=== pixel_sequencer_flat ===
pixel_sequencer_flat, clock routing:
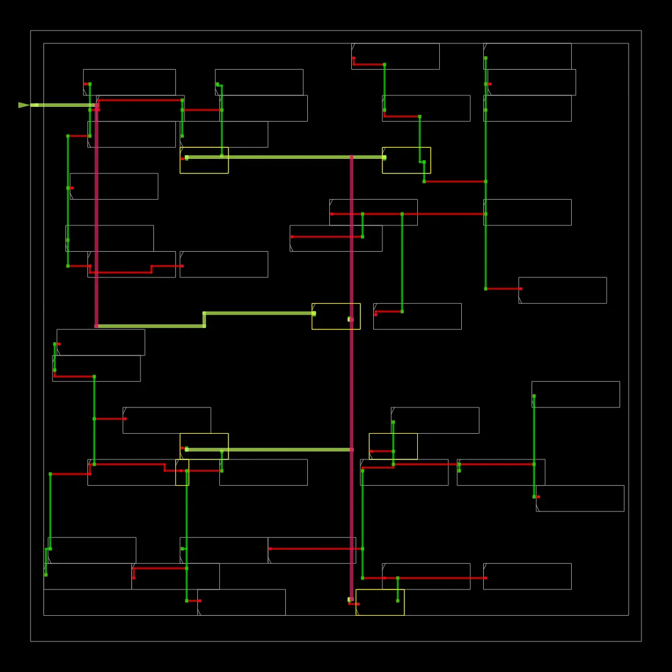

[src/rtl/pixel_sequencer_if.sv]
`default_nettype none
// ============================================================================
// Module   : pixel_sequencer_if
// Brief    : Fetch-side and palette-side signal bundle for pixel_sequencer.
//            UNDERRUN_COUNT exists only when UNDERRUN_COUNT_EN is defined.
// Revision : 1.0 - initial release
// ============================================================================
interface pixel_sequencer_if #(
  parameter int DATA_W = 16
);
  logic [DATA_W-1:0] DATA;
  logic              LOAD;
  logic              DISPEN;
  logic [1:0]        MODE;
  logic              MODE_SYNC;
  logic [3:0]        PEN;
  logic              INK_SEL;
  logic              BORDER_SEL;
  logic              PIXEL_STROBE;
  logic [1:0]        MODE_ACTIVE;
  logic              UNDERRUN;
`ifdef UNDERRUN_COUNT_EN
  logic [7:0]        UNDERRUN_COUNT;
`endif

  modport master (
    output DATA, LOAD, DISPEN, MODE, MODE_SYNC,
    input  PEN, INK_SEL, BORDER_SEL, PIXEL_STROBE, MODE_ACTIVE, UNDERRUN
`ifdef UNDERRUN_COUNT_EN
    , input UNDERRUN_COUNT
`endif
  );

  modport slave (
    input  DATA, LOAD, DISPEN, MODE, MODE_SYNC,
    output PEN, INK_SEL, BORDER_SEL, PIXEL_STROBE, MODE_ACTIVE, UNDERRUN
`ifdef UNDERRUN_COUNT_EN
    , output UNDERRUN_COUNT
`endif
  );
endinterface
`default_nettype wire

[src/rtl/pixel_sequencer.sv]
`default_nettype none
// ============================================================================
// Module   : pixel_sequencer
// Brief    : Serialises DATA_W-bit video fetches into 4-bit pen indices at
//            mode-dependent rates, with ink/border select and underrun flag.
//            Optional macro UNDERRUN_COUNT_EN adds a saturating underrun count.
// Revision : 1.0 - initial release
// ============================================================================
module pixel_sequencer #(
  parameter int         DATA_W     = 16,
  parameter logic [1:0] RESET_MODE = 2'd1
) (
  input wire               CLK_n,
  input wire               RESET_n,
  pixel_sequencer_if.slave bus
);

  localparam int c_PIX_W = $clog2(DATA_W);
  localparam logic [c_PIX_W-1:0] c_LAST_M2 = c_PIX_W'(DATA_W - 1);
  localparam logic [c_PIX_W-1:0] c_LAST_M1 = c_PIX_W'(DATA_W / 2 - 1);
  localparam logic [c_PIX_W-1:0] c_LAST_M0 = c_PIX_W'(DATA_W / 4 - 1);

  typedef enum logic [1:0] {
    S_IDLE = 2'd0,
    S_RUN  = 2'd1,
    S_HOLD = 2'd2
  } state_t;

  state_t              state_q;
  logic [DATA_W-1:0]   data_q;
  logic                dispen_q;
  logic [1:0]          mode_q;
  logic [1:0]          pend_q;
  logic                pend_valid_q;
  logic                sync_q;
  logic [1:0]          div_q;
  logic [c_PIX_W-1:0]  pix_q;
  logic [3:0]          pen_q;
  logic                ink_q;
  logic                border_q;
  logic                strobe_q;
  logic                underrun_q;

  // Pixel index -> byte index and position inside that byte, then bit-plane decode.
  function automatic logic [3:0] pen_decode(input logic [DATA_W-1:0]  word,
                                            input logic [1:0]         mode,
                                            input logic [c_PIX_W-1:0] pix);
    logic [c_PIX_W-1:0] byte_idx;
    logic [2:0]         i;
    logic [DATA_W-1:0]  shifted;
    logic [7:0]         b;
    logic [3:0]         pen;
    byte_idx = '0;
    i        = '0;
    case (mode)
      2'd2: begin
        byte_idx = pix >> 3;
        i        = pix[2:0];
      end
      2'd1: begin
        byte_idx = pix >> 2;
        i        = {1'b0, pix[1:0]};
      end
      default: begin
        byte_idx = pix >> 1;
        i        = {2'b0, pix[0]};
      end
    endcase
    shifted = word << {byte_idx, 3'b000};
    b       = shifted[DATA_W-1 -: 8];
    case (mode)
      2'd2:    pen = {3'b000, b[3'd7 - i]};
      2'd1:    pen = {2'b00, b[3'd3 - i], b[3'd7 - i]};
      2'd0:    pen = {b[3'd1 - i], b[3'd5 - i], b[3'd3 - i], b[3'd7 - i]};
      default: pen = {2'b00, b[3'd3 - i], b[3'd7 - i]};
    endcase
    return pen;
  endfunction

  logic               w_sync_rise;
  logic [1:0]         w_load_mode;
  logic [1:0]         w_cpp_last;
  logic [c_PIX_W-1:0] w_pix_last;
  logic [c_PIX_W-1:0] w_pix_nxt;
  logic               w_div_end;
  logic               w_seq_end;
  logic               w_underrun_set;
  logic [3:0]         w_pen_load;
  logic [3:0]         w_pen_next;

  // A MODE_SYNC rise coinciding with LOAD bypasses the pending slot.
  assign w_sync_rise = bus.MODE_SYNC & ~sync_q;
  assign w_load_mode = w_sync_rise  ? bus.MODE :
                       pend_valid_q ? pend_q   : mode_q;

  always_comb begin
    w_cpp_last = 2'd3;
    w_pix_last = c_LAST_M0;
    case (mode_q)
      2'd2: begin
        w_cpp_last = 2'd0;
        w_pix_last = c_LAST_M2;
      end
      2'd1: begin
        w_cpp_last = 2'd1;
        w_pix_last = c_LAST_M1;
      end
      default: ;
    endcase
  end

  assign w_pix_nxt      = pix_q + c_PIX_W'(1);
  assign w_div_end      = (div_q == w_cpp_last);
  assign w_seq_end      = w_div_end && (pix_q == w_pix_last);
  assign w_underrun_set = (state_q == S_RUN) && !bus.LOAD && w_seq_end;
  assign w_pen_load     = pen_decode(bus.DATA, w_load_mode, '0);
  assign w_pen_next     = pen_decode(data_q, mode_q, w_pix_nxt);

  always_ff @(posedge CLK_n or negedge RESET_n) begin
    if (!RESET_n) begin
      state_q      <= S_IDLE;
      data_q       <= '0;
      dispen_q     <= 1'b0;
      mode_q       <= RESET_MODE;
      pend_q       <= 2'd0;
      pend_valid_q <= 1'b0;
      sync_q       <= 1'b0;
      div_q        <= 2'd0;
      pix_q        <= '0;
      pen_q        <= 4'd0;
      ink_q        <= 1'b0;
      border_q     <= 1'b1;
      strobe_q     <= 1'b0;
      underrun_q   <= 1'b0;
    end else begin
      sync_q     <= bus.MODE_SYNC;
      strobe_q   <= 1'b0;
      underrun_q <= 1'b0;
      if (bus.LOAD) begin
        state_q      <= S_RUN;
        data_q       <= bus.DATA;
        dispen_q     <= bus.DISPEN;
        mode_q       <= w_load_mode;
        pend_valid_q <= 1'b0;
        div_q        <= 2'd0;
        pix_q        <= '0;
        strobe_q     <= 1'b1;
        pen_q        <= bus.DISPEN ? w_pen_load : 4'd0;
        ink_q        <= bus.DISPEN;
        border_q     <= ~bus.DISPEN;
      end else begin
        if (w_sync_rise) begin
          pend_q       <= bus.MODE;
          pend_valid_q <= 1'b1;
        end
        if (state_q == S_RUN) begin
          if (!w_div_end) begin
            div_q <= div_q + 2'd1;
          end else if (w_seq_end) begin
            state_q    <= S_HOLD;
            underrun_q <= 1'b1;
          end else begin
            div_q    <= 2'd0;
            pix_q    <= w_pix_nxt;
            strobe_q <= 1'b1;
            pen_q    <= dispen_q ? w_pen_next : 4'd0;
          end
        end
      end
    end
  end

  assign bus.PEN          = pen_q;
  assign bus.INK_SEL      = ink_q;
  assign bus.BORDER_SEL   = border_q;
  assign bus.PIXEL_STROBE = strobe_q;
  assign bus.MODE_ACTIVE  = mode_q;
  assign bus.UNDERRUN     = underrun_q;

`ifdef UNDERRUN_COUNT_EN
  logic [7:0] ucnt_q;

  always_ff @(posedge CLK_n or negedge RESET_n) begin
    if (!RESET_n) begin
      ucnt_q <= 8'd0;
    end else if (bus.LOAD && bus.MODE_SYNC && (bus.MODE == 2'b11)) begin
      ucnt_q <= 8'd0;
    end else if (w_underrun_set && (ucnt_q != 8'hFF)) begin
      ucnt_q <= ucnt_q + 8'd1;
    end
  end

  assign bus.UNDERRUN_COUNT = ucnt_q;
`endif

endmodule
`default_nettype wire

[src/flat_wrapper.sv]
// flat-port wrapper written by rule: the top's interface ports become plain ports
module pixel_sequencer_flat 
#(
  parameter int         DATA_W     = 16,
  parameter logic [1:0] RESET_MODE = 2'd1
)
  (CLK_n, RESET_n, bus_DATA, bus_LOAD, bus_DISPEN, bus_MODE, bus_MODE_SYNC, bus_PEN, bus_INK_SEL, bus_BORDER_SEL, bus_PIXEL_STROBE, bus_MODE_ACTIVE, bus_UNDERRUN);
  pixel_sequencer_if #(.DATA_W(DATA_W)) bus_i ();
  input wire CLK_n;
  input wire RESET_n;
  input wire logic [$bits(bus_i.DATA)-1:0] bus_DATA;
  input wire logic [$bits(bus_i.LOAD)-1:0] bus_LOAD;
  input wire logic [$bits(bus_i.DISPEN)-1:0] bus_DISPEN;
  input wire logic [$bits(bus_i.MODE)-1:0] bus_MODE;
  input wire logic [$bits(bus_i.MODE_SYNC)-1:0] bus_MODE_SYNC;
  output wire logic [$bits(bus_i.PEN)-1:0] bus_PEN;
  output wire logic [$bits(bus_i.INK_SEL)-1:0] bus_INK_SEL;
  output wire logic [$bits(bus_i.BORDER_SEL)-1:0] bus_BORDER_SEL;
  output wire logic [$bits(bus_i.PIXEL_STROBE)-1:0] bus_PIXEL_STROBE;
  output wire logic [$bits(bus_i.MODE_ACTIVE)-1:0] bus_MODE_ACTIVE;
  output wire logic [$bits(bus_i.UNDERRUN)-1:0] bus_UNDERRUN;
  assign bus_i.DATA = bus_DATA;
  assign bus_i.LOAD = bus_LOAD;
  assign bus_i.DISPEN = bus_DISPEN;
  assign bus_i.MODE = bus_MODE;
  assign bus_i.MODE_SYNC = bus_MODE_SYNC;
  assign bus_PEN = bus_i.PEN;
  assign bus_INK_SEL = bus_i.INK_SEL;
  assign bus_BORDER_SEL = bus_i.BORDER_SEL;
  assign bus_PIXEL_STROBE = bus_i.PIXEL_STROBE;
  assign bus_MODE_ACTIVE = bus_i.MODE_ACTIVE;
  assign bus_UNDERRUN = bus_i.UNDERRUN;
  pixel_sequencer #(.DATA_W(DATA_W), .RESET_MODE(RESET_MODE)) u_core (.CLK_n(CLK_n), .RESET_n(RESET_n), .bus(bus_i));
endmodule
[config.mk]
export PLATFORM = sky130hd
export DESIGN_NAME = pixel_sequencer_flat
export DESIGN_NICKNAME = d
export VERILOG_FILES = /design/src/rtl/pixel_sequencer_if.sv /design/src/rtl/pixel_sequencer.sv /design/src/flat_wrapper.sv
export SDC_FILE = /design/constraint.sdc
export NUM_CORES = 1
export LEC_CHECK = 0
export CORE_MARGIN = 1
export CORE_UTILIZATION = 56
export CTS_BUF_LIST = sky130_fd_sc_hd__clkbuf_8
export DETAILED_ROUTE_END_ITERATION = 10
export PLACE_DENSITY_LB_ADDON = 0.12
export SYNTH_ARGS = -nofsm -noshare
export SYNTH_HDL_FRONTEND = slang
export SYNTH_SLANG_ARGS = --single-unit
[constraint.sdc]
create_clock -name CLK_n -period 3.3 [get_ports CLK_n]
set_input_delay 0.66 -clock CLK_n [delete_from_list [all_inputs] [get_ports CLK_n]]
set_output_delay 0.66 -clock CLK_n [all_outputs]
set_load 0.05 [all_outputs]
=== sat_bin_xfer ===
File: src/rtl/sat_bin_pkg.sv
// Shared definitions for the SAT bin transfer controller: FSM encoding and
// bin-store region selectors.
package sat_bin_pkg;

    typedef enum logic [3:0] {
        IDLE,
        LD_C,
        LD_VS,
        LD_LS,
        START,
        WAIT,
        ST_C,
        ST_VS,
        ST_LS,
        DONE
    } xfer_state_e;

    localparam logic [1:0] SEL_CLAUSE = 2'd0;
    localparam logic [1:0] SEL_VAR    = 2'd1;
    localparam logic [1:0] SEL_LVL    = 2'd2;

endpackage

File: src/rtl/xfer_idx_cnt.sv
// Index counter for sequencing clause load/store; raises last when the
// count equals the limit chosen by the controller for the current phase.
module xfer_idx_cnt #(
    parameter int WIDTH = 4
) (
    input  logic             clk,
    input  logic             rst,
    input  logic             clr,
    input  logic             en,
    input  logic [WIDTH-1:0] limit,
    output logic [WIDTH-1:0] cnt,
    output logic             last
);

    // NOTE: state registers use non-blocking assignments so every flop
    // samples pre-edge values regardless of process ordering.
    always_ff @(posedge clk or negedge rst) begin
        if (!rst) begin
            cnt <= '0;
        end else if (clr) begin
            cnt <= '0;
        end else if (en) begin
            cnt <= cnt + WIDTH'(1);
        end
    end

    assign last = (cnt == limit);

endmodule

File: src/rtl/sat_bin_xfer.sv
// Moves one bin between the bin store and the SAT engine: load clauses and
// states, run the engine, latch its verdict, then write everything back.
module sat_bin_xfer
    import sat_bin_pkg::*;
#(
    parameter int NUM_CLAUSES      = 8,
    parameter int NUM_VARS         = 8,
    parameter int NUM_LVLS         = 8,
    parameter int WIDTH_BIN_ID     = 10,
    parameter int WIDTH_LVL        = 16,
    parameter int WIDTH_VAR_STATES = 19,
    parameter int WIDTH_LVL_STATES = 11,
    parameter int WIDTH_MEM        = WIDTH_VAR_STATES * NUM_VARS
) (
    input  logic                                 clk,
    input  logic                                 rst,
    input  logic                                 start_i,
    input  logic [WIDTH_BIN_ID-1:0]              bin_num_i,
    input  logic [WIDTH_LVL-1:0]                 load_lvl_i,
    input  logic [WIDTH_LVL-1:0]                 base_lvl_i,
    output logic                                 busy_o,
    output logic                                 done_o,
    output logic                                 sat_o,
    output logic                                 unsat_o,
    output logic [WIDTH_LVL-1:0]                 cur_lvl_o,
    output logic [WIDTH_LVL-1:0]                 bkt_lvl_o,
    output logic [WIDTH_BIN_ID-1:0]              bkt_bin_o,
    output logic                                 mem_rd_o,
    output logic                                 mem_wr_o,
    output logic [1:0]                           mem_sel_o,
    output logic [2:0]                           mem_idx_o,
    output logic [WIDTH_MEM-1:0]                 mem_wdata_o,
    input  logic [WIDTH_MEM-1:0]                 mem_rdata_i,
    output logic                                 eng_start_o,
    input  logic                                 eng_done_i,
    output logic [WIDTH_BIN_ID-1:0]              eng_bin_num_o,
    output logic [WIDTH_LVL-1:0]                 eng_load_lvl_o,
    output logic [WIDTH_LVL-1:0]                 eng_base_lvl_o,
    output logic                                 eng_base_lvl_en_o,
    input  logic                                 eng_sat_i,
    input  logic                                 eng_unsat_i,
    input  logic [WIDTH_LVL-1:0]                 eng_cur_lvl_i,
    input  logic [WIDTH_LVL-1:0]                 eng_bkt_lvl_i,
    input  logic [WIDTH_BIN_ID-1:0]              eng_bkt_bin_i,
    output logic [NUM_CLAUSES-1:0]               wr_carray_o,
    output logic [NUM_CLAUSES-1:0]               rd_carray_o,
    output logic [NUM_VARS*2-1:0]                clause_o,
    input  logic [NUM_VARS*2-1:0]                clause_i,
    output logic [NUM_VARS-1:0]                  wr_var_states_o,
    output logic [WIDTH_VAR_STATES*NUM_VARS-1:0] var_states_o,
    input  logic [WIDTH_VAR_STATES*NUM_VARS-1:0] var_states_i,
    output logic [NUM_LVLS-1:0]                  wr_lvl_states_o,
    output logic [WIDTH_LVL_STATES*NUM_LVLS-1:0] lvl_states_o,
    input  logic [WIDTH_LVL_STATES*NUM_LVLS-1:0] lvl_states_i
);

    localparam int           CW      = $clog2(NUM_CLAUSES + 1);
    localparam logic [CW-1:0] LAST_LD = CW'(NUM_CLAUSES);
    localparam logic [CW-1:0] LAST_ST = CW'(NUM_CLAUSES - 1);

    xfer_state_e    state, state_next;
    logic [CW-1:0]  cnt, cnt_limit;
    logic           cnt_en, cnt_clr, cnt_last;

    xfer_idx_cnt #(.WIDTH(CW)) u_idx_cnt (
        .clk   (clk),
        .rst   (rst),
        .clr   (cnt_clr),
        .en    (cnt_en),
        .limit (cnt_limit),
        .cnt   (cnt),
        .last  (cnt_last)
    );

    // Every phase change restarts the index so each phase counts from zero.
    assign cnt_clr = (state_next != state);
    assign busy_o  = (state != IDLE);

    always_ff @(posedge clk or negedge rst) begin
        if (!rst) begin
            state          <= IDLE;
            eng_bin_num_o  <= '0;
            eng_load_lvl_o <= '0;
            eng_base_lvl_o <= '0;
            sat_o          <= 1'b0;
            unsat_o        <= 1'b0;
            cur_lvl_o      <= '0;
            bkt_lvl_o      <= '0;
            bkt_bin_o      <= '0;
        end else begin
            state <= state_next;
            if (state == IDLE && start_i) begin
                eng_bin_num_o  <= bin_num_i;
                eng_load_lvl_o <= load_lvl_i;
                eng_base_lvl_o <= base_lvl_i;
            end
            if (state == WAIT && eng_done_i) begin
                sat_o     <= eng_sat_i;
                unsat_o   <= eng_unsat_i;
                cur_lvl_o <= eng_cur_lvl_i;
                bkt_lvl_o <= eng_bkt_lvl_i;
                bkt_bin_o <= eng_bkt_bin_i;
            end
        end
    end

    // NOTE: every signal written here gets a default first, so no path
    // through the case statement can infer a latch.
    always_comb begin
        state_next        = state;
        cnt_en            = 1'b0;
        cnt_limit         = '0;
        done_o            = 1'b0;
        mem_rd_o          = 1'b0;
        mem_wr_o          = 1'b0;
        mem_sel_o         = SEL_CLAUSE;
        mem_idx_o         = '0;
        mem_wdata_o       = '0;
        eng_start_o       = 1'b0;
        eng_base_lvl_en_o = 1'b0;
        wr_carray_o       = '0;
        rd_carray_o       = '0;
        clause_o          = '0;
        wr_var_states_o   = '0;
        var_states_o      = '0;
        wr_lvl_states_o   = '0;
        lvl_states_o      = '0;

        case (state)
            IDLE: begin
                if (start_i) state_next = LD_C;
            end
            LD_C: begin
                // Reads run one cycle ahead of the matching engine write.
                cnt_en    = 1'b1;
                cnt_limit = LAST_LD;
                if (cnt != LAST_LD) begin
                    mem_rd_o  = 1'b1;
                    mem_idx_o = 3'(cnt);
                end
                if (cnt != '0) begin
                    wr_carray_o = NUM_CLAUSES'(1) << (cnt - CW'(1));
                    clause_o    = mem_rdata_i[NUM_VARS*2-1:0];
                end
                if (cnt_last) state_next = LD_VS;
            end
            LD_VS: begin
                cnt_en    = 1'b1;
                cnt_limit = CW'(1);
                if (!cnt_last) begin
                    mem_rd_o  = 1'b1;
                    mem_sel_o = SEL_VAR;
                end else begin
                    wr_var_states_o = '1;
                    var_states_o    = mem_rdata_i[WIDTH_VAR_STATES*NUM_VARS-1:0];
                    state_next      = LD_LS;
                end
            end
            LD_LS: begin
                cnt_en    = 1'b1;
                cnt_limit = CW'(1);
                if (!cnt_last) begin
                    mem_rd_o  = 1'b1;
                    mem_sel_o = SEL_LVL;
                end else begin
                    wr_lvl_states_o   = '1;
                    lvl_states_o      = mem_rdata_i[WIDTH_LVL_STATES*NUM_LVLS-1:0];
                    eng_base_lvl_en_o = 1'b1;
                    state_next        = START;
                end
            end
            START: begin
                eng_start_o = 1'b1;
                state_next  = WAIT;
            end
            WAIT: begin
                if (eng_done_i) state_next = ST_C;
            end
            ST_C: begin
                cnt_en      = 1'b1;
                cnt_limit   = LAST_ST;
                rd_carray_o = NUM_CLAUSES'(1) << cnt;
                mem_wr_o    = 1'b1;
                mem_idx_o   = 3'(cnt);
                mem_wdata_o = WIDTH_MEM'(clause_i);
                if (cnt_last) state_next = ST_VS;
            end
            ST_VS: begin
                mem_wr_o    = 1'b1;
                mem_sel_o   = SEL_VAR;
                mem_wdata_o = WIDTH_MEM'(var_states_i);
                state_next  = ST_LS;
            end
            ST_LS: begin
                mem_wr_o    = 1'b1;
                mem_sel_o   = SEL_LVL;
                mem_wdata_o = WIDTH_MEM'(lvl_states_i);
                state_next  = DONE;
            end
            DONE: begin
                done_o     = 1'b1;
                state_next = IDLE;
            end
            default: state_next = IDLE;
        endcase
    end

endmodule
File: config.mk
export PLATFORM = sky130hd
export DESIGN_NAME = sat_bin_xfer
export DESIGN_NICKNAME = d
export VERILOG_FILES = /design/src/rtl/sat_bin_pkg.sv /design/src/rtl/xfer_idx_cnt.sv /design/src/rtl/sat_bin_xfer.sv
export SDC_FILE = /design/constraint.sdc
export NUM_CORES = 1
export LEC_CHECK = 0
export CORE_AREA = 2 2 399 401
export DETAILED_ROUTE_END_ITERATION = 6
export DIE_AREA = 0 0 401 403
export PLACE_DENSITY_LB_ADDON = 0.1
export SYNTH_ARGS = -nofsm -noshare
export SYNTH_HDL_FRONTEND = slang
export SYNTH_SLANG_ARGS = --single-unit
File: constraint.sdc
create_clock -name clk -period 4.4 [get_ports clk]
set_input_delay 0.44 -clock clk [delete_from_list [all_inputs] [get_ports clk]]
set_output_delay 0.44 -clock clk [all_outputs]
set_load 0.1 [all_outputs]
=== chan_select_reg ===
==> config.mk <==
export PLATFORM = sky130hd
export DESIGN_NAME = chan_select_reg
export DESIGN_NICKNAME = d
export VERILOG_FILES = /design/src/rtl/chan_select_reg.sv
export SDC_FILE = /design/constraint.sdc
export NUM_CORES = 1
export LEC_CHECK = 0
export CELL_PAD_IN_SITES_DETAIL_PLACEMENT = 1
export CELL_PAD_IN_SITES_GLOBAL_PLACEMENT = 2
export CORE_AREA = 2 2 44 46
export CTS_BUF_LIST = sky130_fd_sc_hd__clkbuf_8
export DETAILED_ROUTE_END_ITERATION = 6
export DIE_AREA = 0 0 46 48
export GPL_TIMING_DRIVEN = 0
export PLACE_DENSITY_LB_ADDON = 0.15
export SLEW_MARGIN = 0
export SYNTH_ARGS = -nofsm -noshare
export SYNTH_HDL_FRONTEND = slang
export SYNTH_SLANG_ARGS = --single-unit
export TNS_END_PERCENT = 100
==> constraint.sdc <==
create_clock -name clk -period 1.9 [get_ports clk]
set_input_delay 0.285 -clock clk [delete_from_list [all_inputs] [get_ports clk]]
set_output_delay 0.285 -clock clk [all_outputs]
set_load 0.02 [all_outputs]
==> src/rtl/chan_select_reg.sv <==
// Registered N-to-1 channel selector, fixed-priority or round-robin.
// Optional grant counter port enabled by defining CHSEL_STATS_EN.
module chan_select_reg #(
  parameter int WIDTH    = 5,
  parameter int CHANNELS = 2,
  parameter int MODE     = 0,
  localparam int CW = (CHANNELS > 1) ? $clog2(CHANNELS) : 1
) (
  input  logic                      clk,
  input  logic                      rst_n,
  input  logic [CHANNELS-1:0]       in_valid,
  input  logic [CHANNELS*WIDTH-1:0] in_data,
  output logic [CHANNELS-1:0]       in_ready,
  output logic                      out_valid,
  output logic [WIDTH-1:0]          out_data,
  output logic [CW-1:0]             out_chan,
  input  logic                      out_ready
`ifdef CHSEL_STATS_EN
  ,
  output logic [15:0]               grant_cnt
`endif
);

  logic                      load;
  logic                      win_any;
  logic                      fire;
  logic [CW-1:0]             win_idx;
  logic [CW-1:0]             ptr;
  logic [CW-1:0]             ptr_nxt;
  logic [WIDTH-1:0]          win_data;
  logic [CHANNELS-1:0]       vsh;
  logic [CHANNELS*WIDTH-1:0] dsh;
  int                        j;

  assign load = !out_valid || out_ready;
  assign fire = win_any && load && rst_n;

  // search requests starting at 0 (fixed) or at ptr (round-robin)
  always_comb begin
    win_any = 1'b0;
    win_idx = '0;
    vsh     = '0;
    j       = 0;
    for (int k = 0; k < CHANNELS; k++) begin
      j   = (MODE == 1) ? ((int'(ptr) + k) % CHANNELS) : k;
      vsh = in_valid >> j;
      if (!win_any && vsh[0]) begin
        win_any = 1'b1;
        win_idx = CW'(j);
      end
    end
  end

  // winner's word and the rotated pointer that follows it
  always_comb begin
    dsh      = in_data >> (int'(win_idx) * WIDTH);
    win_data = dsh[WIDTH-1:0];
    if (int'(win_idx) == CHANNELS - 1)
      ptr_nxt = '0;
    else
      ptr_nxt = win_idx + 1'b1;
  end

  // one-hot accept to the winner, only when the register can load
  always_comb begin
    in_ready = '0;
    if (fire)
      in_ready[win_idx] = 1'b1;
  end

  // output register and arbitration pointer
  always_ff @(posedge clk or negedge rst_n) begin
    if (!rst_n) begin
      out_valid <= 1'b0;
      out_data  <= '0;
      out_chan  <= '0;
      ptr       <= '0;
    end else if (fire) begin
      out_valid <= 1'b1;
      out_data  <= win_data;
      out_chan  <= win_idx;
      ptr       <= ptr_nxt;
    end else if (load) begin
      out_valid <= 1'b0;
    end
  end

`ifdef CHSEL_STATS_EN
  // count accepted words, wrapping at 16 bits
  always_ff @(posedge clk or negedge rst_n) begin
    if (!rst_n)
      grant_cnt <= '0;
    else if (fire)
      grant_cnt <= grant_cnt + 16'd1;
  end
`endif

endmodule


==> gallery <==
Local utilization.
image #1
Scale bar: 20 µm. The die is cut into 6 by 6 equal tiles; dark purple is low, yellow is high, 0 to 100% covered.
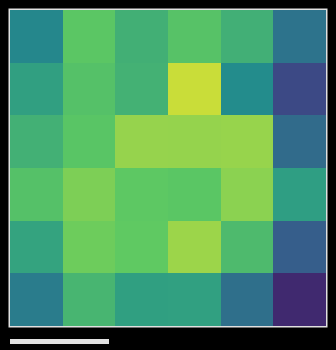
image #2
Scale bar: 100 µm. The die is cut into 20 by 20 equal tiles; dark purple is low, yellow is high, 0 to 100% covered.
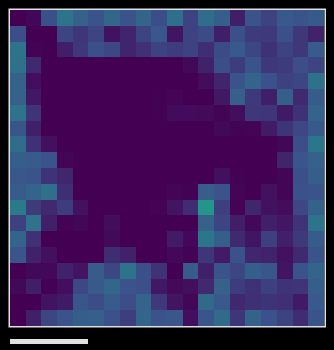
image #3
Scale bar: 10 µm. The die is cut into 9 by 10 equal tiles; dark purple is low, yellow is high, 0 to 100% covered.
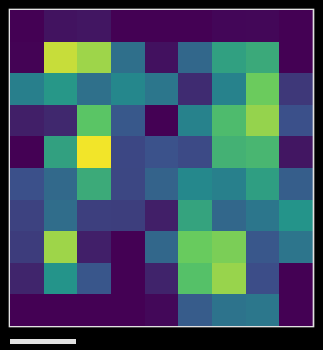
image #1: pixel_sequencer_flat
image #3: chan_select_reg
image #2: sat_bin_xfer
Of these, smallest die: image #3

sat_bin_xfer, clock routing:
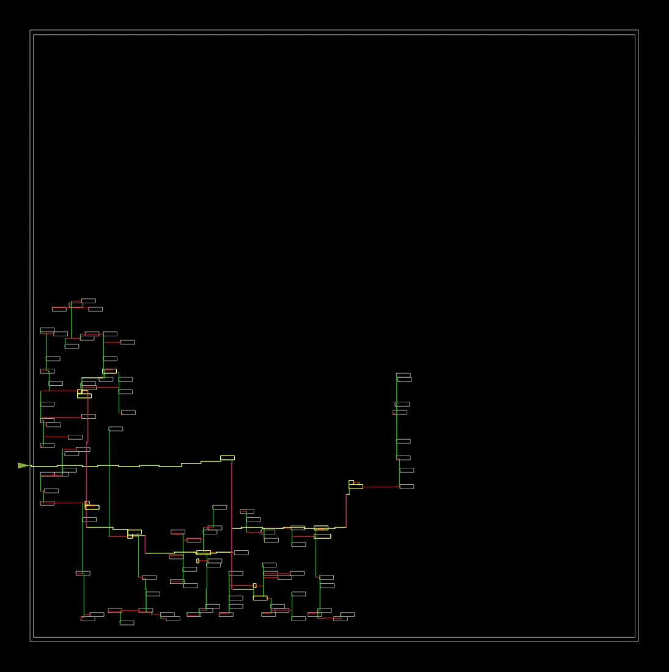
number of CTS-inserted buffers: 9
Worst Skew: 14.1 ps

==> flow_summary.toml, sat_bin_xfer <==
# generated from flow reports
[final_timing]
hold_violations = 0
whs_ps = 128
period_needed_ps = 4160
finalClockPeriodUsage = 0.946

[cells_and_area]
comb_share = 0.208
nNonClkBuffers = 1056
lay_top_count = "clkdlybuf4s50_1"
seq_share = 0.103
antenna_cells = 10

[placed_design]
place_hpwl_um = 74600

[synthesis]
ff_type = "dfrtp_1"
top_cell_area_share = 0.314
netlist_top_cells_count = "and2_1 (329), dfrtp_1 (94), mux2_2 (86)"
edf_count = 0
synthCells = 829

[global_route]
grt.total_usage = 0.0986
met3_usage = 0.0360
gr-total-overflow = 0
antenna_found_initial = 40

[floorplan]
die_x_um = 401

[setup_path]
timing.rr.start = "state[0]"
r2r-end = "u_idx_cnt.cnt[1]"
path_buffers = 3
critical-path-top-delay-family = "simple AND/OR/NAND/NOR gates"
cp-start-kind = "register"
critPathCapture = "var_states_o[33]"
cp-startpoint = "state[0]"
reg2reg_slack_ps = 1340

[min_path]
hp-class = "input pin to asynchronous set/reset pin"

[power_and_ir_drop]
power_per_cell_area_nw_per_um2 = 513
intPower_w = 0.00426

[status]
status = "completed"

[clock_tree]
cts_setup_buffers = 0

[drt]
wl_met3_um = 7270
sat_bin_xfer: cell families (layout without fill, tap and decap cells):
logic type,count (synthesis),after routing,share of synthesized area
multiplexers,88,88,0.132
AND-OR/OR-AND,117,117,0.129
AND/OR/NAND/NOR,423,423,0.341
other,0,10,0
flip-flops,94,94,0.314
adder cells (fa/ha/maj),12,12,0.0201
buffers and inverters,91,1077,0.0580
XOR/XNOR,4,4,0.00468
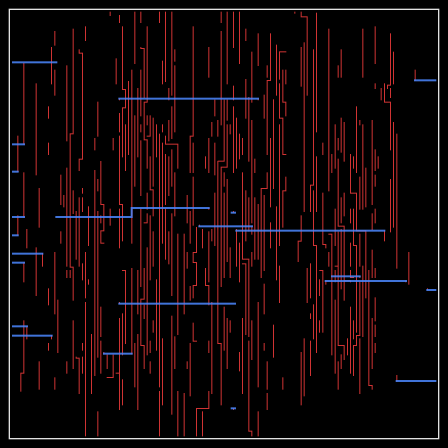
pixel_sequencer_flat: wiring by layer
Two of the layers only.
legend:
  met3:
    color: blue
    wire_length: 148 µm
  met2:
    color: red
    wire_length: 2310 µm

About 'clock routing' of pixel_sequencer_flat:
Clock Sinks: 38
clock buffers: 6
number of CTS-inserted buffers: 5
Worst Skew: 5.96 ps
Flops: 38

==> flow_summary.toml, pixel_sequencer_flat <==
# generated from flow reports
[floorplan]
io_pins = 33
die_x_um = 63.9
well_tap_count = 48
die_area_um2 = 4080
core_um2 = 3660

[global_route]
grt_pass1_wl_um = 7200
grt.total_usage = 0.236
grt_max_degree = 39

[final_timing]
setup_viol = 0
rsz0062_at_grt = "no"
fin_ws_ps = 485
hold_violations = 0
slew_violations = 0
whs_ps = 463
setup-tns-final_ps = 0
finalClockPeriodUsage = 0.853

[setup_path]
cpMaxStageDelayCell = "dfstp_2"
path_buffers = 1
worstSetupEndpointType = "register"
critPathMaxFanout = 10
timing.rr.start = "u_core.bus.MODE_ACTIVE[0]"

[cells_and_area]
fillerInstances = 284
largest_class = "multi-input combinational cells"
stdcell_count = 264
n_all_inverters = 7
seq_share = 0.368
regMostFlops = "u_core.data_q"
largest_reg_flops = 16
mi_logic_area_um2 = 1120
comb_share = 0.433
syn2layout_area_growth_pct = 20.9
final-clk-cell-share = 0.0333

[drt]
drc = 0
drt-initial-drc-count = 78

[placed_design]
port_buffers = 32

[power_and_ir_drop]
pg_comb_w = 0.000667
ir_worst_vdd_mv = 0.292
total_power_w = 0.00157
netSwitchingFraction = 0.363

[synthesis]
avgSynthCellArea_um2 = 11.8
ys_top_logic_family = "multiplexers"
ys_sh_simple = 0.129
yosysTopAreaCell = "dfrtp_1"
ys_area_um2 = 2150
synthCells = 182
fa_ha_area_frac = 0.0292
ys_cells = 182
fp_nets = 210
yosys_warnings = 0

[min_path]
holdCritStartpoint = "u_core.bus.BORDER_SEL"

[clock_tree]
cts_buffer_depth = 2

[run]
maxCapViolCount = 0

[status]
status = "completed"
## pixel_sequencer_flat: path summary, 6_finish.rpt
| kind | endpoint | depth (start not counted) |
|---|---|---|
| max | u_core.bus.PEN[3] | 7 |
| min | u_core.bus.BORDER_SEL | 2 |
| max reg2reg | u_core.bus.PEN[3] | 7 |
| min reg2reg | u_core.bus.BORDER_SEL | 2 |
| max in group asynchronous | u_core.sync_q | 1 |
| min in group asynchronous | u_core.pend_q[0] | 1 |
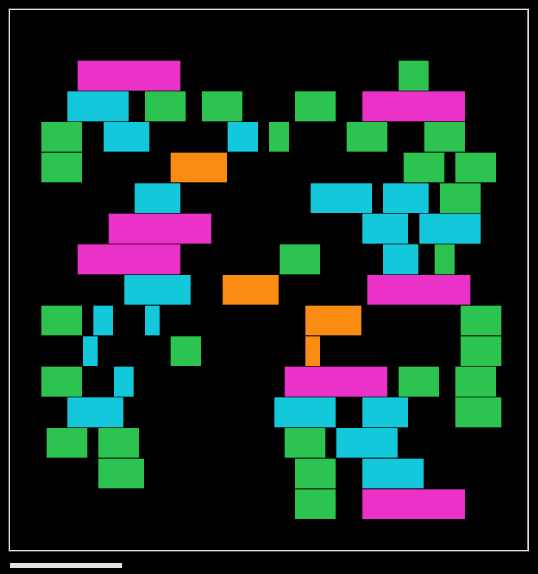
chan_select_reg: cell classes on the final placement
Scale bar: 10 µm.
legend:
  other buffers and delay cells:
    color: green
    cells: 28
  all other logic:
    color: cyan
    cells: 19
  flip-flops:
    color: magenta
    cells: 7
  clock drivers and dummy loads:
    color: orange
    cells: 4

==> flow_summary.toml, chan_select_reg <==
# generated from flow reports
[run]
maxCapViolCount = 0

[final_timing]
hold_violations = 0
max_freq_mhz = 585
setup_viol = 0
whs_ps = 494

[drt]
num_vias = 329
drc = 0
drt-initial-drc-count = 2
wl_um = 1030

[cells_and_area]
regMostFlops = "out_data"
largest_class = "buffers"
final_layout_size_suffix_gt1_frac = 0.414
nNetsFinal = 74
syn2layout_area_growth_pct = 81.4
nNonClkBuffers = 28

[synthesis]
top_cell = "dfrtp_1"
ys_top_logic_family = "multiplexers"
yosys_warnings = 0
ys_sh_simple = 0.0757
ys_sh_aoi = 0.0662
avgSynthCellArea_um2 = 14.7
ys_cells = 27
fa_ha_area_frac = 0

[placed_design]
place.gp.congestion = 0.627

[status]
status = "completed"

[setup_path]
worst-setup-path-type = "input pin to primary output"
[chan_select_reg: power breakdown]
group	total (W)	internal (W)	switching (W)
Clock	0.000203	0.000140	0.0000635
Combinational	0.000200	0.000121	0.0000787
Sequential	0.000192	0.000177	0.0000155
[chan_select_reg: final timing paths]
check                                  from           to  slack [ps]  depth (start not counted)
worst max-delay path            in_valid[0]  in_ready[1]         190                          5
worst min-delay path                  rst_n    out_valid         490                          3
worst max register to register    out_valid  out_data[0]         660                          3
worst min register to register  out_data[3]  out_data[3]         500                          1
max in group asynchronous             rst_n    out_valid        1140                          2
min in group asynchronous             rst_n  out_data[4]         540                          2

=== keypad_scan_controller ===
keypad_scan_controller, wiring by layer:
Two of the layers only.
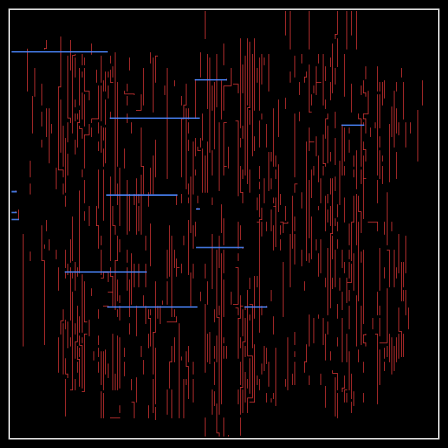

[src/rtl/keypad_scan_controller.sv]
// Column-scanning controller for a 3x4 membrane keypad: drives one column at a
// time, assembles full-keypad frames, debounces them and emits one event per press.
module keypad_scan_controller #(
  parameter int SCAN_DIV = 1000,
  parameter int DEBOUNCE = 4
) (
  input  logic       clk,
  input  logic       rst_n,
  input  logic       scan_en,
  input  logic [3:0] rows,
  output logic [2:0] cols,
  output logic       key_valid,
  output logic [3:0] key_code,
  output logic       key_held
);

  localparam int CNT_W = (SCAN_DIV > 1) ? $clog2(SCAN_DIV) : 1;
  localparam int STB_W = (DEBOUNCE > 0) ? $clog2(DEBOUNCE + 1) : 1;
  localparam logic [CNT_W-1:0] CNT_LAST = CNT_W'(SCAN_DIV - 1);
  localparam logic [STB_W-1:0] STB_MAX  = STB_W'(DEBOUNCE);

  typedef enum logic {
    ST_IDLE,
    ST_SCAN
  } state_e;

  // CL_EMPTY marks "no previous frame", so the first frame never counts as a repeat
  typedef enum logic [1:0] {
    CL_EMPTY,
    CL_NONE,
    CL_KEY,
    CL_MULTI
  } class_e;

  state_e           state_q, state_d;
  logic [1:0]       col_q, col_d;
  logic [CNT_W-1:0] cnt_q, cnt_d;
  logic [7:0]       slot_q, slot_d;
  logic [11:0]      frame_q, frame_d;
  logic             frame_rdy_q, frame_rdy_d;
  class_e           prev_class_q, prev_class_d;
  logic [3:0]       prev_key_q, prev_key_d;
  logic [STB_W-1:0] stable_q, stable_d;
  logic             key_valid_q, key_valid_d;
  logic [3:0]       key_code_q, key_code_d;
  logic             key_held_q, key_held_d;

  logic [3:0]       bit_cnt;
  logic [3:0]       key_idx;
  class_e           frame_class;
  logic             same_as_prev;
  logic [STB_W-1:0] stable_next;
  logic             stable_done;

  // Frame bit index is col*4 + row; map it to the printed legend of the key
  function automatic logic [3:0] code_of(input logic [3:0] idx);
    logic [3:0] r;
    logic [3:0] c;
    logic [3:0] code;
    r = {2'b00, idx[1:0]};
    c = {2'b00, idx[3:2]};
    if (r == 4'd3) begin
      case (c)
        4'd0:    code = 4'hA;
        4'd1:    code = 4'h0;
        default: code = 4'hB;
      endcase
    end else begin
      code = r * 4'd3 + c + 4'd1;
    end
    return code;
  endfunction

  always_comb begin
    bit_cnt = '0;
    key_idx = '0;
    for (int i = 0; i < 12; i++) begin
      if (frame_q[i]) begin
        bit_cnt = bit_cnt + 4'd1;
        key_idx = 4'(i);
      end
    end
    if (bit_cnt == 4'd0) begin
      frame_class = CL_NONE;
    end else if (bit_cnt == 4'd1) begin
      frame_class = CL_KEY;
    end else begin
      frame_class = CL_MULTI;
    end
  end

  always_comb begin
    same_as_prev = (frame_class == prev_class_q) &&
                   ((frame_class != CL_KEY) || (key_idx == prev_key_q));
    if (same_as_prev) begin
      stable_next = (stable_q == STB_MAX) ? stable_q : stable_q + STB_W'(1);
    end else begin
      stable_next = STB_W'(1);
    end
    stable_done = (stable_next == STB_MAX);
  end

  always_comb begin
    state_d      = state_q;
    col_d        = col_q;
    cnt_d        = cnt_q;
    slot_d       = slot_q;
    frame_d      = frame_q;
    frame_rdy_d  = 1'b0;
    prev_class_d = prev_class_q;
    prev_key_d   = prev_key_q;
    stable_d     = stable_q;
    key_valid_d  = 1'b0;
    key_code_d   = key_code_q;
    key_held_d   = key_held_q;

    case (state_q)
      ST_IDLE: begin
        if (scan_en) begin
          state_d = ST_SCAN;
          col_d   = 2'd0;
          cnt_d   = '0;
        end
      end

      default: begin
        if (!scan_en) begin
          // Dropping enable abandons the partial frame and forgets the held key
          state_d      = ST_IDLE;
          col_d        = 2'd0;
          cnt_d        = '0;
          prev_class_d = CL_EMPTY;
          prev_key_d   = '0;
          stable_d     = '0;
          key_held_d   = 1'b0;
        end else begin
          if (frame_rdy_q) begin
            prev_class_d = frame_class;
            prev_key_d   = key_idx;
            stable_d     = stable_next;
            if (stable_done) begin
              if ((frame_class == CL_KEY) && !key_held_q) begin
                key_valid_d = 1'b1;
                key_code_d  = code_of(key_idx);
                key_held_d  = 1'b1;
              end else if (frame_class == CL_NONE) begin
                key_held_d = 1'b0;
              end
            end
          end

          if (cnt_q == CNT_LAST) begin
            cnt_d = '0;
            case (col_q)
              2'd0: begin
                slot_d[3:0] = rows;
                col_d       = 2'd1;
              end
              2'd1: begin
                slot_d[7:4] = rows;
                col_d       = 2'd2;
              end
              default: begin
                frame_d     = {rows, slot_q};
                frame_rdy_d = 1'b1;
                col_d       = 2'd0;
              end
            endcase
          end else begin
            cnt_d = cnt_q + CNT_W'(1);
          end
        end
      end
    endcase
  end

  always_ff @(posedge clk or negedge rst_n) begin
    if (!rst_n) begin
      state_q      <= ST_IDLE;
      col_q        <= 2'd0;
      cnt_q        <= '0;
      slot_q       <= '0;
      frame_q      <= '0;
      frame_rdy_q  <= 1'b0;
      prev_class_q <= CL_EMPTY;
      prev_key_q   <= '0;
      stable_q     <= '0;
      key_valid_q  <= 1'b0;
      key_code_q   <= '0;
      key_held_q   <= 1'b0;
    end else begin
      state_q      <= state_d;
      col_q        <= col_d;
      cnt_q        <= cnt_d;
      slot_q       <= slot_d;
      frame_q      <= frame_d;
      frame_rdy_q  <= frame_rdy_d;
      prev_class_q <= prev_class_d;
      prev_key_q   <= prev_key_d;
      stable_q     <= stable_d;
      key_valid_q  <= key_valid_d;
      key_code_q   <= key_code_d;
      key_held_q   <= key_held_d;
    end
  end

  always_comb begin
    cols = 3'b000;
    if (state_q == ST_SCAN) begin
      case (col_q)
        2'd0:    cols = 3'b001;
        2'd1:    cols = 3'b010;
        default: cols = 3'b100;
      endcase
    end
  end

  assign key_valid = key_valid_q;
  assign key_code  = key_code_q;
  assign key_held  = key_held_q;

endmodule

[config.mk]
export PLATFORM = sky130hd
export DESIGN_NAME = keypad_scan_controller
export DESIGN_NICKNAME = d
export VERILOG_FILES = /design/src/rtl/keypad_scan_controller.sv
export SDC_FILE = /design/constraint.sdc
export NUM_CORES = 1
export LEC_CHECK = 0
export ABC_AREA = 1
export CAP_MARGIN = 10
export CORE_MARGIN = 2
export CORE_UTILIZATION = 55
export DETAILED_ROUTE_END_ITERATION = 10
export PLACE_DENSITY = 0.74
export SYNTH_ARGS = -nofsm -noshare
export SYNTH_HDL_FRONTEND = slang
export SYNTH_SLANG_ARGS = --single-unit
[constraint.sdc]
create_clock -name clk -period 13.1 [get_ports clk]
set_clock_uncertainty 0.15 [all_clocks]
set_input_delay 2.62 -clock clk [delete_from_list [all_inputs] [get_ports clk]]
set_output_delay 2.62 -clock clk [all_outputs]
set_load 0.02 [all_outputs]
=== hazard_controller_flat ===
File: config.mk
export PLATFORM = sky130hd
export DESIGN_NAME = hazard_controller_flat
export DESIGN_NICKNAME = d
export VERILOG_FILES = /design/src/rtl/hazard_pkg.sv /design/src/rtl/hazard_controller_if.sv /design/src/rtl/hazard_controller_forward_sel.sv /design/src/rtl/hazard_controller.sv /design/src/flat_wrapper.sv
export SDC_FILE = /design/constraint.sdc
export NUM_CORES = 1
export LEC_CHECK = 0
export ABC_CLOCK_PERIOD_IN_PS = 4350
export CAP_MARGIN = 10
export CORE_UTILIZATION = 40
export CTS_BUF_LIST = sky130_fd_sc_hd__clkbuf_2 sky130_fd_sc_hd__clkbuf_4 sky130_fd_sc_hd__clkbuf_8
export CTS_CLUSTER_DIAMETER = 120
export DETAILED_ROUTE_END_ITERATION = 10
export HOLD_SLACK_MARGIN = 0.05
export PLACE_DENSITY = 0.75
export SLEW_MARGIN = 5
export SYNTH_ARGS = -nofsm -noshare
export SYNTH_HDL_FRONTEND = slang
export SYNTH_SLANG_ARGS = --single-unit
File: constraint.sdc
create_clock -name clk -period 4.35 [get_ports clk]
set_input_delay 0.87 -clock clk [delete_from_list [all_inputs] [get_ports clk]]
set_output_delay 0.87 -clock clk [all_outputs]
set_load 0.01 [all_outputs]
File: src/rtl/hazard_pkg.sv
// -----------------------------------------------------------------------------
// hazard_pkg
//
// Types and constants shared by the hazard controller and its pieces.
//
// Contents:
//   hz_state_t       FSM state: RUN (normal flow) or MISS (waiting for the
//                    data cache to return the missed access)
//   FWD_RF/W/M       ALU operand forward selects
//   RESULT_SRC_LOAD  ResultSrcE encoding that marks a load in E
//   reg_hit()        nonzero register-address match helper
// -----------------------------------------------------------------------------
package hazard_pkg;

  typedef enum logic {
    RUN  = 1'b0,
    MISS = 1'b1
  } hz_state_t;

  // ALU operand forward select encodings
  localparam logic [1:0] FWD_RF = 2'b00;  // register file value
  localparam logic [1:0] FWD_W  = 2'b01;  // result from writeback stage
  localparam logic [1:0] FWD_M  = 2'b10;  // ALU result from memory stage

  // ResultSrcE value identifying a load instruction in E
  localparam logic [1:0] RESULT_SRC_LOAD = 2'b01;

  // True when a producer address matches a consumer address and is not x0.
  // x0 is hardwired to zero, so it never creates a real dependency.
  // The address width is fixed to 5 bits here (RV32I register file).
  function automatic logic reg_hit(input logic [4:0] producer,
                                   input logic [4:0] consumer);
    return (producer != 5'd0) && (producer == consumer);
  endfunction

endpackage

File: src/rtl/hazard_controller_if.sv
// -----------------------------------------------------------------------------
// hazard_if
//
// Bundle of pipeline status inputs and hazard control outputs exchanged
// between the core pipeline and the hazard controller.
//
// Modports:
//   master  pipeline side: drives register addresses, load/branch/cache
//           status; receives stall, flush, forward and counter values
//   slave   hazard controller side (mirror of master)
//
// Signals (pipeline -> controller):
//   Rs1D, Rs2D          decode-stage source registers
//   Rs1E, Rs2E, RdE     execute-stage sources and destination
//   ResultSrcE          2'b01 marks a load in E
//   PCSrcE              taken branch or jump resolved in E
//   RegWriteM, RdM      memory-stage write-back info
//   RegWriteW, RdW      writeback-stage write-back info
//   CacheMissM          data-cache miss for the access in M
//   CacheReadyM         miss data valid this cycle
// Signals (controller -> pipeline):
//   StallF/D/E/M        hold the respective pipeline register
//   FlushD/E/W          clear the respective pipeline register
//   ForwardAE/BE        ALU operand forward selects
//   StallCycles         saturating count of cycles with any stall
//   FlushCycles         saturating count of cycles with FlushD
// -----------------------------------------------------------------------------
interface hazard_if #(
  parameter int DATA_WIDTH = 32,
  parameter int ADDR_WIDTH = 5
);

  logic [ADDR_WIDTH-1:0] Rs1D;
  logic [ADDR_WIDTH-1:0] Rs2D;
  logic [ADDR_WIDTH-1:0] Rs1E;
  logic [ADDR_WIDTH-1:0] Rs2E;
  logic [ADDR_WIDTH-1:0] RdE;
  logic [1:0]            ResultSrcE;
  logic                  PCSrcE;
  logic                  RegWriteM;
  logic [ADDR_WIDTH-1:0] RdM;
  logic                  RegWriteW;
  logic [ADDR_WIDTH-1:0] RdW;
  logic                  CacheMissM;
  logic                  CacheReadyM;

  logic                  StallF;
  logic                  StallD;
  logic                  StallE;
  logic                  StallM;
  logic                  FlushD;
  logic                  FlushE;
  logic                  FlushW;
  logic [1:0]            ForwardAE;
  logic [1:0]            ForwardBE;
  logic [DATA_WIDTH-1:0] StallCycles;
  logic [DATA_WIDTH-1:0] FlushCycles;

  modport master (
    output Rs1D, Rs2D, Rs1E, Rs2E, RdE, ResultSrcE, PCSrcE,
           RegWriteM, RdM, RegWriteW, RdW, CacheMissM, CacheReadyM,
    input  StallF, StallD, StallE, StallM, FlushD, FlushE, FlushW,
           ForwardAE, ForwardBE, StallCycles, FlushCycles
  );

  modport slave (
    input  Rs1D, Rs2D, Rs1E, Rs2E, RdE, ResultSrcE, PCSrcE,
           RegWriteM, RdM, RegWriteW, RdW, CacheMissM, CacheReadyM,
    output StallF, StallD, StallE, StallM, FlushD, FlushE, FlushW,
           ForwardAE, ForwardBE, StallCycles, FlushCycles
  );

endinterface

File: src/rtl/hazard_controller_forward_sel.sv
// -----------------------------------------------------------------------------
// forward_sel
//
// Combinational forwarding selector for one ALU operand in E. The memory
// stage holds the younger result, so it takes priority over writeback.
//
// Ports:
//   rs_e         execute-stage source register for this operand
//   reg_write_m  memory-stage instruction writes a register
//   rd_m         memory-stage destination register
//   reg_write_w  writeback-stage instruction writes a register
//   rd_w         writeback-stage destination register
//   sel          FWD_M, FWD_W or FWD_RF
// -----------------------------------------------------------------------------
module forward_sel
  import hazard_pkg::*;
#(
  parameter int ADDR_WIDTH = 5
) (
  input  logic [ADDR_WIDTH-1:0] rs_e,
  input  logic                  reg_write_m,
  input  logic [ADDR_WIDTH-1:0] rd_m,
  input  logic                  reg_write_w,
  input  logic [ADDR_WIDTH-1:0] rd_w,
  output logic [1:0]            sel
);

  logic hit_m;
  logic hit_w;

  // x0 never produces a forwardable value.
  assign hit_m = reg_write_m && (rd_m != '0) && (rd_m == rs_e);
  assign hit_w = reg_write_w && (rd_w != '0) && (rd_w == rs_e);

  always_comb begin
    // NOTE: assigning a default before any branch guarantees every path
    // drives sel, so no latch is inferred.
    sel = FWD_RF;
    if (hit_m) begin
      sel = FWD_M;
    end else if (hit_w) begin
      sel = FWD_W;
    end
  end

endmodule

File: src/rtl/hazard_controller.sv
// -----------------------------------------------------------------------------
// hazard_controller
//
// Pipeline hazard and stall/flush sequencer for the 5-stage RV32I core.
// Drives the stall/clear controls of the F, D, E, M and W pipeline
// registers, selects ALU operand forwarding, and counts stall/flush cycles.
//
// Ports:
//   clk   core clock
//   rst   synchronous active-high reset
//   hz    hazard_if.slave bundle (see hazard_controller_if.sv)
//
// Priority of the control decisions, highest first:
//   rst > data-cache miss stall > taken branch/jump flush > load-use stall
//
// A miss freezes F..M and bubbles W; a branch resolved in E during a miss
// is simply left on PCSrcE (E is held) and acted on in the release cycle.
// -----------------------------------------------------------------------------
module hazard_controller
  import hazard_pkg::*;
#(
  parameter int DATA_WIDTH = 32,
  parameter int ADDR_WIDTH = 5
) (
  input  logic    clk,
  input  logic    rst,
  hazard_if.slave hz
);

  hz_state_t state;
  hz_state_t state_next;

  logic [1:0] fwd_a;
  logic [1:0] fwd_b;

  logic miss_stall;
  logic load_use;

  logic stall_f;
  logic stall_d;
  logic stall_e;
  logic stall_m;
  logic flush_d;
  logic flush_e;
  logic flush_w;
  logic [1:0] forward_a;
  logic [1:0] forward_b;
  logic any_stall;

  logic [DATA_WIDTH-1:0] stall_cnt;
  logic [DATA_WIDTH-1:0] flush_cnt;

  // ---------------------------------------------------------------------------
  // Operand forwarding (computed in every FSM state)
  // ---------------------------------------------------------------------------
  forward_sel #(.ADDR_WIDTH(ADDR_WIDTH)) u_fwd_a (
    .rs_e        (hz.Rs1E),
    .reg_write_m (hz.RegWriteM),
    .rd_m        (hz.RdM),
    .reg_write_w (hz.RegWriteW),
    .rd_w        (hz.RdW),
    .sel         (fwd_a)
  );

  forward_sel #(.ADDR_WIDTH(ADDR_WIDTH)) u_fwd_b (
    .rs_e        (hz.Rs2E),
    .reg_write_m (hz.RegWriteM),
    .rd_m        (hz.RdM),
    .reg_write_w (hz.RegWriteW),
    .rd_w        (hz.RdW),
    .sel         (fwd_b)
  );

  // ---------------------------------------------------------------------------
  // Hazard detection
  // ---------------------------------------------------------------------------
  // A load in E whose destination is read by the instruction in D cannot
  // forward in time; one bubble lets the value arrive via W instead.
  assign load_use = (hz.ResultSrcE == RESULT_SRC_LOAD) &&
                    (hz.RdE != '0) &&
                    ((hz.RdE == hz.Rs1D) || (hz.RdE == hz.Rs2D));

  // Miss and ready together in RUN is a hit; in MISS, ready is the release.
  assign miss_stall = ((state == RUN)  && hz.CacheMissM && !hz.CacheReadyM) ||
                      ((state == MISS) && !hz.CacheReadyM);

  // ---------------------------------------------------------------------------
  // FSM next state
  // ---------------------------------------------------------------------------
  always_comb begin
    state_next = state;
    case (state)
      RUN:     if (hz.CacheMissM && !hz.CacheReadyM) state_next = MISS;
      MISS:    if (hz.CacheReadyM)                   state_next = RUN;
      default: state_next = RUN;
    endcase
  end

  // ---------------------------------------------------------------------------
  // Stall / flush / forward outputs
  // ---------------------------------------------------------------------------
  always_comb begin
    stall_f   = 1'b0;
    stall_d   = 1'b0;
    stall_e   = 1'b0;
    stall_m   = 1'b0;
    flush_d   = 1'b0;
    flush_e   = 1'b0;
    flush_w   = 1'b0;
    forward_a = fwd_a;
    forward_b = fwd_b;

    if (rst) begin
      // Clear every downstream register while reset is held.
      flush_d   = 1'b1;
      flush_e   = 1'b1;
      flush_w   = 1'b1;
      forward_a = FWD_RF;
      forward_b = FWD_RF;
    end else if (miss_stall) begin
      // Freeze F..M; W gets a bubble so the stalled M result is not
      // written back twice. D/E are held, not cleared, so a pending
      // branch in E survives until release.
      stall_f = 1'b1;
      stall_d = 1'b1;
      stall_e = 1'b1;
      stall_m = 1'b1;
      flush_w = 1'b1;
    end else if (hz.PCSrcE) begin
      // Wrong-path instructions in D and E are discarded; any load-use
      // stall for them is pointless, so it is dropped.
      flush_d = 1'b1;
      flush_e = 1'b1;
    end else if (load_use) begin
      stall_f = 1'b1;
      stall_d = 1'b1;
      flush_e = 1'b1;
    end
  end

  assign any_stall = stall_f | stall_d | stall_e | stall_m;

  assign hz.StallF      = stall_f;
  assign hz.StallD      = stall_d;
  assign hz.StallE      = stall_e;
  assign hz.StallM      = stall_m;
  assign hz.FlushD      = flush_d;
  assign hz.FlushE      = flush_e;
  assign hz.FlushW      = flush_w;
  assign hz.ForwardAE   = forward_a;
  assign hz.ForwardBE   = forward_b;
  assign hz.StallCycles = stall_cnt;
  assign hz.FlushCycles = flush_cnt;

  // ---------------------------------------------------------------------------
  // State register and saturating performance counters
  // ---------------------------------------------------------------------------
  always_ff @(posedge clk) begin
    // NOTE: sequential state uses non-blocking assignments so every
    // register samples pre-edge values, independent of statement order.
    if (rst) begin
      state     <= RUN;
      stall_cnt <= '0;
      flush_cnt <= '0;
    end else begin
      state <= state_next;
      if (any_stall && (stall_cnt != '1)) begin
        stall_cnt <= stall_cnt + DATA_WIDTH'(1);
      end
      if (flush_d && (flush_cnt != '1)) begin
        flush_cnt <= flush_cnt + DATA_WIDTH'(1);
      end
    end
  end

endmodule

File: src/flat_wrapper.sv
// flat-port wrapper written by rule: the top's interface ports become plain ports
module hazard_controller_flat import hazard_pkg::*;
#(
  parameter int DATA_WIDTH = 32,
  parameter int ADDR_WIDTH = 5
)
  (clk, rst, hz_Rs1D, hz_Rs2D, hz_Rs1E, hz_Rs2E, hz_RdE, hz_ResultSrcE, hz_PCSrcE, hz_RegWriteM, hz_RdM, hz_RegWriteW, hz_RdW, hz_CacheMissM, hz_CacheReadyM, hz_StallF, hz_StallD, hz_StallE, hz_StallM, hz_FlushD, hz_FlushE, hz_FlushW, hz_ForwardAE, hz_ForwardBE, hz_StallCycles, hz_FlushCycles);
  hazard_if #(.DATA_WIDTH(DATA_WIDTH), .ADDR_WIDTH(ADDR_WIDTH)) hz_i ();
  input  logic clk;
  input  logic rst;
  input wire logic [$bits(hz_i.Rs1D)-1:0] hz_Rs1D;
  input wire logic [$bits(hz_i.Rs2D)-1:0] hz_Rs2D;
  input wire logic [$bits(hz_i.Rs1E)-1:0] hz_Rs1E;
  input wire logic [$bits(hz_i.Rs2E)-1:0] hz_Rs2E;
  input wire logic [$bits(hz_i.RdE)-1:0] hz_RdE;
  input wire logic [$bits(hz_i.ResultSrcE)-1:0] hz_ResultSrcE;
  input wire logic [$bits(hz_i.PCSrcE)-1:0] hz_PCSrcE;
  input wire logic [$bits(hz_i.RegWriteM)-1:0] hz_RegWriteM;
  input wire logic [$bits(hz_i.RdM)-1:0] hz_RdM;
  input wire logic [$bits(hz_i.RegWriteW)-1:0] hz_RegWriteW;
  input wire logic [$bits(hz_i.RdW)-1:0] hz_RdW;
  input wire logic [$bits(hz_i.CacheMissM)-1:0] hz_CacheMissM;
  input wire logic [$bits(hz_i.CacheReadyM)-1:0] hz_CacheReadyM;
  output wire logic [$bits(hz_i.StallF)-1:0] hz_StallF;
  output wire logic [$bits(hz_i.StallD)-1:0] hz_StallD;
  output wire logic [$bits(hz_i.StallE)-1:0] hz_StallE;
  output wire logic [$bits(hz_i.StallM)-1:0] hz_StallM;
  output wire logic [$bits(hz_i.FlushD)-1:0] hz_FlushD;
  output wire logic [$bits(hz_i.FlushE)-1:0] hz_FlushE;
  output wire logic [$bits(hz_i.FlushW)-1:0] hz_FlushW;
  output wire logic [$bits(hz_i.ForwardAE)-1:0] hz_ForwardAE;
  output wire logic [$bits(hz_i.ForwardBE)-1:0] hz_ForwardBE;
  output wire logic [$bits(hz_i.StallCycles)-1:0] hz_StallCycles;
  output wire logic [$bits(hz_i.FlushCycles)-1:0] hz_FlushCycles;
  assign hz_i.Rs1D = hz_Rs1D;
  assign hz_i.Rs2D = hz_Rs2D;
  assign hz_i.Rs1E = hz_Rs1E;
  assign hz_i.Rs2E = hz_Rs2E;
  assign hz_i.RdE = hz_RdE;
  assign hz_i.ResultSrcE = hz_ResultSrcE;
  assign hz_i.PCSrcE = hz_PCSrcE;
  assign hz_i.RegWriteM = hz_RegWriteM;
  assign hz_i.RdM = hz_RdM;
  assign hz_i.RegWriteW = hz_RegWriteW;
  assign hz_i.RdW = hz_RdW;
  assign hz_i.CacheMissM = hz_CacheMissM;
  assign hz_i.CacheReadyM = hz_CacheReadyM;
  assign hz_StallF = hz_i.StallF;
  assign hz_StallD = hz_i.StallD;
  assign hz_StallE = hz_i.StallE;
  assign hz_StallM = hz_i.StallM;
  assign hz_FlushD = hz_i.FlushD;
  assign hz_FlushE = hz_i.FlushE;
  assign hz_FlushW = hz_i.FlushW;
  assign hz_ForwardAE = hz_i.ForwardAE;
  assign hz_ForwardBE = hz_i.ForwardBE;
  assign hz_StallCycles = hz_i.StallCycles;
  assign hz_FlushCycles = hz_i.FlushCycles;
  hazard_controller #(.DATA_WIDTH(DATA_WIDTH), .ADDR_WIDTH(ADDR_WIDTH)) u_core (.clk(clk), .rst(rst), .hz(hz_i));
endmodule
hazard_controller_flat, cell classes on the final placement:
Scale bar: 20 µm.
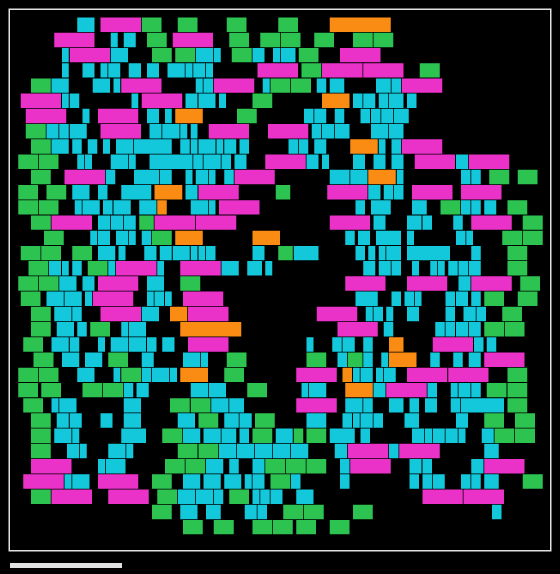
legend:
  other buffers and delay cells:
    color: green
    cells: 122
  flip-flops:
    color: magenta
    cells: 65
  all other logic:
    color: cyan
    cells: 348
  clock drivers and dummy loads:
    color: orange
    cells: 16
Core ar.: 8680 µm²
sequential cell area share: 0.258

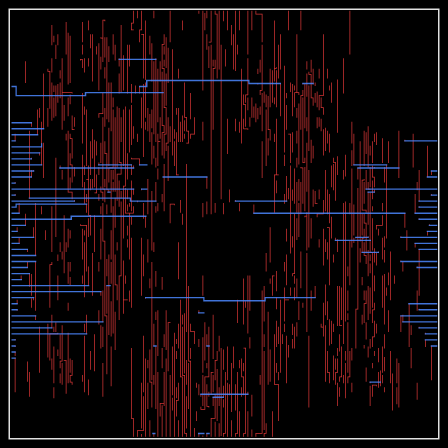
hazard_controller_flat: wiring by layer
Two of the layers only.
legend:
  met2:
    color: red
    wire_length: 4700 µm
  met3:
    color: blue
    wire_length: 673 µm

==> flow_summary.toml, hazard_controller_flat <==
# generated from flow reports
[cells_and_area]
lay_top_cells = "clkdlybuf4s50_1 (117), dfxtp_1 (65), nor2_1 (45), xor2_1 (36), nand3_1 (32)"
final_layout_size_suffix_gt1_frac = 0.0599
stdcell_count = 659

[drt]
ant_nets = 0
routedWlPerCell_um = 14.6
dr_wl_met2_um = 4700
met1_length_um = 4090
maxUsedRoutingLayer = "met4"

[power_and_ir_drop]
intPower_w = 0.00102
power_per_cell_area_nw_per_um2 = 261
p_clk_frac = 0.439
combPwrFrac = 0.102
netSwitchingFraction = 0.229
power.group.top = "sequential cells"

[final_timing]
rsz0062_at_grt = "no"
whs_ps = 508
hold_violations = 0
finalClockPeriodUsage = 0.960
max_freq_mhz = 239

[setup_path]
critPathMaxFanout = 4
ff2ff_path_depth = 6
cp-start-kind = "input pin"
worst-setup-path-type = "input pin to primary output"
path_cells = "clkdlybuf4s50_1 -> or4_1 -> o21ai_0 -> nor3_1 -> nor4_1 -> clkdlybuf4s50_1"
reg2reg_slack_ps = 1820
path_buffers = 2

[floorplan]
die_x_um = 96.5
initCoreUtil = 0.411
floorplan.rows = 34
fp.dieH_um = 96.5
io_pins = 119

[global_route]
grt_pass1_vias = 3368
grt.met2_usage = 0.359
antenna_found_initial = 0

[synthesis]
ys_cells = 431
top_cell_area_share = 0.365
synthCells = 431
fp_nets = 477
ys_area_um2 = 3570
fa_ha_area_frac = 0.00701
ys_top_logic_family = "simple AND/OR/NAND/NOR gates"
async_flop_share = 0
ys_types = 44
ys_sh_mux = 0.00876
ys_sh_aoi = 0.115
edf_count = 0
synth_flops = 65
ys_seq_frac = 0.365
ys_sh_xor = 0.150

[min_path]
holdCritStartpoint = "u_core.hz.StallCycles[27]"

[clock_tree]
cts_buffer_depth = 2
postCtsResizedCells = 0
cts_max_level = 3

[placed_design]
port_buffers = 118
place.gp.congestion = 0.960
place_hpwl_um = 7110

[status]
status = "completed"
## hazard_controller_flat: flip-flops by register name, indices dropped and copies added, names as in the netlist
register and count:
u_core.hz.FlushCycles 32, u_core.hz.StallCycles 32, u_core.state 1
## hazard_controller_flat: final cells by class
class / count / area [µm²]
fillers: 805 / 3630
clock buffers: 11 / 145
clock inverters: 5 / 78.8
well taps: 108 / 135
multi-input cells: 340 / 2150
repair buffers: 122 / 1210
flip-flops and latches: 65 / 1300
inverters: 8 / 30.0
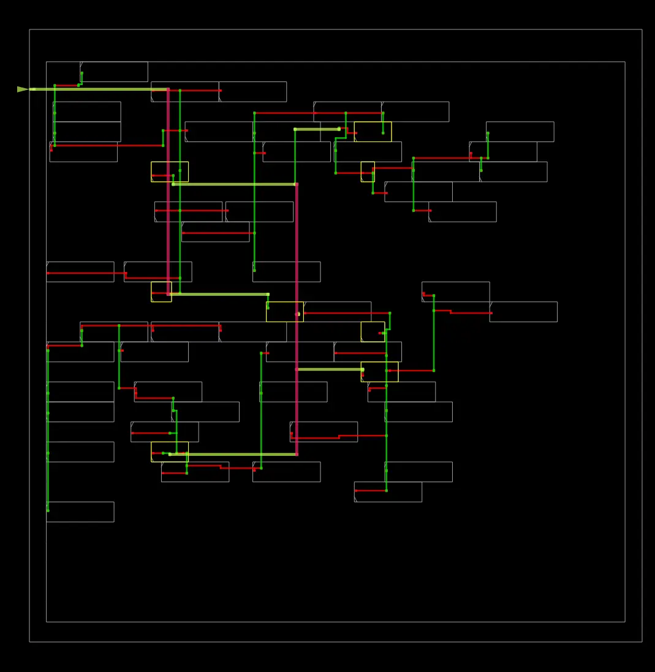
keypad_scan_controller: clock routing
Clock Sinks: 49
clock buffers: 5

Notes on 'wiring by layer' of keypad_scan_controller above:
legend:
  met3:
    color: blue
    wire_length: 108 µm
  met2:
    color: red
    wire_length: 3200 µm
via count: 2989
Overall Global Routing Usage: 0.207

==> flow_summary.toml, keypad_scan_controller <==
# generated from flow reports
[setup_path]
cp_data_required_time_ps = 13150
critPathCapture = "key_code[3]"
worstSetupEndpointType = "register"
max_stage_delay_ps = 360
cp-start-kind = "register"
r2r-end = "key_code[3]"

[synthesis]
ys_cells = 490
ys_sh_aoi = 0.0995
netlist_top_cells_count = "nand2_1 (149), inv_1 (81), dfrtp_1 (49)"
async_flop_share = 1.00
ys_top_logic_family = "simple AND/OR/NAND/NOR gates"
ys_area_um2 = 3460
ys_sh_simple = 0.352
top_cell_area_share = 0.355
ys_sh_mux = 0
ys_types = 34

[drt]
met1_length_um = 3420
dr_wl_met2_um = 3200
routedWlPerCell_um = 11.6
wl_met3_um = 107
ant_nets = 0
wl_um = 6790

[final_timing]
max_freq_mhz = 153
slew_violations = 0
slew_headroom = 0.291
rsz0062_at_grt = "no"
finalClockPeriodUsage = 0.498

[power_and_ir_drop]
intPower_w = 0.000193
p_clk_frac = 0.358
combPwrFrac = 0.039
leakage_nw = 2.01
total_power_w = 0.000253

[cells_and_area]
largest_reg_flops = 12
syn2layout_area_growth_pct = 9.66
lay_top_count = "nand2_1"
nNetsFinal = 537

[clock_tree]
cts_made_buffers = 5
cts_buffer_depth = 2
clkLatencyLatePin_ps = 310
cts_setup_buffers = 0

[global_route]
grt_pass1_wl_um = 12100
grt_pass1_vias = 2806
grt_max_degree = 50

[min_path]
holdCritStartpoint = "slot_q[6]"
hold_path_depth = 2

[status]
status = "completed"

[floorplan]
die_area_um2 = 6940

[placed_design]
place.gp.congestion = 0.810
port_buffers = 15
[keypad_scan_controller: critical path: cells and delay by family (launching register included)]
kind                     cells  cell delay, ps
XOR/XNOR                     1             300
adder cells (fa/ha/maj)     10            2660
buffers and inverters        5             320
flip-flops                   1             360
AND/OR/NAND/NOR             27            2610
[keypad_scan_controller: final cells by class]
type                    count  area, µm²
repair buffers             16        156
inverters                  86        323
clock buffers               5       68.8
well taps                  75       93.8
multi-input cells         352       1900
flip-flops and latches     49       1230
clock inverters             3       21.3
fillers                   551       2200

=== counter_param ===
counter_param, routed metal per tile:
The die is cut into 13 by 13 equal tiles; dark purple is low, yellow is high, scaled to the fullest tile. Values are wire area over tile area, all layers added.
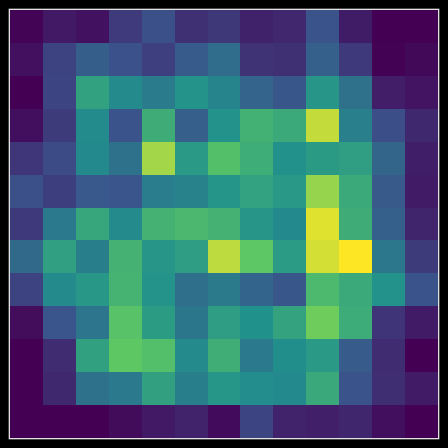

$ cat src/rtl/counter_param.sv
`default_nettype none
// ============================================================================
//  Module      : counter_param
//  Description : Parametrised synchronous up/down counter with modulo limit,
//                wrap/saturate mode, terminal-count pulse and event counter.
//  Revision    : 1.0 - initial release
// ============================================================================
module counter_param #(
    parameter int              WIDTH    = 16,
    parameter longint unsigned MAX_VAL  = (64'd1 << WIDTH) - 64'd1,
    parameter int              SATURATE = 0,
    parameter int              EVT_W    = 8
) (
    input  logic             clk,
    input  logic             rst,
    input  logic             clear,
    input  logic             load,
    input  logic [WIDTH-1:0] load_val,
    input  logic             en,
    input  logic             up_dn,
    output logic [WIDTH-1:0] num,
    output logic             tc,
    output logic [EVT_W-1:0] evt_cnt
);

    localparam logic [WIDTH-1:0] c_max_val = WIDTH'(MAX_VAL);
    localparam logic [EVT_W-1:0] c_evt_max = '1;

    generate
        if ((WIDTH < 2) || (WIDTH > 32) || (MAX_VAL < 64'd1) ||
            (MAX_VAL > ((64'd1 << WIDTH) - 64'd1))) begin : g_bad_params
            $error("counter_param: MAX_VAL must lie in 1..2**WIDTH-1 and WIDTH in 2..32");
        end
    endgenerate

    logic [WIDTH-1:0] r_num;
    logic             r_tc;
    logic [EVT_W-1:0] r_evt;

    logic [WIDTH-1:0] w_num_next;
    logic             w_tc_next;
    logic [EVT_W-1:0] w_evt_next;
    logic             w_at_limit;

    always_comb begin
        w_num_next = r_num;
        w_tc_next  = 1'b0;
        w_evt_next = r_evt;
        w_at_limit = up_dn ? (r_num == c_max_val) : (r_num == '0);

        if (clear) begin
            w_num_next = '0;
            w_evt_next = '0;
        end else if (load) begin
            w_num_next = (load_val > c_max_val) ? c_max_val : load_val;
        end else if (en) begin
            if (w_at_limit) begin
                // Every enabled cycle at a limit is an event, even when holding.
                w_tc_next = 1'b1;
                if (r_evt != c_evt_max) begin
                    w_evt_next = r_evt + 1'b1;
                end
                if (SATURATE == 0) begin
                    w_num_next = up_dn ? '0 : c_max_val;
                end
            end else begin
                w_num_next = up_dn ? (r_num + 1'b1) : (r_num - 1'b1);
            end
        end
    end

    always_ff @(posedge clk) begin
        if (rst) begin
            r_num <= '0;
            r_tc  <= 1'b0;
            r_evt <= '0;
        end else begin
            r_num <= w_num_next;
            r_tc  <= w_tc_next;
            r_evt <= w_evt_next;
        end
    end

    assign num     = r_num;
    assign tc      = r_tc;
    assign evt_cnt = r_evt;

endmodule
`default_nettype wire

$ cat config.mk
export PLATFORM = sky130hd
export DESIGN_NAME = counter_param
export DESIGN_NICKNAME = d
export VERILOG_FILES = /design/src/rtl/counter_param.sv
export SDC_FILE = /design/constraint.sdc
export NUM_CORES = 1
export LEC_CHECK = 0
export CORE_MARGIN = 2
export CORE_UTILIZATION = 50
export DETAILED_ROUTE_END_ITERATION = 10
export GPL_TIMING_DRIVEN = 0
export PLACE_DENSITY = 0.79
export SYNTH_ARGS = -nofsm -noshare
export SYNTH_HDL_FRONTEND = slang
export SYNTH_SLANG_ARGS = --single-unit
$ cat constraint.sdc
create_clock -name clk -period 2.91 [get_ports clk]
set_input_delay 0.582 -clock clk [delete_from_list [all_inputs] [get_ports clk]]
set_output_delay 0.582 -clock clk [all_outputs]
set_load 0.005 [all_outputs]
=== mac_feeder ===
File: src/rtl/mac_feeder.sv
// Operand feeder for an external multiply-accumulate unit: clears the MAC, streams len
// A/B pairs into it, then captures and holds the accumulated dot product until it is taken.
module mac_feeder #(
   parameter int DW = 8,
   parameter int RW = 24
) (
   input  logic          clk,
   input  logic          rst,
   input  logic          start,
   input  logic [7:0]    len,
   input  logic          a_valid,
   input  logic [DW-1:0] a_data,
   input  logic          b_valid,
   input  logic [DW-1:0] b_data,
   output logic          a_ready,
   output logic          b_ready,
   output logic          En,
   output logic          Clr,
   output logic [DW-1:0] Ain,
   output logic [DW-1:0] Bin,
   input  logic [RW-1:0] Cout,
   output logic          busy,
   output logic          res_valid,
   output logic [RW-1:0] res_data,
   input  logic          res_ready
);

   localparam logic [2:0] ST_IDLE  = 3'd0;
   localparam logic [2:0] ST_CLEAR = 3'd1;
   localparam logic [2:0] ST_FEED  = 3'd2;
   localparam logic [2:0] ST_DRAIN = 3'd3;
   localparam logic [2:0] ST_HOLD  = 3'd4;

   logic [2:0]    state_q, state_d;
   logic [7:0]    count_q, count_d;
   logic [7:0]    len_q, len_d;
   logic          drain_q, drain_d;
   logic          en_q, en_d;
   logic [DW-1:0] ain_q, ain_d;
   logic [DW-1:0] bin_q, bin_d;
   logic          res_valid_q, res_valid_d;
   logic [RW-1:0] res_data_q, res_data_d;

   logic          feed_ready;
   logic          consume;
   logic [7:0]    count_inc;

   assign feed_ready = (state_q == ST_FEED) && (count_q < len_q);
   assign consume    = feed_ready && a_valid && b_valid;
   assign count_inc  = count_q + 8'd1;

   always_comb begin
      state_d     = state_q;
      count_d     = count_q;
      len_d       = len_q;
      drain_d     = drain_q;
      en_d        = 1'b0;
      ain_d       = ain_q;
      bin_d       = bin_q;
      res_valid_d = res_valid_q;
      res_data_d  = res_data_q;

      case (state_q)
         ST_IDLE: begin
            if (start && (len != 8'd0)) begin
               len_d   = len;
               count_d = 8'd0;
               state_d = ST_CLEAR;
            end
         end
         ST_CLEAR: begin
            state_d = ST_FEED;
         end
         ST_FEED: begin
            if (consume) begin
               en_d    = 1'b1;
               ain_d   = a_data;
               bin_d   = b_data;
               count_d = count_inc;
               if (count_inc == len_q) begin
                  drain_d = 1'b0;
                  state_d = ST_DRAIN;
               end
            end
         end
         // First DRAIN cycle carries the final En; the second waits for the MAC register.
         ST_DRAIN: begin
            if (!drain_q) begin
               drain_d = 1'b1;
            end else begin
               drain_d     = 1'b0;
               res_data_d  = Cout;
               res_valid_d = 1'b1;
               state_d     = ST_HOLD;
            end
         end
         ST_HOLD: begin
            if (res_valid_q && res_ready) begin
               res_valid_d = 1'b0;
               state_d     = ST_IDLE;
            end
         end
         default: begin
            state_d = ST_IDLE;
         end
      endcase
   end

   always_ff @(posedge clk) begin
      if (rst) begin
         state_q     <= ST_IDLE;
         count_q     <= 8'd0;
         len_q       <= 8'd0;
         drain_q     <= 1'b0;
         en_q        <= 1'b0;
         ain_q       <= '0;
         bin_q       <= '0;
         res_valid_q <= 1'b0;
         res_data_q  <= '0;
      end else begin
         state_q     <= state_d;
         count_q     <= count_d;
         len_q       <= len_d;
         drain_q     <= drain_d;
         en_q        <= en_d;
         ain_q       <= ain_d;
         bin_q       <= bin_d;
         res_valid_q <= res_valid_d;
         res_data_q  <= res_data_d;
      end
   end

   assign a_ready   = feed_ready;
   assign b_ready   = feed_ready;
   assign Clr       = (state_q == ST_CLEAR);
   assign En        = en_q;
   assign Ain       = ain_q;
   assign Bin       = bin_q;
   assign busy      = (state_q != ST_IDLE);
   assign res_valid = res_valid_q;
   assign res_data  = res_data_q;

endmodule

File: config.mk
export PLATFORM = sky130hd
export DESIGN_NAME = mac_feeder
export DESIGN_NICKNAME = d
export VERILOG_FILES = /design/src/rtl/mac_feeder.sv
export SDC_FILE = /design/constraint.sdc
export NUM_CORES = 1
export LEC_CHECK = 0
export ABC_AREA = 1
export CORE_ASPECT_RATIO = 0.6
export CORE_MARGIN = 4
export CORE_UTILIZATION = 46
export DETAILED_ROUTE_END_ITERATION = 6
export PLACE_DENSITY = 0.82
export REMOVE_ABC_BUFFERS = 1
export SLEW_MARGIN = 20
export SYNTH_ARGS = -nofsm -noshare
export SYNTH_HDL_FRONTEND = slang
export SYNTH_SLANG_ARGS = --single-unit
File: constraint.sdc
create_clock -name clk -period 3.5 [get_ports clk]
set_input_delay 1.05 -clock clk [delete_from_list [all_inputs] [get_ports clk]]
set_output_delay 1.05 -clock clk [all_outputs]
set_load 0.05 [all_outputs]
=== quiz_round_ctrl ===
--- config.mk ---
export PLATFORM = sky130hd
export DESIGN_NAME = quiz_round_ctrl
export DESIGN_NICKNAME = d
export VERILOG_FILES = /design/src/rtl/quiz_round_ctrl.sv
export SDC_FILE = /design/constraint.sdc
export NUM_CORES = 1
export LEC_CHECK = 0
export CAP_MARGIN = 20
export CORE_AREA = 2 2 62 109
export DETAILED_ROUTE_END_ITERATION = 16
export DIE_AREA = 0 0 64 111
export PLACE_DENSITY = 0.78
export SYNTH_ARGS = -nofsm -noshare
export SYNTH_HDL_FRONTEND = slang
export SYNTH_SLANG_ARGS = --single-unit
--- constraint.sdc ---
create_clock -name clk -period 2.4 [get_ports clk]
set_clock_uncertainty 0.1 [all_clocks]
set_input_delay 0.48 -clock clk [delete_from_list [all_inputs] [get_ports clk]]
set_output_delay 0.48 -clock clk [all_outputs]
set_load 0.05 [all_outputs]
--- src/rtl/quiz_round_ctrl.sv ---
// Quiz round FSM: accepts latched buzzer winners, runs the answer timer, keeps lockout and saturating scores.
// Build option NEG_SCORE_EN: a judged-wrong answer also decrements the answerer's score (floor 0).
module quiz_round_ctrl #(
  parameter int TICK_DIV     = 50000000,
  parameter int ANSWER_TICKS = 10,
  parameter int SCORE_W      = 4
) (
  input  logic                   clk,
  input  logic                   rst_n,
  input  logic                   host_start,
  input  logic                   host_correct,
  input  logic                   host_wrong,
  input  logic                   buzz_valid,
  input  logic [1:0]             buzz_id,
  output logic                   latch_clear,
  output logic [3:0]             lockout,
  output logic                   winner_valid,
  output logic [1:0]             winner,
  output logic [3:0]             timer_val,
  output logic [1:0]             round_state,
  output logic [4*SCORE_W-1:0]   score_bus
);

  localparam int PW = (TICK_DIV > 1) ? $clog2(TICK_DIV) : 1;
  localparam logic [PW-1:0]      PRESC_MAX  = PW'(TICK_DIV - 1);
  localparam logic [3:0]         TIMER_INIT = 4'(ANSWER_TICKS);
  localparam logic [SCORE_W-1:0] SCORE_MAX  = '1;

  typedef enum logic [1:0] {
    S_IDLE   = 2'd0,
    S_ARMED  = 2'd1,
    S_ANSWER = 2'd2
  } state_t;

  state_t              r_state;
  logic [3:0]          r_lockout;
  logic                r_latch_clear;
  logic                r_clr_d;
  logic [1:0]          r_winner;
  logic [3:0]          r_timer;
  logic [PW-1:0]       r_presc;
  logic [SCORE_W-1:0]  r_score [4];

  state_t              w_state_nxt;
  logic [3:0]          w_lock_nxt;
  logic                w_clr_req;
  logic [1:0]          w_winner_nxt;
  logic [3:0]          w_timer_nxt;
  logic [PW-1:0]       w_presc_nxt;
  logic                w_inc;
  logic                w_dec;
  logic                w_buzz_ok;
  logic                w_tick;
  logic [SCORE_W-1:0]  w_score_nxt [4];

  // A buzz is stale while latch_clear is high and for the cycle after, while upstream re-arms.
  assign w_buzz_ok = buzz_valid & ~r_latch_clear & ~r_clr_d;
  assign w_tick    = (r_state == S_ANSWER) && (r_presc == PRESC_MAX);

  always_comb begin
    w_state_nxt  = r_state;
    w_lock_nxt   = r_lockout;
    w_clr_req    = 1'b0;
    w_winner_nxt = r_winner;
    w_timer_nxt  = r_timer;
    w_presc_nxt  = '0;
    w_inc        = 1'b0;
    w_dec        = 1'b0;
    case (r_state)
      S_IDLE: begin
        if (host_start) begin
          w_state_nxt = S_ARMED;
          w_lock_nxt  = 4'b0000;
          w_clr_req   = 1'b1;
        end
      end
      S_ARMED: begin
        if (host_start) begin
          w_lock_nxt = 4'b0000;
          w_clr_req  = 1'b1;
        end else if (w_buzz_ok) begin
          if (r_lockout[buzz_id]) begin
            w_clr_req = 1'b1;
          end else begin
            w_state_nxt  = S_ANSWER;
            w_winner_nxt = buzz_id;
            w_timer_nxt  = TIMER_INIT;
          end
        end
      end
      S_ANSWER: begin
        w_presc_nxt = w_tick ? '0 : r_presc + 1'b1;
        if (host_correct) begin
          w_inc       = 1'b1;
          w_clr_req   = 1'b1;
          w_timer_nxt = 4'd0;
          w_state_nxt = S_IDLE;
        end else if (host_wrong || (w_tick && r_timer == 4'd1)) begin
`ifdef NEG_SCORE_EN
          w_dec = host_wrong;
`endif
          w_lock_nxt[r_winner] = 1'b1;
          w_clr_req   = 1'b1;
          w_timer_nxt = 4'd0;
          w_state_nxt = (&w_lock_nxt) ? S_IDLE : S_ARMED;
        end else if (w_tick) begin
          w_timer_nxt = r_timer - 4'd1;
        end
      end
      default: begin
        w_state_nxt = S_IDLE;
        w_timer_nxt = 4'd0;
      end
    endcase
  end

  always_comb begin
    w_score_nxt = r_score;
    if (w_inc && (r_score[r_winner] != SCORE_MAX))
      w_score_nxt[r_winner] = r_score[r_winner] + 1'b1;
    if (w_dec && (r_score[r_winner] != '0))
      w_score_nxt[r_winner] = r_score[r_winner] - 1'b1;
  end

  always_ff @(posedge clk or negedge rst_n) begin
    if (!rst_n) begin
      r_state       <= S_IDLE;
      r_lockout     <= 4'b0000;
      r_latch_clear <= 1'b0;
      r_clr_d       <= 1'b0;
      r_winner      <= 2'd0;
      r_timer       <= 4'd0;
      r_presc       <= '0;
      for (int i = 0; i < 4; i++) r_score[i] <= '0;
    end else begin
      r_state       <= w_state_nxt;
      r_lockout     <= w_lock_nxt;
      // Back-to-back requests collapse so the pulse never stretches over two cycles.
      r_latch_clear <= w_clr_req & ~r_latch_clear;
      r_clr_d       <= r_latch_clear;
      r_winner      <= w_winner_nxt;
      r_timer       <= w_timer_nxt;
      r_presc       <= w_presc_nxt;
      r_score       <= w_score_nxt;
    end
  end

  assign latch_clear  = r_latch_clear;
  assign lockout      = r_lockout;
  assign winner_valid = (r_state == S_ANSWER);
  assign winner       = r_winner;
  assign timer_val    = r_timer;
  assign round_state  = r_state;

  for (genvar g = 0; g < 4; g++) begin : g_score
    assign score_bus[g*SCORE_W +: SCORE_W] = r_score[g];
  end

endmodule


==> layout pictures side by side <==
Wiring by layer.
Two of the layers only.
shot_01.png
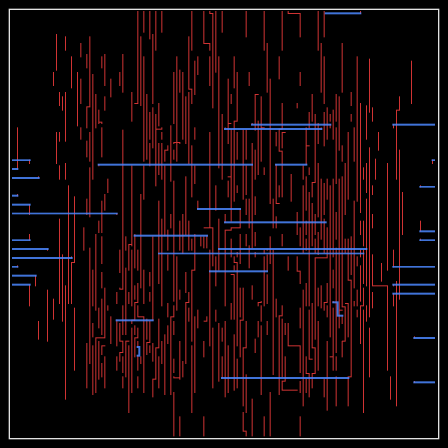
shot_02.png
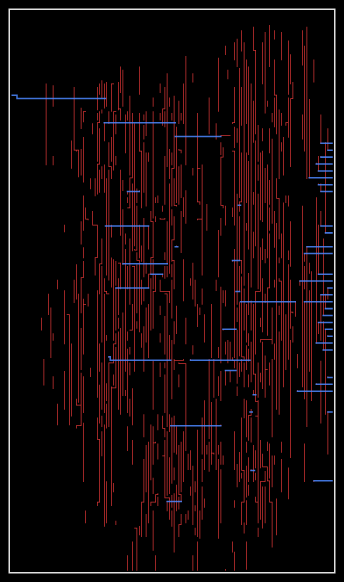
shot_03.png
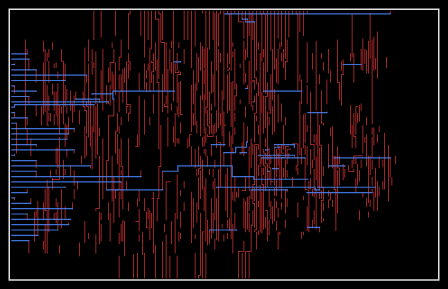
- shot_02.png = quiz_round_ctrl
- shot_01.png = counter_param
- shot_03.png = mac_feeder

mac_feeder, routed metal per tile:
The die is cut into 22 by 14 equal tiles; dark purple is low, yellow is high, scaled to the fullest tile. Values are wire area over tile area, all layers added.
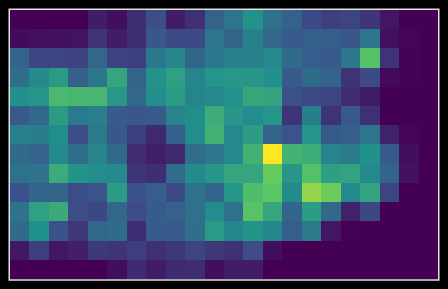
nearly empty tiles: 18%
mean over tiles: 0.18
densest ninth of the die: middle
tiles over half the peak: 18%
emptiest ninth of the die: bottom right

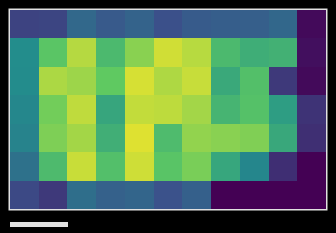
mac_feeder: local utilization
Scale bar: 20 µm. The die is cut into 11 by 7 equal tiles; dark purple is low, yellow is high, 0 to 100% covered.
mean over tiles: 53%
nearly empty tiles: 6.5%
emptiest ninth of the die: bottom right
tiles over 75% full: 31%

==> flow_summary.toml, mac_feeder <==
# generated from flow reports
[cells_and_area]
antenna_cells = 0
nNetsFinal = 537
lay_top_count = "clkdlybuf4s50_1"
nNonClkBuffers = 103
syn2layout_area_growth_pct = 44.1
finish.utilization = 0.706

[clock_tree]
cts_max_level = 3
clock-sinks = 62
cts_setup_buffers = 0

[synthesis]
yosysTopAreaCell = "dfxtp_1"
ff_type = "dfxtp_1"

[power_and_ir_drop]
pwr-share-seq = 0.344
power_per_cell_area_nw_per_um2 = 634

[floorplan]
well_tap_count = 80
die_x_um = 109

[global_route]
grt.total_usage = 0.225
met3_usage = 0.0865

[drt]
drt-initial-drc-count = 174
wl_met3_um = 656
drc = 0

[final_timing]
setup_viol = 0
slew_violations = 0
max_freq_mhz = 325

[min_path]
holdCritStartpoint = "Ain[3]"

[run]
maxCapViolCount = 0

[status]
status = "completed"
## mac_feeder: through the flow
step / cell area, µm² / power [W]
6_report: 4060 / 0.00258
3_3_place_gp: 3830 / 0.00185
4_1_cts: 4060 / 0.00258
2_1_floorplan: 2710 / 0.00155
3_5_place_dp: 3830 / 0.00188
5_1_grt: 4060 / 0.00273
## mac_feeder: tightest hold or removal path, cell delays in order (launching register included)
cell	delay, ps
dfxtp_1	310
inv_1	50
a21oi_1	50
## mac_feeder: state kept, by name, indices dropped and copies added, names as in the netlist
signal and count:
res_data 24, Ain 8, Bin 8, count_q 8, len_q 8, state_q 3
En 1, drain_q 1, res_valid 1
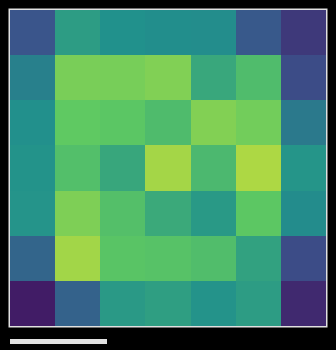
counter_param: local utilization
Scale bar: 20 µm. The die is cut into 7 by 7 equal tiles; dark purple is low, yellow is high, 0 to 100% covered.
tiles over 75% full: 20%
densest ninth of the die: middle
fullest tile: 88%
mean over tiles: 56%

Notes on 'routed metal per tile' of counter_param above:
fullest tile: 0.52
densest ninth of the die: middle
nearly empty tiles: 7.1%
mean over tiles: 0.19
tiles over half the peak: 33%

==> flow_summary.toml, counter_param <==
# generated from flow reports
[status]
status = "completed"

[power_and_ir_drop]
power.switching_w = 0.000276
pwr-share-seq = 0.432
p_clk_frac = 0.256
p_seq_w = 0.000374
power_per_cell_area_nw_per_um2 = 350

[synthesis]
async_flop_share = 0
synth_flops = 25
area_leaders = "dfxtp_1 (26%), ha_1 (9.9%), a21oi_1 (8.2%)"
ys_types = 39

[cells_and_area]
antenna_cells = 0

[setup_path]
cp-startpoint = "up_dn"
worstSetupEndpointType = "register"
reg2reg_slack_ps = 590
timing.rr.start = "num[12]"

[run]
maxCapViolCount = 0

[final_timing]
whs_ps = 532
tightest_slew_ps = 499

[global_route]
grt_max_degree = 16
[counter_param: critical path: stages]
cell and delay (ps):
clkbuf_2 200, clkinvlp_4 190, buf_4 190, ha_1 360, a21oi_1 210, o21ai_0 150, or2_2 310, a221oi_1 340
xnor2_1 160, o22ai_1 90
[counter_param: routing by layer]
layer	routed length (µm)	up-vias	track usage
met5	0	-	0
li1	-	1026	-
met4	31	0	0.0599
met2	2470	55	0.439
met1	2260	927	0.349
met3	272	2	0.0205
[counter_param: sequential cells by signal, indices dropped and copies added, names as in the netlist]
name     cells
num         16
evt_cnt      8
tc           1
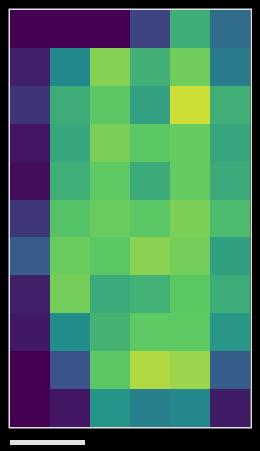
quiz_round_ctrl: local utilization
Scale bar: 20 µm. The die is cut into 6 by 11 equal tiles; dark purple is low, yellow is high, 0 to 100% covered.
mean over tiles: 52%
tiles over 75% full: 23%
fullest tile: 93%
nearly empty tiles: 7.6%

==> flow_summary.toml, quiz_round_ctrl <==
# generated from flow reports
[clock_tree]
clock-sinks = 56
clkTransAtPathRegs_ps = 70

[cells_and_area]
regArea_um2 = 1410
nNonClkBuffers = 51

[final_timing]
whs_ps = 61.5
slew_headroom = 0.645

[setup_path]
cp-startpoint = "winner[0]"
timing.rr.start = "winner[0]"
max_stage_delay_ps = 590
critPathMaxFanout = 7
cp_data_required_time_ps = 2490

[min_path]
hp-class = "input pin to asynchronous set/reset pin"

[floorplan]
initCoreUtil = 0.483

[global_route]
grt.total_usage = 0.206

[placed_design]
dpl_cell_area_um2 = 3600

[drt]
met1_length_um = 2540
wl_um = 6770
ant_nets = 0

[power_and_ir_drop]
p_seq_w = 0.00125
power.switching_w = 0.00146

[synthesis]
top_cell = "dfrtp_1"

[status]
status = "completed"
[quiz_round_ctrl: cell families (layout without fill, tap and decap cells)]
group,Yosys count,after routing,synth area share
flip-flops,56,56,0.461
adder cells (fa/ha/maj),8,8,0.0330
AND/OR/NAND/NOR,117,117,0.217
buffers and inverters,20,71,0.0284
XOR/XNOR,21,21,0.0605
AND-OR/OR-AND,45,45,0.104
multiplexers,20,20,0.0956
[quiz_round_ctrl: sequential cells by signal (all words and copies together), names as in the netlist]
register / count
r_clr_d: 1
lockout: 4
r_presc: 26
winner: 2
timer_val: 4
latch_clear: 1
score_bus: 16
round_state: 2

=== cross_comm_engine_flat ===
cross_comm_engine_flat, local utilization:
Scale bar: 100 µm. The die is cut into 26 by 26 equal tiles; dark purple is low, yellow is high, 0 to 100% covered.
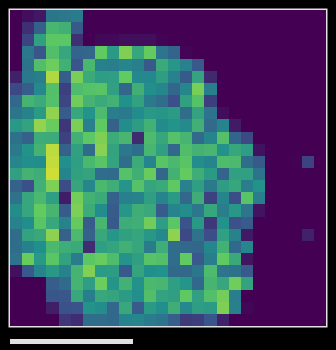

==> src/rtl/cross_comm_engine_if.sv <==
// Request/result handshake bundle for cross_comm_engine.
// Operands are packed per leg, with leg 0 in the least significant slice.
interface cross_comm_engine_if #(
  parameter int N_LEGS  = 4,
  parameter int RATE_W  = 16,
  parameter int RATIO_W = 8,
  parameter int PCT_W   = 8,
  parameter int OUT_W   = 16
);
  logic                      in_valid;
  logic                      in_ready;
  logic [N_LEGS*RATE_W-1:0]  outright_rate;
  logic [N_LEGS*RATIO_W-1:0] ratio;
  logic [PCT_W-1:0]          inter_rate;
  logic                      out_valid;
  logic                      out_ready;
  logic [OUT_W-1:0]          cross_comm_charge;
  logic                      overflow;

  modport master (
    output in_valid, outright_rate, ratio, inter_rate, out_ready,
    input  in_ready, out_valid, cross_comm_charge, overflow
  );

  modport slave (
    input  in_valid, outright_rate, ratio, inter_rate, out_ready,
    output in_ready, out_valid, cross_comm_charge, overflow
  );
endinterface

==> src/rtl/cross_comm_engine.sv <==
// Cross-commodity charge: sum(rate*ratio)*inter_rate/PCT_BASE, serial divide.
// Optional macro CROSS_COMM_SAT_EN saturates the charge on overflow.
module cross_comm_engine #(
  parameter int N_LEGS   = 4,
  parameter int RATE_W   = 16,
  parameter int RATIO_W  = 8,
  parameter int PCT_W    = 8,
  parameter int PCT_BASE = 100,
  parameter int OUT_W    = 16
) (
  input logic clk,
  input logic reset,
  cross_comm_engine_if.slave bus
);
  localparam int ACC_W  = RATE_W + RATIO_W + $clog2(N_LEGS);
  localparam int PROD_W = ACC_W + PCT_W;
  localparam int IDX_W  = (N_LEGS > 1) ? $clog2(N_LEGS) : 1;
  localparam int CNT_W  = $clog2(PROD_W);
  localparam int REM_W  = PCT_W + 1;
  localparam int TRL_W  = REM_W + 1;
  localparam int QX_W   = PROD_W + OUT_W;

  typedef enum logic [2:0] {
    IDLE, ACCUM, SCALE, DIV, DONE
  } state_t;

  state_t                     state_q, state_d;
  logic [N_LEGS*RATE_W-1:0]   rates_q, rates_d;
  logic [N_LEGS*RATIO_W-1:0]  ratios_q, ratios_d;
  logic [PCT_W-1:0]           pct_q, pct_d;
  logic [ACC_W-1:0]           acc_q, acc_d;
  logic [IDX_W-1:0]           idx_q, idx_d;
  logic [PROD_W-1:0]          prod_q, prod_d;
  logic [REM_W-1:0]           rem_q, rem_d;
  logic [CNT_W-1:0]           cnt_q, cnt_d;
  logic                       rdy_q, rdy_d;
  logic                       vld_q, vld_d;
  logic [OUT_W-1:0]           chg_q, chg_d;
  logic                       ovf_q, ovf_d;

  logic [RATE_W-1:0]  leg_rate;
  logic [RATIO_W-1:0] leg_ratio;
  logic [ACC_W-1:0]   leg_term;
  logic [TRL_W-1:0]   trial;
  logic [TRL_W-1:0]   base_w;
  logic               qbit;
  logic [PROD_W-1:0]  quot;
  logic [QX_W-1:0]    q_ext;
  logic               q_ovf;
  logic [OUT_W-1:0]   q_chg;

  assign leg_rate  = rates_q[idx_q*RATE_W +: RATE_W];
  assign leg_ratio = ratios_q[idx_q*RATIO_W +: RATIO_W];
  assign leg_term  = ACC_W'(leg_rate) * ACC_W'(leg_ratio);

  // prod_q shifts out dividend bits at the top and quotient bits in below
  assign base_w = TRL_W'(PCT_BASE);
  assign trial  = {rem_q, prod_q[PROD_W-1]};
  assign qbit   = (trial >= base_w);
  assign quot   = {prod_q[PROD_W-2:0], qbit};
  assign q_ext  = QX_W'(quot);
  assign q_ovf  = |(q_ext >> OUT_W);

`ifdef CROSS_COMM_SAT_EN
  assign q_chg = q_ovf ? '1 : q_ext[OUT_W-1:0];
`else
  assign q_chg = q_ext[OUT_W-1:0];
`endif

  always_comb begin
    state_d  = state_q;
    rates_d  = rates_q;
    ratios_d = ratios_q;
    pct_d    = pct_q;
    acc_d    = acc_q;
    idx_d    = idx_q;
    prod_d   = prod_q;
    rem_d    = rem_q;
    cnt_d    = cnt_q;
    rdy_d    = rdy_q;
    vld_d    = vld_q;
    chg_d    = chg_q;
    ovf_d    = ovf_q;
    unique case (state_q)
      IDLE: begin
        if (bus.in_valid) begin
          rates_d  = bus.outright_rate;
          ratios_d = bus.ratio;
          pct_d    = bus.inter_rate;
          acc_d    = '0;
          idx_d    = '0;
          rdy_d    = 1'b0;
          state_d  = ACCUM;
        end
      end
      ACCUM: begin
        acc_d = acc_q + leg_term;
        idx_d = idx_q + IDX_W'(1);
        if (idx_q == IDX_W'(N_LEGS - 1)) state_d = SCALE;
      end
      SCALE: begin
        prod_d  = PROD_W'(acc_q) * PROD_W'(pct_q);
        rem_d   = '0;
        cnt_d   = CNT_W'(PROD_W - 1);
        state_d = DIV;
      end
      DIV: begin
        rem_d  = REM_W'(qbit ? (trial - base_w) : trial);
        prod_d = quot;
        cnt_d  = cnt_q - CNT_W'(1);
        if (cnt_q == '0) begin
          vld_d   = 1'b1;
          chg_d   = q_chg;
          ovf_d   = q_ovf;
          state_d = DONE;
        end
      end
      DONE: begin
        if (bus.out_ready) begin
          vld_d   = 1'b0;
          rdy_d   = 1'b1;
          state_d = IDLE;
        end
      end
      default: state_d = IDLE;
    endcase
  end

  always_ff @(posedge clk) begin
    if (reset) begin
      state_q  <= IDLE;
      rates_q  <= '0;
      ratios_q <= '0;
      pct_q    <= '0;
      acc_q    <= '0;
      idx_q    <= '0;
      prod_q   <= '0;
      rem_q    <= '0;
      cnt_q    <= '0;
      rdy_q    <= 1'b1;
      vld_q    <= 1'b0;
      chg_q    <= '0;
      ovf_q    <= 1'b0;
    end else begin
      state_q  <= state_d;
      rates_q  <= rates_d;
      ratios_q <= ratios_d;
      pct_q    <= pct_d;
      acc_q    <= acc_d;
      idx_q    <= idx_d;
      prod_q   <= prod_d;
      rem_q    <= rem_d;
      cnt_q    <= cnt_d;
      rdy_q    <= rdy_d;
      vld_q    <= vld_d;
      chg_q    <= chg_d;
      ovf_q    <= ovf_d;
    end
  end

  // Held low throughout reset, not just after the first reset edge
  assign bus.in_ready          = rdy_q & ~reset;
  assign bus.out_valid         = vld_q;
  assign bus.cross_comm_charge = chg_q;
  assign bus.overflow          = ovf_q;
endmodule

==> src/flat_wrapper.sv <==
// flat-port wrapper written by rule: the top's interface ports become plain ports
module cross_comm_engine_flat 
#(
  parameter int N_LEGS   = 4,
  parameter int RATE_W   = 16,
  parameter int RATIO_W  = 8,
  parameter int PCT_W    = 8,
  parameter int PCT_BASE = 100,
  parameter int OUT_W    = 16
)
  (clk, reset, bus_in_valid, bus_outright_rate, bus_ratio, bus_inter_rate, bus_out_ready, bus_in_ready, bus_out_valid, bus_cross_comm_charge, bus_overflow);
  cross_comm_engine_if #(.N_LEGS(N_LEGS), .RATE_W(RATE_W), .RATIO_W(RATIO_W), .PCT_W(PCT_W), .OUT_W(OUT_W)) bus_i ();
  input logic clk;
  input logic reset;
  input wire logic [$bits(bus_i.in_valid)-1:0] bus_in_valid;
  input wire logic [$bits(bus_i.outright_rate)-1:0] bus_outright_rate;
  input wire logic [$bits(bus_i.ratio)-1:0] bus_ratio;
  input wire logic [$bits(bus_i.inter_rate)-1:0] bus_inter_rate;
  input wire logic [$bits(bus_i.out_ready)-1:0] bus_out_ready;
  output wire logic [$bits(bus_i.in_ready)-1:0] bus_in_ready;
  output wire logic [$bits(bus_i.out_valid)-1:0] bus_out_valid;
  output wire logic [$bits(bus_i.cross_comm_charge)-1:0] bus_cross_comm_charge;
  output wire logic [$bits(bus_i.overflow)-1:0] bus_overflow;
  assign bus_i.in_valid = bus_in_valid;
  assign bus_i.outright_rate = bus_outright_rate;
  assign bus_i.ratio = bus_ratio;
  assign bus_i.inter_rate = bus_inter_rate;
  assign bus_i.out_ready = bus_out_ready;
  assign bus_in_ready = bus_i.in_ready;
  assign bus_out_valid = bus_i.out_valid;
  assign bus_cross_comm_charge = bus_i.cross_comm_charge;
  assign bus_overflow = bus_i.overflow;
  cross_comm_engine #(.N_LEGS(N_LEGS), .RATE_W(RATE_W), .RATIO_W(RATIO_W), .PCT_W(PCT_W), .PCT_BASE(PCT_BASE), .OUT_W(OUT_W)) u_core (.clk(clk), .reset(reset), .bus(bus_i));
endmodule
==> config.mk <==
export PLATFORM = sky130hd
export DESIGN_NAME = cross_comm_engine_flat
export DESIGN_NICKNAME = d
export VERILOG_FILES = /design/src/rtl/cross_comm_engine_if.sv /design/src/rtl/cross_comm_engine.sv /design/src/flat_wrapper.sv
export SDC_FILE = /design/constraint.sdc
export NUM_CORES = 1
export LEC_CHECK = 0
export ABC_CLOCK_PERIOD_IN_PS = 8400
export CORE_UTILIZATION = 30
export DETAILED_ROUTE_END_ITERATION = 12
export GPL_TIMING_DRIVEN = 0
export MAX_ROUTING_LAYER = met4
export PLACE_DENSITY = 0.56
export SLEW_MARGIN = 30
export SYNTH_ARGS = -nofsm -noshare
export SYNTH_HDL_FRONTEND = slang
export SYNTH_SLANG_ARGS = --single-unit
==> constraint.sdc <==
create_clock -name clk -period 8.4 [get_ports clk]
set_input_delay 1.68 -clock clk [delete_from_list [all_inputs] [get_ports clk]]
set_output_delay 1.68 -clock clk [all_outputs]
set_load 0.02 [all_outputs]
=== fp_res_buf_flat ===
[src/rtl/fp_res_buf_pkg.sv]
// Shared FPU result-classification package.
// Holds the class codes reported for fp_mul results and the function that
// turns the five one-hot class flags into a code.
package fp_res_buf_pkg;

  typedef enum logic [2:0] {
    CLS_NORM  = 3'd0,
    CLS_DNORM = 3'd1,
    CLS_ZERO  = 3'd2,
    CLS_INF   = 3'd3,
    CLS_NAN   = 3'd4,
    CLS_BAD   = 3'd7
  } cls_e;

  localparam int NAN_CNT_W = 16;

  // Exactly one flag set selects its code; none or several is inconsistent.
  function automatic cls_e encode_cls(input logic nan, input logic inf,
                                      input logic zero, input logic dnorm,
                                      input logic norm);
    case ({nan, inf, zero, dnorm, norm})
      5'b10000: return CLS_NAN;
      5'b01000: return CLS_INF;
      5'b00100: return CLS_ZERO;
      5'b00010: return CLS_DNORM;
      5'b00001: return CLS_NORM;
      default:  return CLS_BAD;
    endcase
  endfunction

endpackage

[src/rtl/fp_res_buf_if.sv]
// Handshake bundle between fp_mul (upstream), the result buffer and its
// consumer (downstream).
//   in_valid/in_ready/in_p + class flags : push side
//   out_valid/out_ready/out_p/out_cls    : pop side
// master = the environment around the buffer, slave = the buffer itself.
interface fp_res_buf_if #(
  parameter int N_EXP = 11,
  parameter int N_MAN = 52
);
  localparam int W = N_EXP + N_MAN + 1;

  logic         in_valid;
  logic         in_ready;
  logic [W-1:0] in_p;
  logic         in_nan;
  logic         in_inf;
  logic         in_zero;
  logic         in_dnorm;
  logic         in_norm;
  logic         out_valid;
  logic         out_ready;
  logic [W-1:0] out_p;
  logic [2:0]   out_cls;

  modport master (
    output in_valid, in_p, in_nan, in_inf, in_zero, in_dnorm, in_norm, out_ready,
    input  in_ready, out_valid, out_p, out_cls
  );

  modport slave (
    input  in_valid, in_p, in_nan, in_inf, in_zero, in_dnorm, in_norm, out_ready,
    output in_ready, out_valid, out_p, out_cls
  );
endinterface

[src/rtl/fp_fifo.sv]
// Plain synchronous FIFO, no bypass.
//   clk, rst            : clock, asynchronous active-high reset
//   wr_valid/wr_ready   : push handshake (wr_ready = not full)
//   wr_data             : entry to store
//   rd_valid/rd_ready   : pop handshake (rd_valid = not empty)
//   rd_data             : head entry
//   count               : occupancy, 0..DEPTH
// DEPTH must be a power of two so the pointers wrap by natural overflow.
module fp_fifo #(
  parameter int WIDTH = 67,
  parameter int DEPTH = 4
) (
  input  logic                     clk,
  input  logic                     rst,
  input  logic                     wr_valid,
  output logic                     wr_ready,
  input  logic [WIDTH-1:0]         wr_data,
  output logic                     rd_valid,
  input  logic                     rd_ready,
  output logic [WIDTH-1:0]         rd_data,
  output logic [$clog2(DEPTH):0]   count
);
  localparam int AW = $clog2(DEPTH);
  localparam logic [AW:0] FULL_CNT = (AW + 1)'(DEPTH);

  logic [WIDTH-1:0] mem [DEPTH];
  logic [AW-1:0]    wr_ptr;
  logic [AW-1:0]    rd_ptr;
  logic             wr_fire;
  logic             rd_fire;

  // Ready depends on occupancy only, so a pop never frees a slot for a
  // push in the same cycle.
  assign wr_ready = (count != FULL_CNT);
  assign rd_valid = (count != '0);
  assign wr_fire  = wr_valid && wr_ready;
  assign rd_fire  = rd_valid && rd_ready;
  assign rd_data  = mem[rd_ptr];

  // NOTE: storage has no reset; emptiness is tracked by count, so stale
  // contents are never observed and the array maps onto plain RAM.
  always_ff @(posedge clk) begin
    if (wr_fire) mem[wr_ptr] <= wr_data;
  end

  always_ff @(posedge clk or posedge rst) begin
    if (rst) begin
      wr_ptr <= '0;
      rd_ptr <= '0;
      count  <= '0;
    end else begin
      if (wr_fire) wr_ptr <= wr_ptr + 1'b1;
      if (rd_fire) rd_ptr <= rd_ptr + 1'b1;
      case ({wr_fire, rd_fire})
        2'b10:   count <= count + 1'b1;
        2'b01:   count <= count - 1'b1;
        default: count <= count;
      endcase
    end
  end

endmodule

[src/rtl/fp_res_buf.sv]
// Result buffer behind fp_mul: classifies each product as it is pushed,
// stores {class, product} in a FIFO and keeps sticky class flags plus a
// saturating NaN counter.
//   clk, rst        : clock, asynchronous active-high reset
//   bus (slave)     : push/pop handshake, product word and class flags
//   count           : buffer occupancy
//   flag_*          : sticky class flags, set by accepted pushes
//   flag_clr        : synchronous clear of the sticky flags and nan_cnt
//   nan_cnt         : saturating count of accepted NaN results
module fp_res_buf
  import fp_res_buf_pkg::*;
#(
  parameter int N_EXP = 11,
  parameter int N_MAN = 52,
  parameter int DEPTH = 4
) (
  input  logic                   clk,
  input  logic                   rst,
  fp_res_buf_if.slave            bus,
  output logic [$clog2(DEPTH):0] count,
  output logic                   flag_nan,
  output logic                   flag_inf,
  output logic                   flag_zero,
  output logic                   flag_dnorm,
  output logic                   flag_bad,
  input  logic                   flag_clr,
  output logic [NAN_CNT_W-1:0]   nan_cnt
);
  localparam int W = N_EXP + N_MAN + 1;

  cls_e         in_cls;
  logic         push;
  logic [W+2:0] head;

  assign in_cls = encode_cls(bus.in_nan, bus.in_inf, bus.in_zero,
                             bus.in_dnorm, bus.in_norm);
  assign push   = bus.in_valid && bus.in_ready;

  fp_fifo #(
    .WIDTH (W + 3),
    .DEPTH (DEPTH)
  ) u_fifo (
    .clk      (clk),
    .rst      (rst),
    .wr_valid (bus.in_valid),
    .wr_ready (bus.in_ready),
    .wr_data  ({in_cls, bus.in_p}),
    .rd_valid (bus.out_valid),
    .rd_ready (bus.out_ready),
    .rd_data  (head),
    .count    (count)
  );

  assign bus.out_p   = head[W-1:0];
  assign bus.out_cls = head[W+2:W];

  // NOTE: the clear is written first and the push update after it; with
  // non-blocking assignments the later one wins, so a push coinciding with
  // flag_clr still leaves its own flag set.
  always_ff @(posedge clk or posedge rst) begin
    if (rst) begin
      flag_nan   <= 1'b0;
      flag_inf   <= 1'b0;
      flag_zero  <= 1'b0;
      flag_dnorm <= 1'b0;
      flag_bad   <= 1'b0;
      nan_cnt    <= '0;
    end else begin
      if (flag_clr) begin
        flag_nan   <= 1'b0;
        flag_inf   <= 1'b0;
        flag_zero  <= 1'b0;
        flag_dnorm <= 1'b0;
        flag_bad   <= 1'b0;
        nan_cnt    <= '0;
      end
      if (push) begin
        case (in_cls)
          CLS_NAN: begin
            flag_nan <= 1'b1;
            if (flag_clr)               nan_cnt <= NAN_CNT_W'(1);
            else if (nan_cnt != '1)     nan_cnt <= nan_cnt + 1'b1;
          end
          CLS_INF:   flag_inf   <= 1'b1;
          CLS_ZERO:  flag_zero  <= 1'b1;
          CLS_DNORM: flag_dnorm <= 1'b1;
          CLS_BAD:   flag_bad   <= 1'b1;
          CLS_NORM:  ;
          default:   ;
        endcase
      end
    end
  end

endmodule

[src/flat_wrapper.sv]
// flat-port wrapper written by rule: the top's interface ports become plain ports
module fp_res_buf_flat import fp_res_buf_pkg::*;
#(
  parameter int N_EXP = 11,
  parameter int N_MAN = 52,
  parameter int DEPTH = 4
)
  (clk, rst, count, flag_nan, flag_inf, flag_zero, flag_dnorm, flag_bad, flag_clr, nan_cnt, bus_in_valid, bus_in_p, bus_in_nan, bus_in_inf, bus_in_zero, bus_in_dnorm, bus_in_norm, bus_out_ready, bus_in_ready, bus_out_valid, bus_out_p, bus_out_cls);
  fp_res_buf_if #(.N_EXP(N_EXP), .N_MAN(N_MAN)) bus_i ();
  input  logic clk;
  input  logic rst;
  output logic [$clog2(DEPTH):0] count;
  output logic flag_nan;
  output logic flag_inf;
  output logic flag_zero;
  output logic flag_dnorm;
  output logic flag_bad;
  input  logic flag_clr;
  output logic [NAN_CNT_W-1:0] nan_cnt;
  input wire logic [$bits(bus_i.in_valid)-1:0] bus_in_valid;
  input wire logic [$bits(bus_i.in_p)-1:0] bus_in_p;
  input wire logic [$bits(bus_i.in_nan)-1:0] bus_in_nan;
  input wire logic [$bits(bus_i.in_inf)-1:0] bus_in_inf;
  input wire logic [$bits(bus_i.in_zero)-1:0] bus_in_zero;
  input wire logic [$bits(bus_i.in_dnorm)-1:0] bus_in_dnorm;
  input wire logic [$bits(bus_i.in_norm)-1:0] bus_in_norm;
  input wire logic [$bits(bus_i.out_ready)-1:0] bus_out_ready;
  output wire logic [$bits(bus_i.in_ready)-1:0] bus_in_ready;
  output wire logic [$bits(bus_i.out_valid)-1:0] bus_out_valid;
  output wire logic [$bits(bus_i.out_p)-1:0] bus_out_p;
  output wire logic [$bits(bus_i.out_cls)-1:0] bus_out_cls;
  assign bus_i.in_valid = bus_in_valid;
  assign bus_i.in_p = bus_in_p;
  assign bus_i.in_nan = bus_in_nan;
  assign bus_i.in_inf = bus_in_inf;
  assign bus_i.in_zero = bus_in_zero;
  assign bus_i.in_dnorm = bus_in_dnorm;
  assign bus_i.in_norm = bus_in_norm;
  assign bus_i.out_ready = bus_out_ready;
  assign bus_in_ready = bus_i.in_ready;
  assign bus_out_valid = bus_i.out_valid;
  assign bus_out_p = bus_i.out_p;
  assign bus_out_cls = bus_i.out_cls;
  fp_res_buf #(.N_EXP(N_EXP), .N_MAN(N_MAN), .DEPTH(DEPTH)) u_core (.clk(clk), .rst(rst), .bus(bus_i), .count(count), .flag_nan(flag_nan), .flag_inf(flag_inf), .flag_zero(flag_zero), .flag_dnorm(flag_dnorm), .flag_bad(flag_bad), .flag_clr(flag_clr), .nan_cnt(nan_cnt));
endmodule
[config.mk]
export PLATFORM = sky130hd
export DESIGN_NAME = fp_res_buf_flat
export DESIGN_NICKNAME = d
export VERILOG_FILES = /design/src/rtl/fp_res_buf_pkg.sv /design/src/rtl/fp_res_buf_if.sv /design/src/rtl/fp_fifo.sv /design/src/rtl/fp_res_buf.sv /design/src/flat_wrapper.sv
export SDC_FILE = /design/constraint.sdc
export NUM_CORES = 1
export LEC_CHECK = 0
export CORE_ASPECT_RATIO = 0.75
export CORE_MARGIN = 10
export CORE_UTILIZATION = 60
export CTS_BUF_LIST = sky130_fd_sc_hd__clkbuf_8
export CTS_CLUSTER_SIZE = 24
export DETAILED_ROUTE_END_ITERATION = 6
export GPL_TIMING_DRIVEN = 0
export MAX_ROUTING_LAYER = met4
export PLACE_DENSITY_LB_ADDON = 0.15
export SLEW_MARGIN = 5
export SYNTH_ARGS = -nofsm -noshare
export SYNTH_HDL_FRONTEND = slang
export SYNTH_SLANG_ARGS = --single-unit
[constraint.sdc]
create_clock -name clk -period 6.3 [get_ports clk]
set_input_delay 1.26 -clock clk [delete_from_list [all_inputs] [get_ports clk]]
set_output_delay 1.26 -clock clk [all_outputs]
set_load 0.01 [all_outputs]

==> gallery <==
Register map, names as in the netlist.
picture 1
Scale bar: 50 µm. Other sequential cells in the stronger gray, the rest of the logic in the fainter gray.
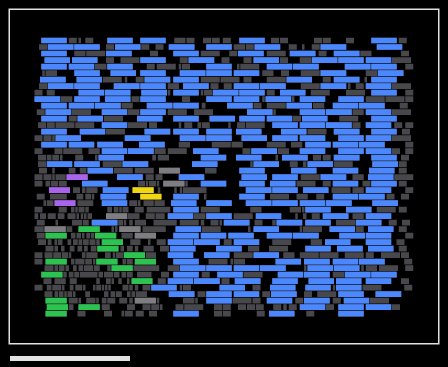
picture 2
Scale bar: 100 µm. Other sequential cells in the stronger gray, the rest of the logic in the fainter gray.
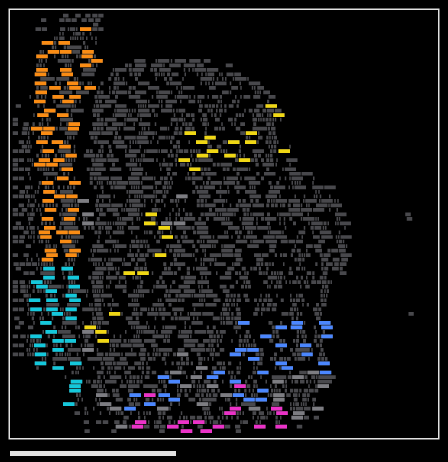
| from | picture |
|---|---|
| fp_res_buf_flat | picture 1 |
| cross_comm_engine_flat | picture 2 |
The one with the most cells is picture 2.

fp_res_buf_flat, local utilization:
Scale bar: 50 µm. The die is cut into 18 by 14 equal tiles; dark purple is low, yellow is high, 0 to 100% covered.
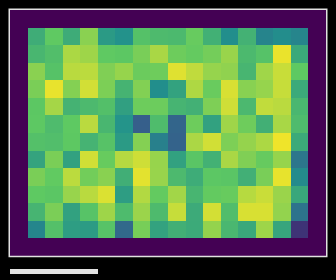
mean over tiles: 56%
tiles over 75% full: 39%
fullest tile: 98%
nearly empty tiles: 24%

==> flow_summary.toml, fp_res_buf_flat <==
# generated from flow reports
[synthesis]
top_cell = "edfxtp_1"
netlist_top_cells_count = "edfxtp_1 (268), mux4_2 (67), dfrtp_1 (28)"
ys_sh_simple = 0.0430
syn_area_um2 = 11400
synthCells = 534
ys_sh_aoi = 0.0178
ys_top_logic_family = "multiplexers"
ys_cells = 534

[final_timing]
slew_violations = 0
finalClockPeriodUsage = 0.699
finClkSkew_ps = 22.8
whs_ps = 528
max_freq_mhz = 227

[floorplan]
initCoreUtil = 0.613
die_area_um2 = 24900
die_x_um = 179

[setup_path]
cp-start-kind = "register"
reg2reg_slack_ps = 3590
path_common_cell = "clkbuf_1"

[cells_and_area]
fillerInstances = 1015
lay_top_cells = "edfxtp_1 (268), clkdlybuf4s50_1 (162), mux4_2 (67), clkbuf_8 (45), dfrtp_1 (28)"

[power_and_ir_drop]
pwr-share-seq = 0.433
intPower_w = 0.00436
pg_comb_w = 0.00208
p_clk_w = 0.00139

[drt]
drc = 0

[placed_design]
place_hpwl_um = 15300

[clock_tree]
cts_buffer_depth = 3
cts_tree = "built"
postCtsResizedCells = 0

[global_route]
antenna_found_initial = 0
grt.total_usage = 0.194

[status]
status = "completed"
-- fp_res_buf_flat: routing by layer --
layer,part of all wire,global-route usage,wire length (µm)
met4,0.010,0.0426,233
met1,0.41,0.251,9490
met5,0,-,0
met2,0.52,0.314,12100
met3,0.067,0.0419,1570
-- fp_res_buf_flat: area by class of cell --
cell class	instances	area, µm²	area share
buffer	26	121	0.00854
sequential	296	8750	0.616
tap	247	309	0.0217
clock buffer	45	619	0.0436
inverter	14	52.6	0.00370
multi-input combinational	198	2470	0.174
clock inverter	32	156	0.0110
timing repair buffer	166	1730	0.122
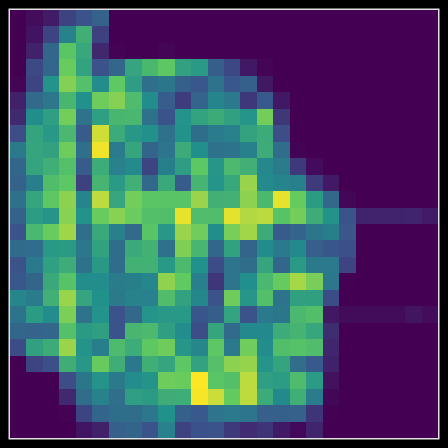
cross_comm_engine_flat: routed metal per tile
The die is cut into 26 by 26 equal tiles; dark purple is low, yellow is high, scaled to the fullest tile. Values are wire area over tile area, all layers added.
fullest tile: 0.43
densest ninth of the die: middle
mean over tiles: 0.14
emptiest ninth of the die: top right
nearly empty tiles: 34%
tiles over half the peak: 32%

About 'local utilization' of cross_comm_engine_flat:
mean over tiles: 33%
fullest tile: 93%
emptiest ninth of the die: top right
tiles over 75% full: 5.8%

==> flow_summary.toml, cross_comm_engine_flat <==
# generated from flow reports
[cells_and_area]
lay_top_count = "nand2_1"
final_layout_size_suffix_gt1_frac = 0.0357
final_area_um2 = 22700
nNetsFinal = 2939

[drt]
met1_length_um = 25900
routedWlPerCell_um = 17.3
wl_um = 58000
dr_wl_met2_um = 28500

[setup_path]
critPathMaxFanout = 10
path_cells = "clkbuf_1 -> buf_1 -> mux4_2 -> buf_1 -> nand2_1 -> fa_1 -> inv_1 -> fa_1 -> inv_1 -> fa_1 -> fa_1 -> inv_1 -> ha_1 -> o21ai_0 -> o21bai_1 -> a31oi_1 -> o21ai_0 -> o21bai_1 -> and3b_1 -> nor4_1 -> a21oi_1"
max_stage_delay_ps = 590
r2r-end = "u_core.acc_q[25]"
timing.rr.start = "u_core.idx_q[1]"
crit_arrival_ps = 7530
cpMaxStageDelayCell = "buf_1"

[global_route]
met3_usage = 0.0182
grt.met2_usage = 0.312

[power_and_ir_drop]
power_per_cell_area_nw_per_um2 = 110
netSwitchingFraction = 0.293
p_clk_frac = 0.405
power.switching_w = 0.000735

[final_timing]
tightest_slew_ps = 995
finalClockPeriodUsage = 0.846
hold_violations = 0

[clock_tree]
cts_tree = "built"
clock-sinks = 203

[synthesis]
synthCells = 2322
fp_nets = 2787
top_cell = "nand2_1"
ys_seq_frac = 0.207
edf_count = 0
ys_area_um2 = 19600
netlist_top_cells_count = "nand2_1 (422), inv_1 (287), fa_1 (250)"
synth_flops = 203

[min_path]
hold_path_depth = 2
hp-class = "register to register"

[status]
status = "completed"

[placed_design]
dp_slack_ps = 1250

[run]
maxCapViolCount = 0
## cross_comm_engine_flat: logic make-up after synthesis
group / count (synthesis) / synth area share
buf+inv: 424 / 0.0845
compound gates: 412 / 0.127
simple gates: 849 / 0.206
fa+ha+maj: 357 / 0.323
flops: 203 / 0.207
xor+xnor: 43 / 0.0192
mux: 34 / 0.0327
## cross_comm_engine_flat: cell type report
class	count	area, µm²
buffer	137	581
clock buffer	34	687
clock inverter	7	67.6
fill	6730	41900
inverter	287	1080
multi-input combinational	1695	13900
sequential	203	4060
tap	855	1070
timing repair buffer	127	1270


## Gallery

Clock routing.
Plate I
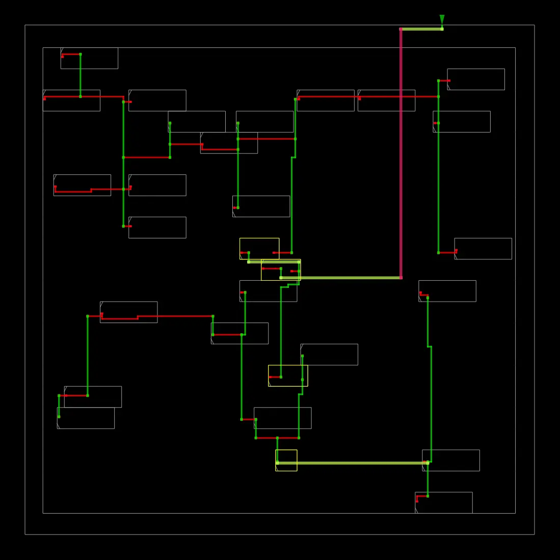
Plate II
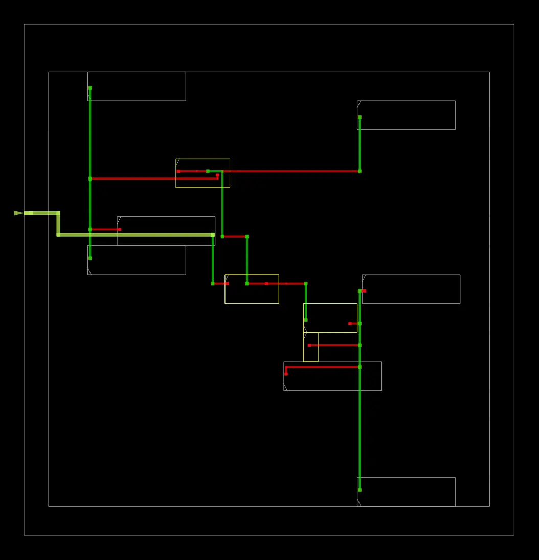
Plate III
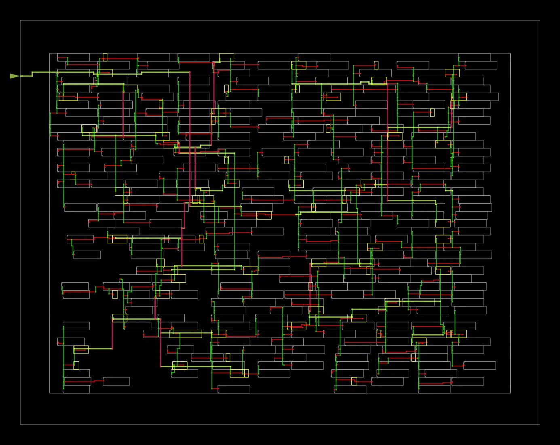
Plate IV
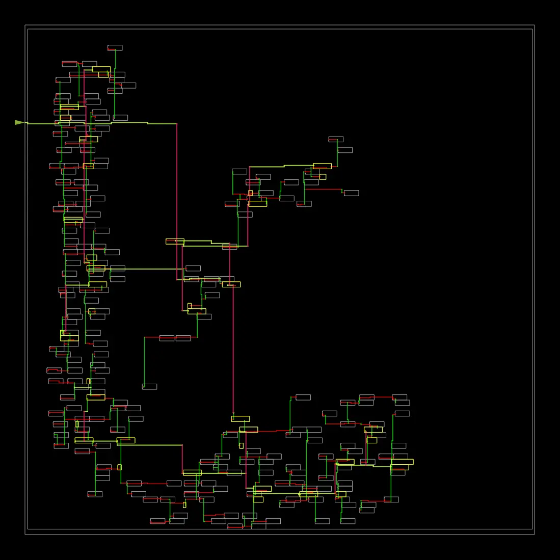
Plate V
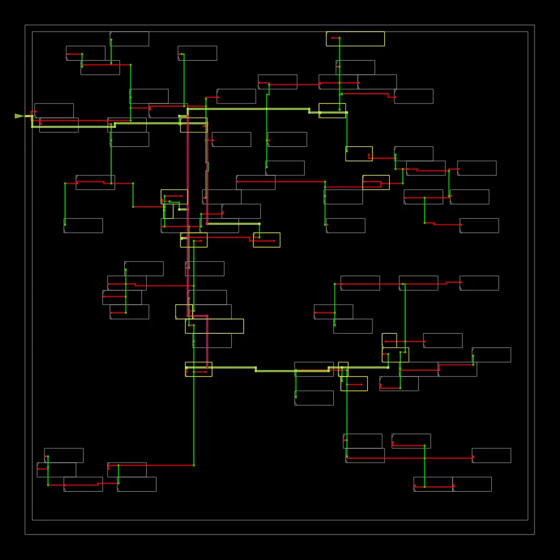
counter_param -> Plate I
fp_res_buf_flat -> Plate III
chan_select_reg -> Plate II
hazard_controller_flat -> Plate V
cross_comm_engine_flat -> Plate IV
The one with the most clock buffers is Plate III.
The one with the fewest sequential cells is Plate II.


==> notes/layouts.md <==
Pictures saved along the way, in no particular order.

Routed metal per tile.
(a)
The die is cut into 36 by 28 equal tiles; dark purple is low, yellow is high, scaled to the fullest tile. Values are wire area over tile area, all layers added.
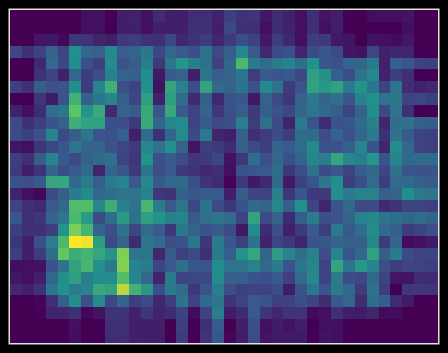
(b)
The die is cut into 13 by 22 equal tiles; dark purple is low, yellow is high, scaled to the fullest tile. Values are wire area over tile area, all layers added.
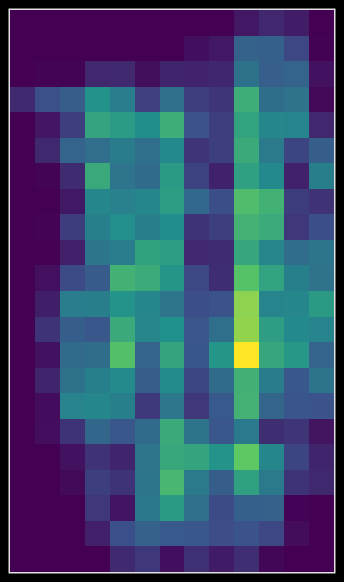
(c)
The die is cut into 9 by 10 equal tiles; dark purple is low, yellow is high, scaled to the fullest tile. Values are wire area over tile area, all layers added.
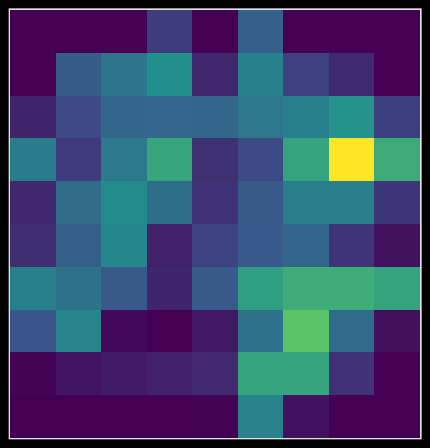
(d)
The die is cut into 19 by 19 equal tiles; dark purple is low, yellow is high, scaled to the fullest tile. Values are wire area over tile area, all layers added.
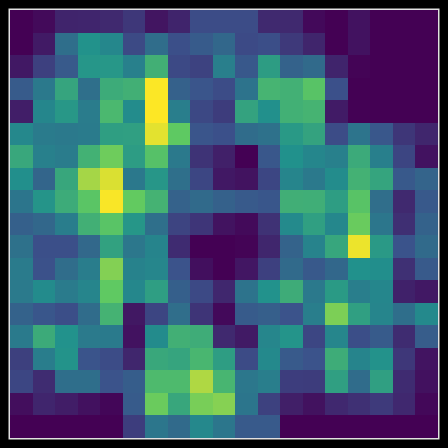
(e)
The die is cut into 17 by 17 equal tiles; dark purple is low, yellow is high, scaled to the fullest tile. Values are wire area over tile area, all layers added.
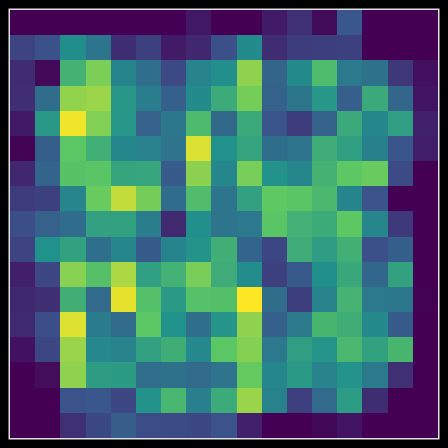
(f)
The die is cut into 20 by 20 equal tiles; dark purple is low, yellow is high, scaled to the fullest tile. Values are wire area over tile area, all layers added.
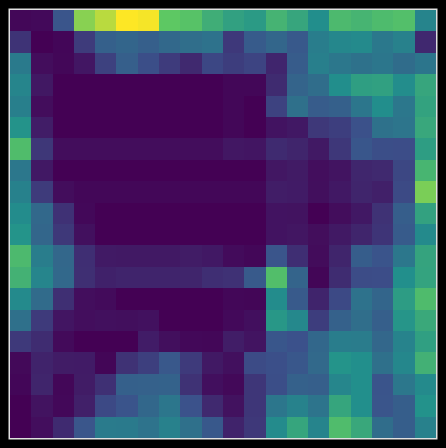
| picture | from |
|---|---|
| (c) | chan_select_reg |
| (f) | sat_bin_xfer |
| (a) | fp_res_buf_flat |
| (d) | hazard_controller_flat |
| (e) | keypad_scan_controller |
| (b) | quiz_round_ctrl |

Key to (c):
densest ninth of the die: right middle
tiles over half the peak: 13%
nearly empty tiles: 21%
emptiest ninth of the die: bottom left

Power figures rest on the tool's default switching activity, not on a simulated workload.
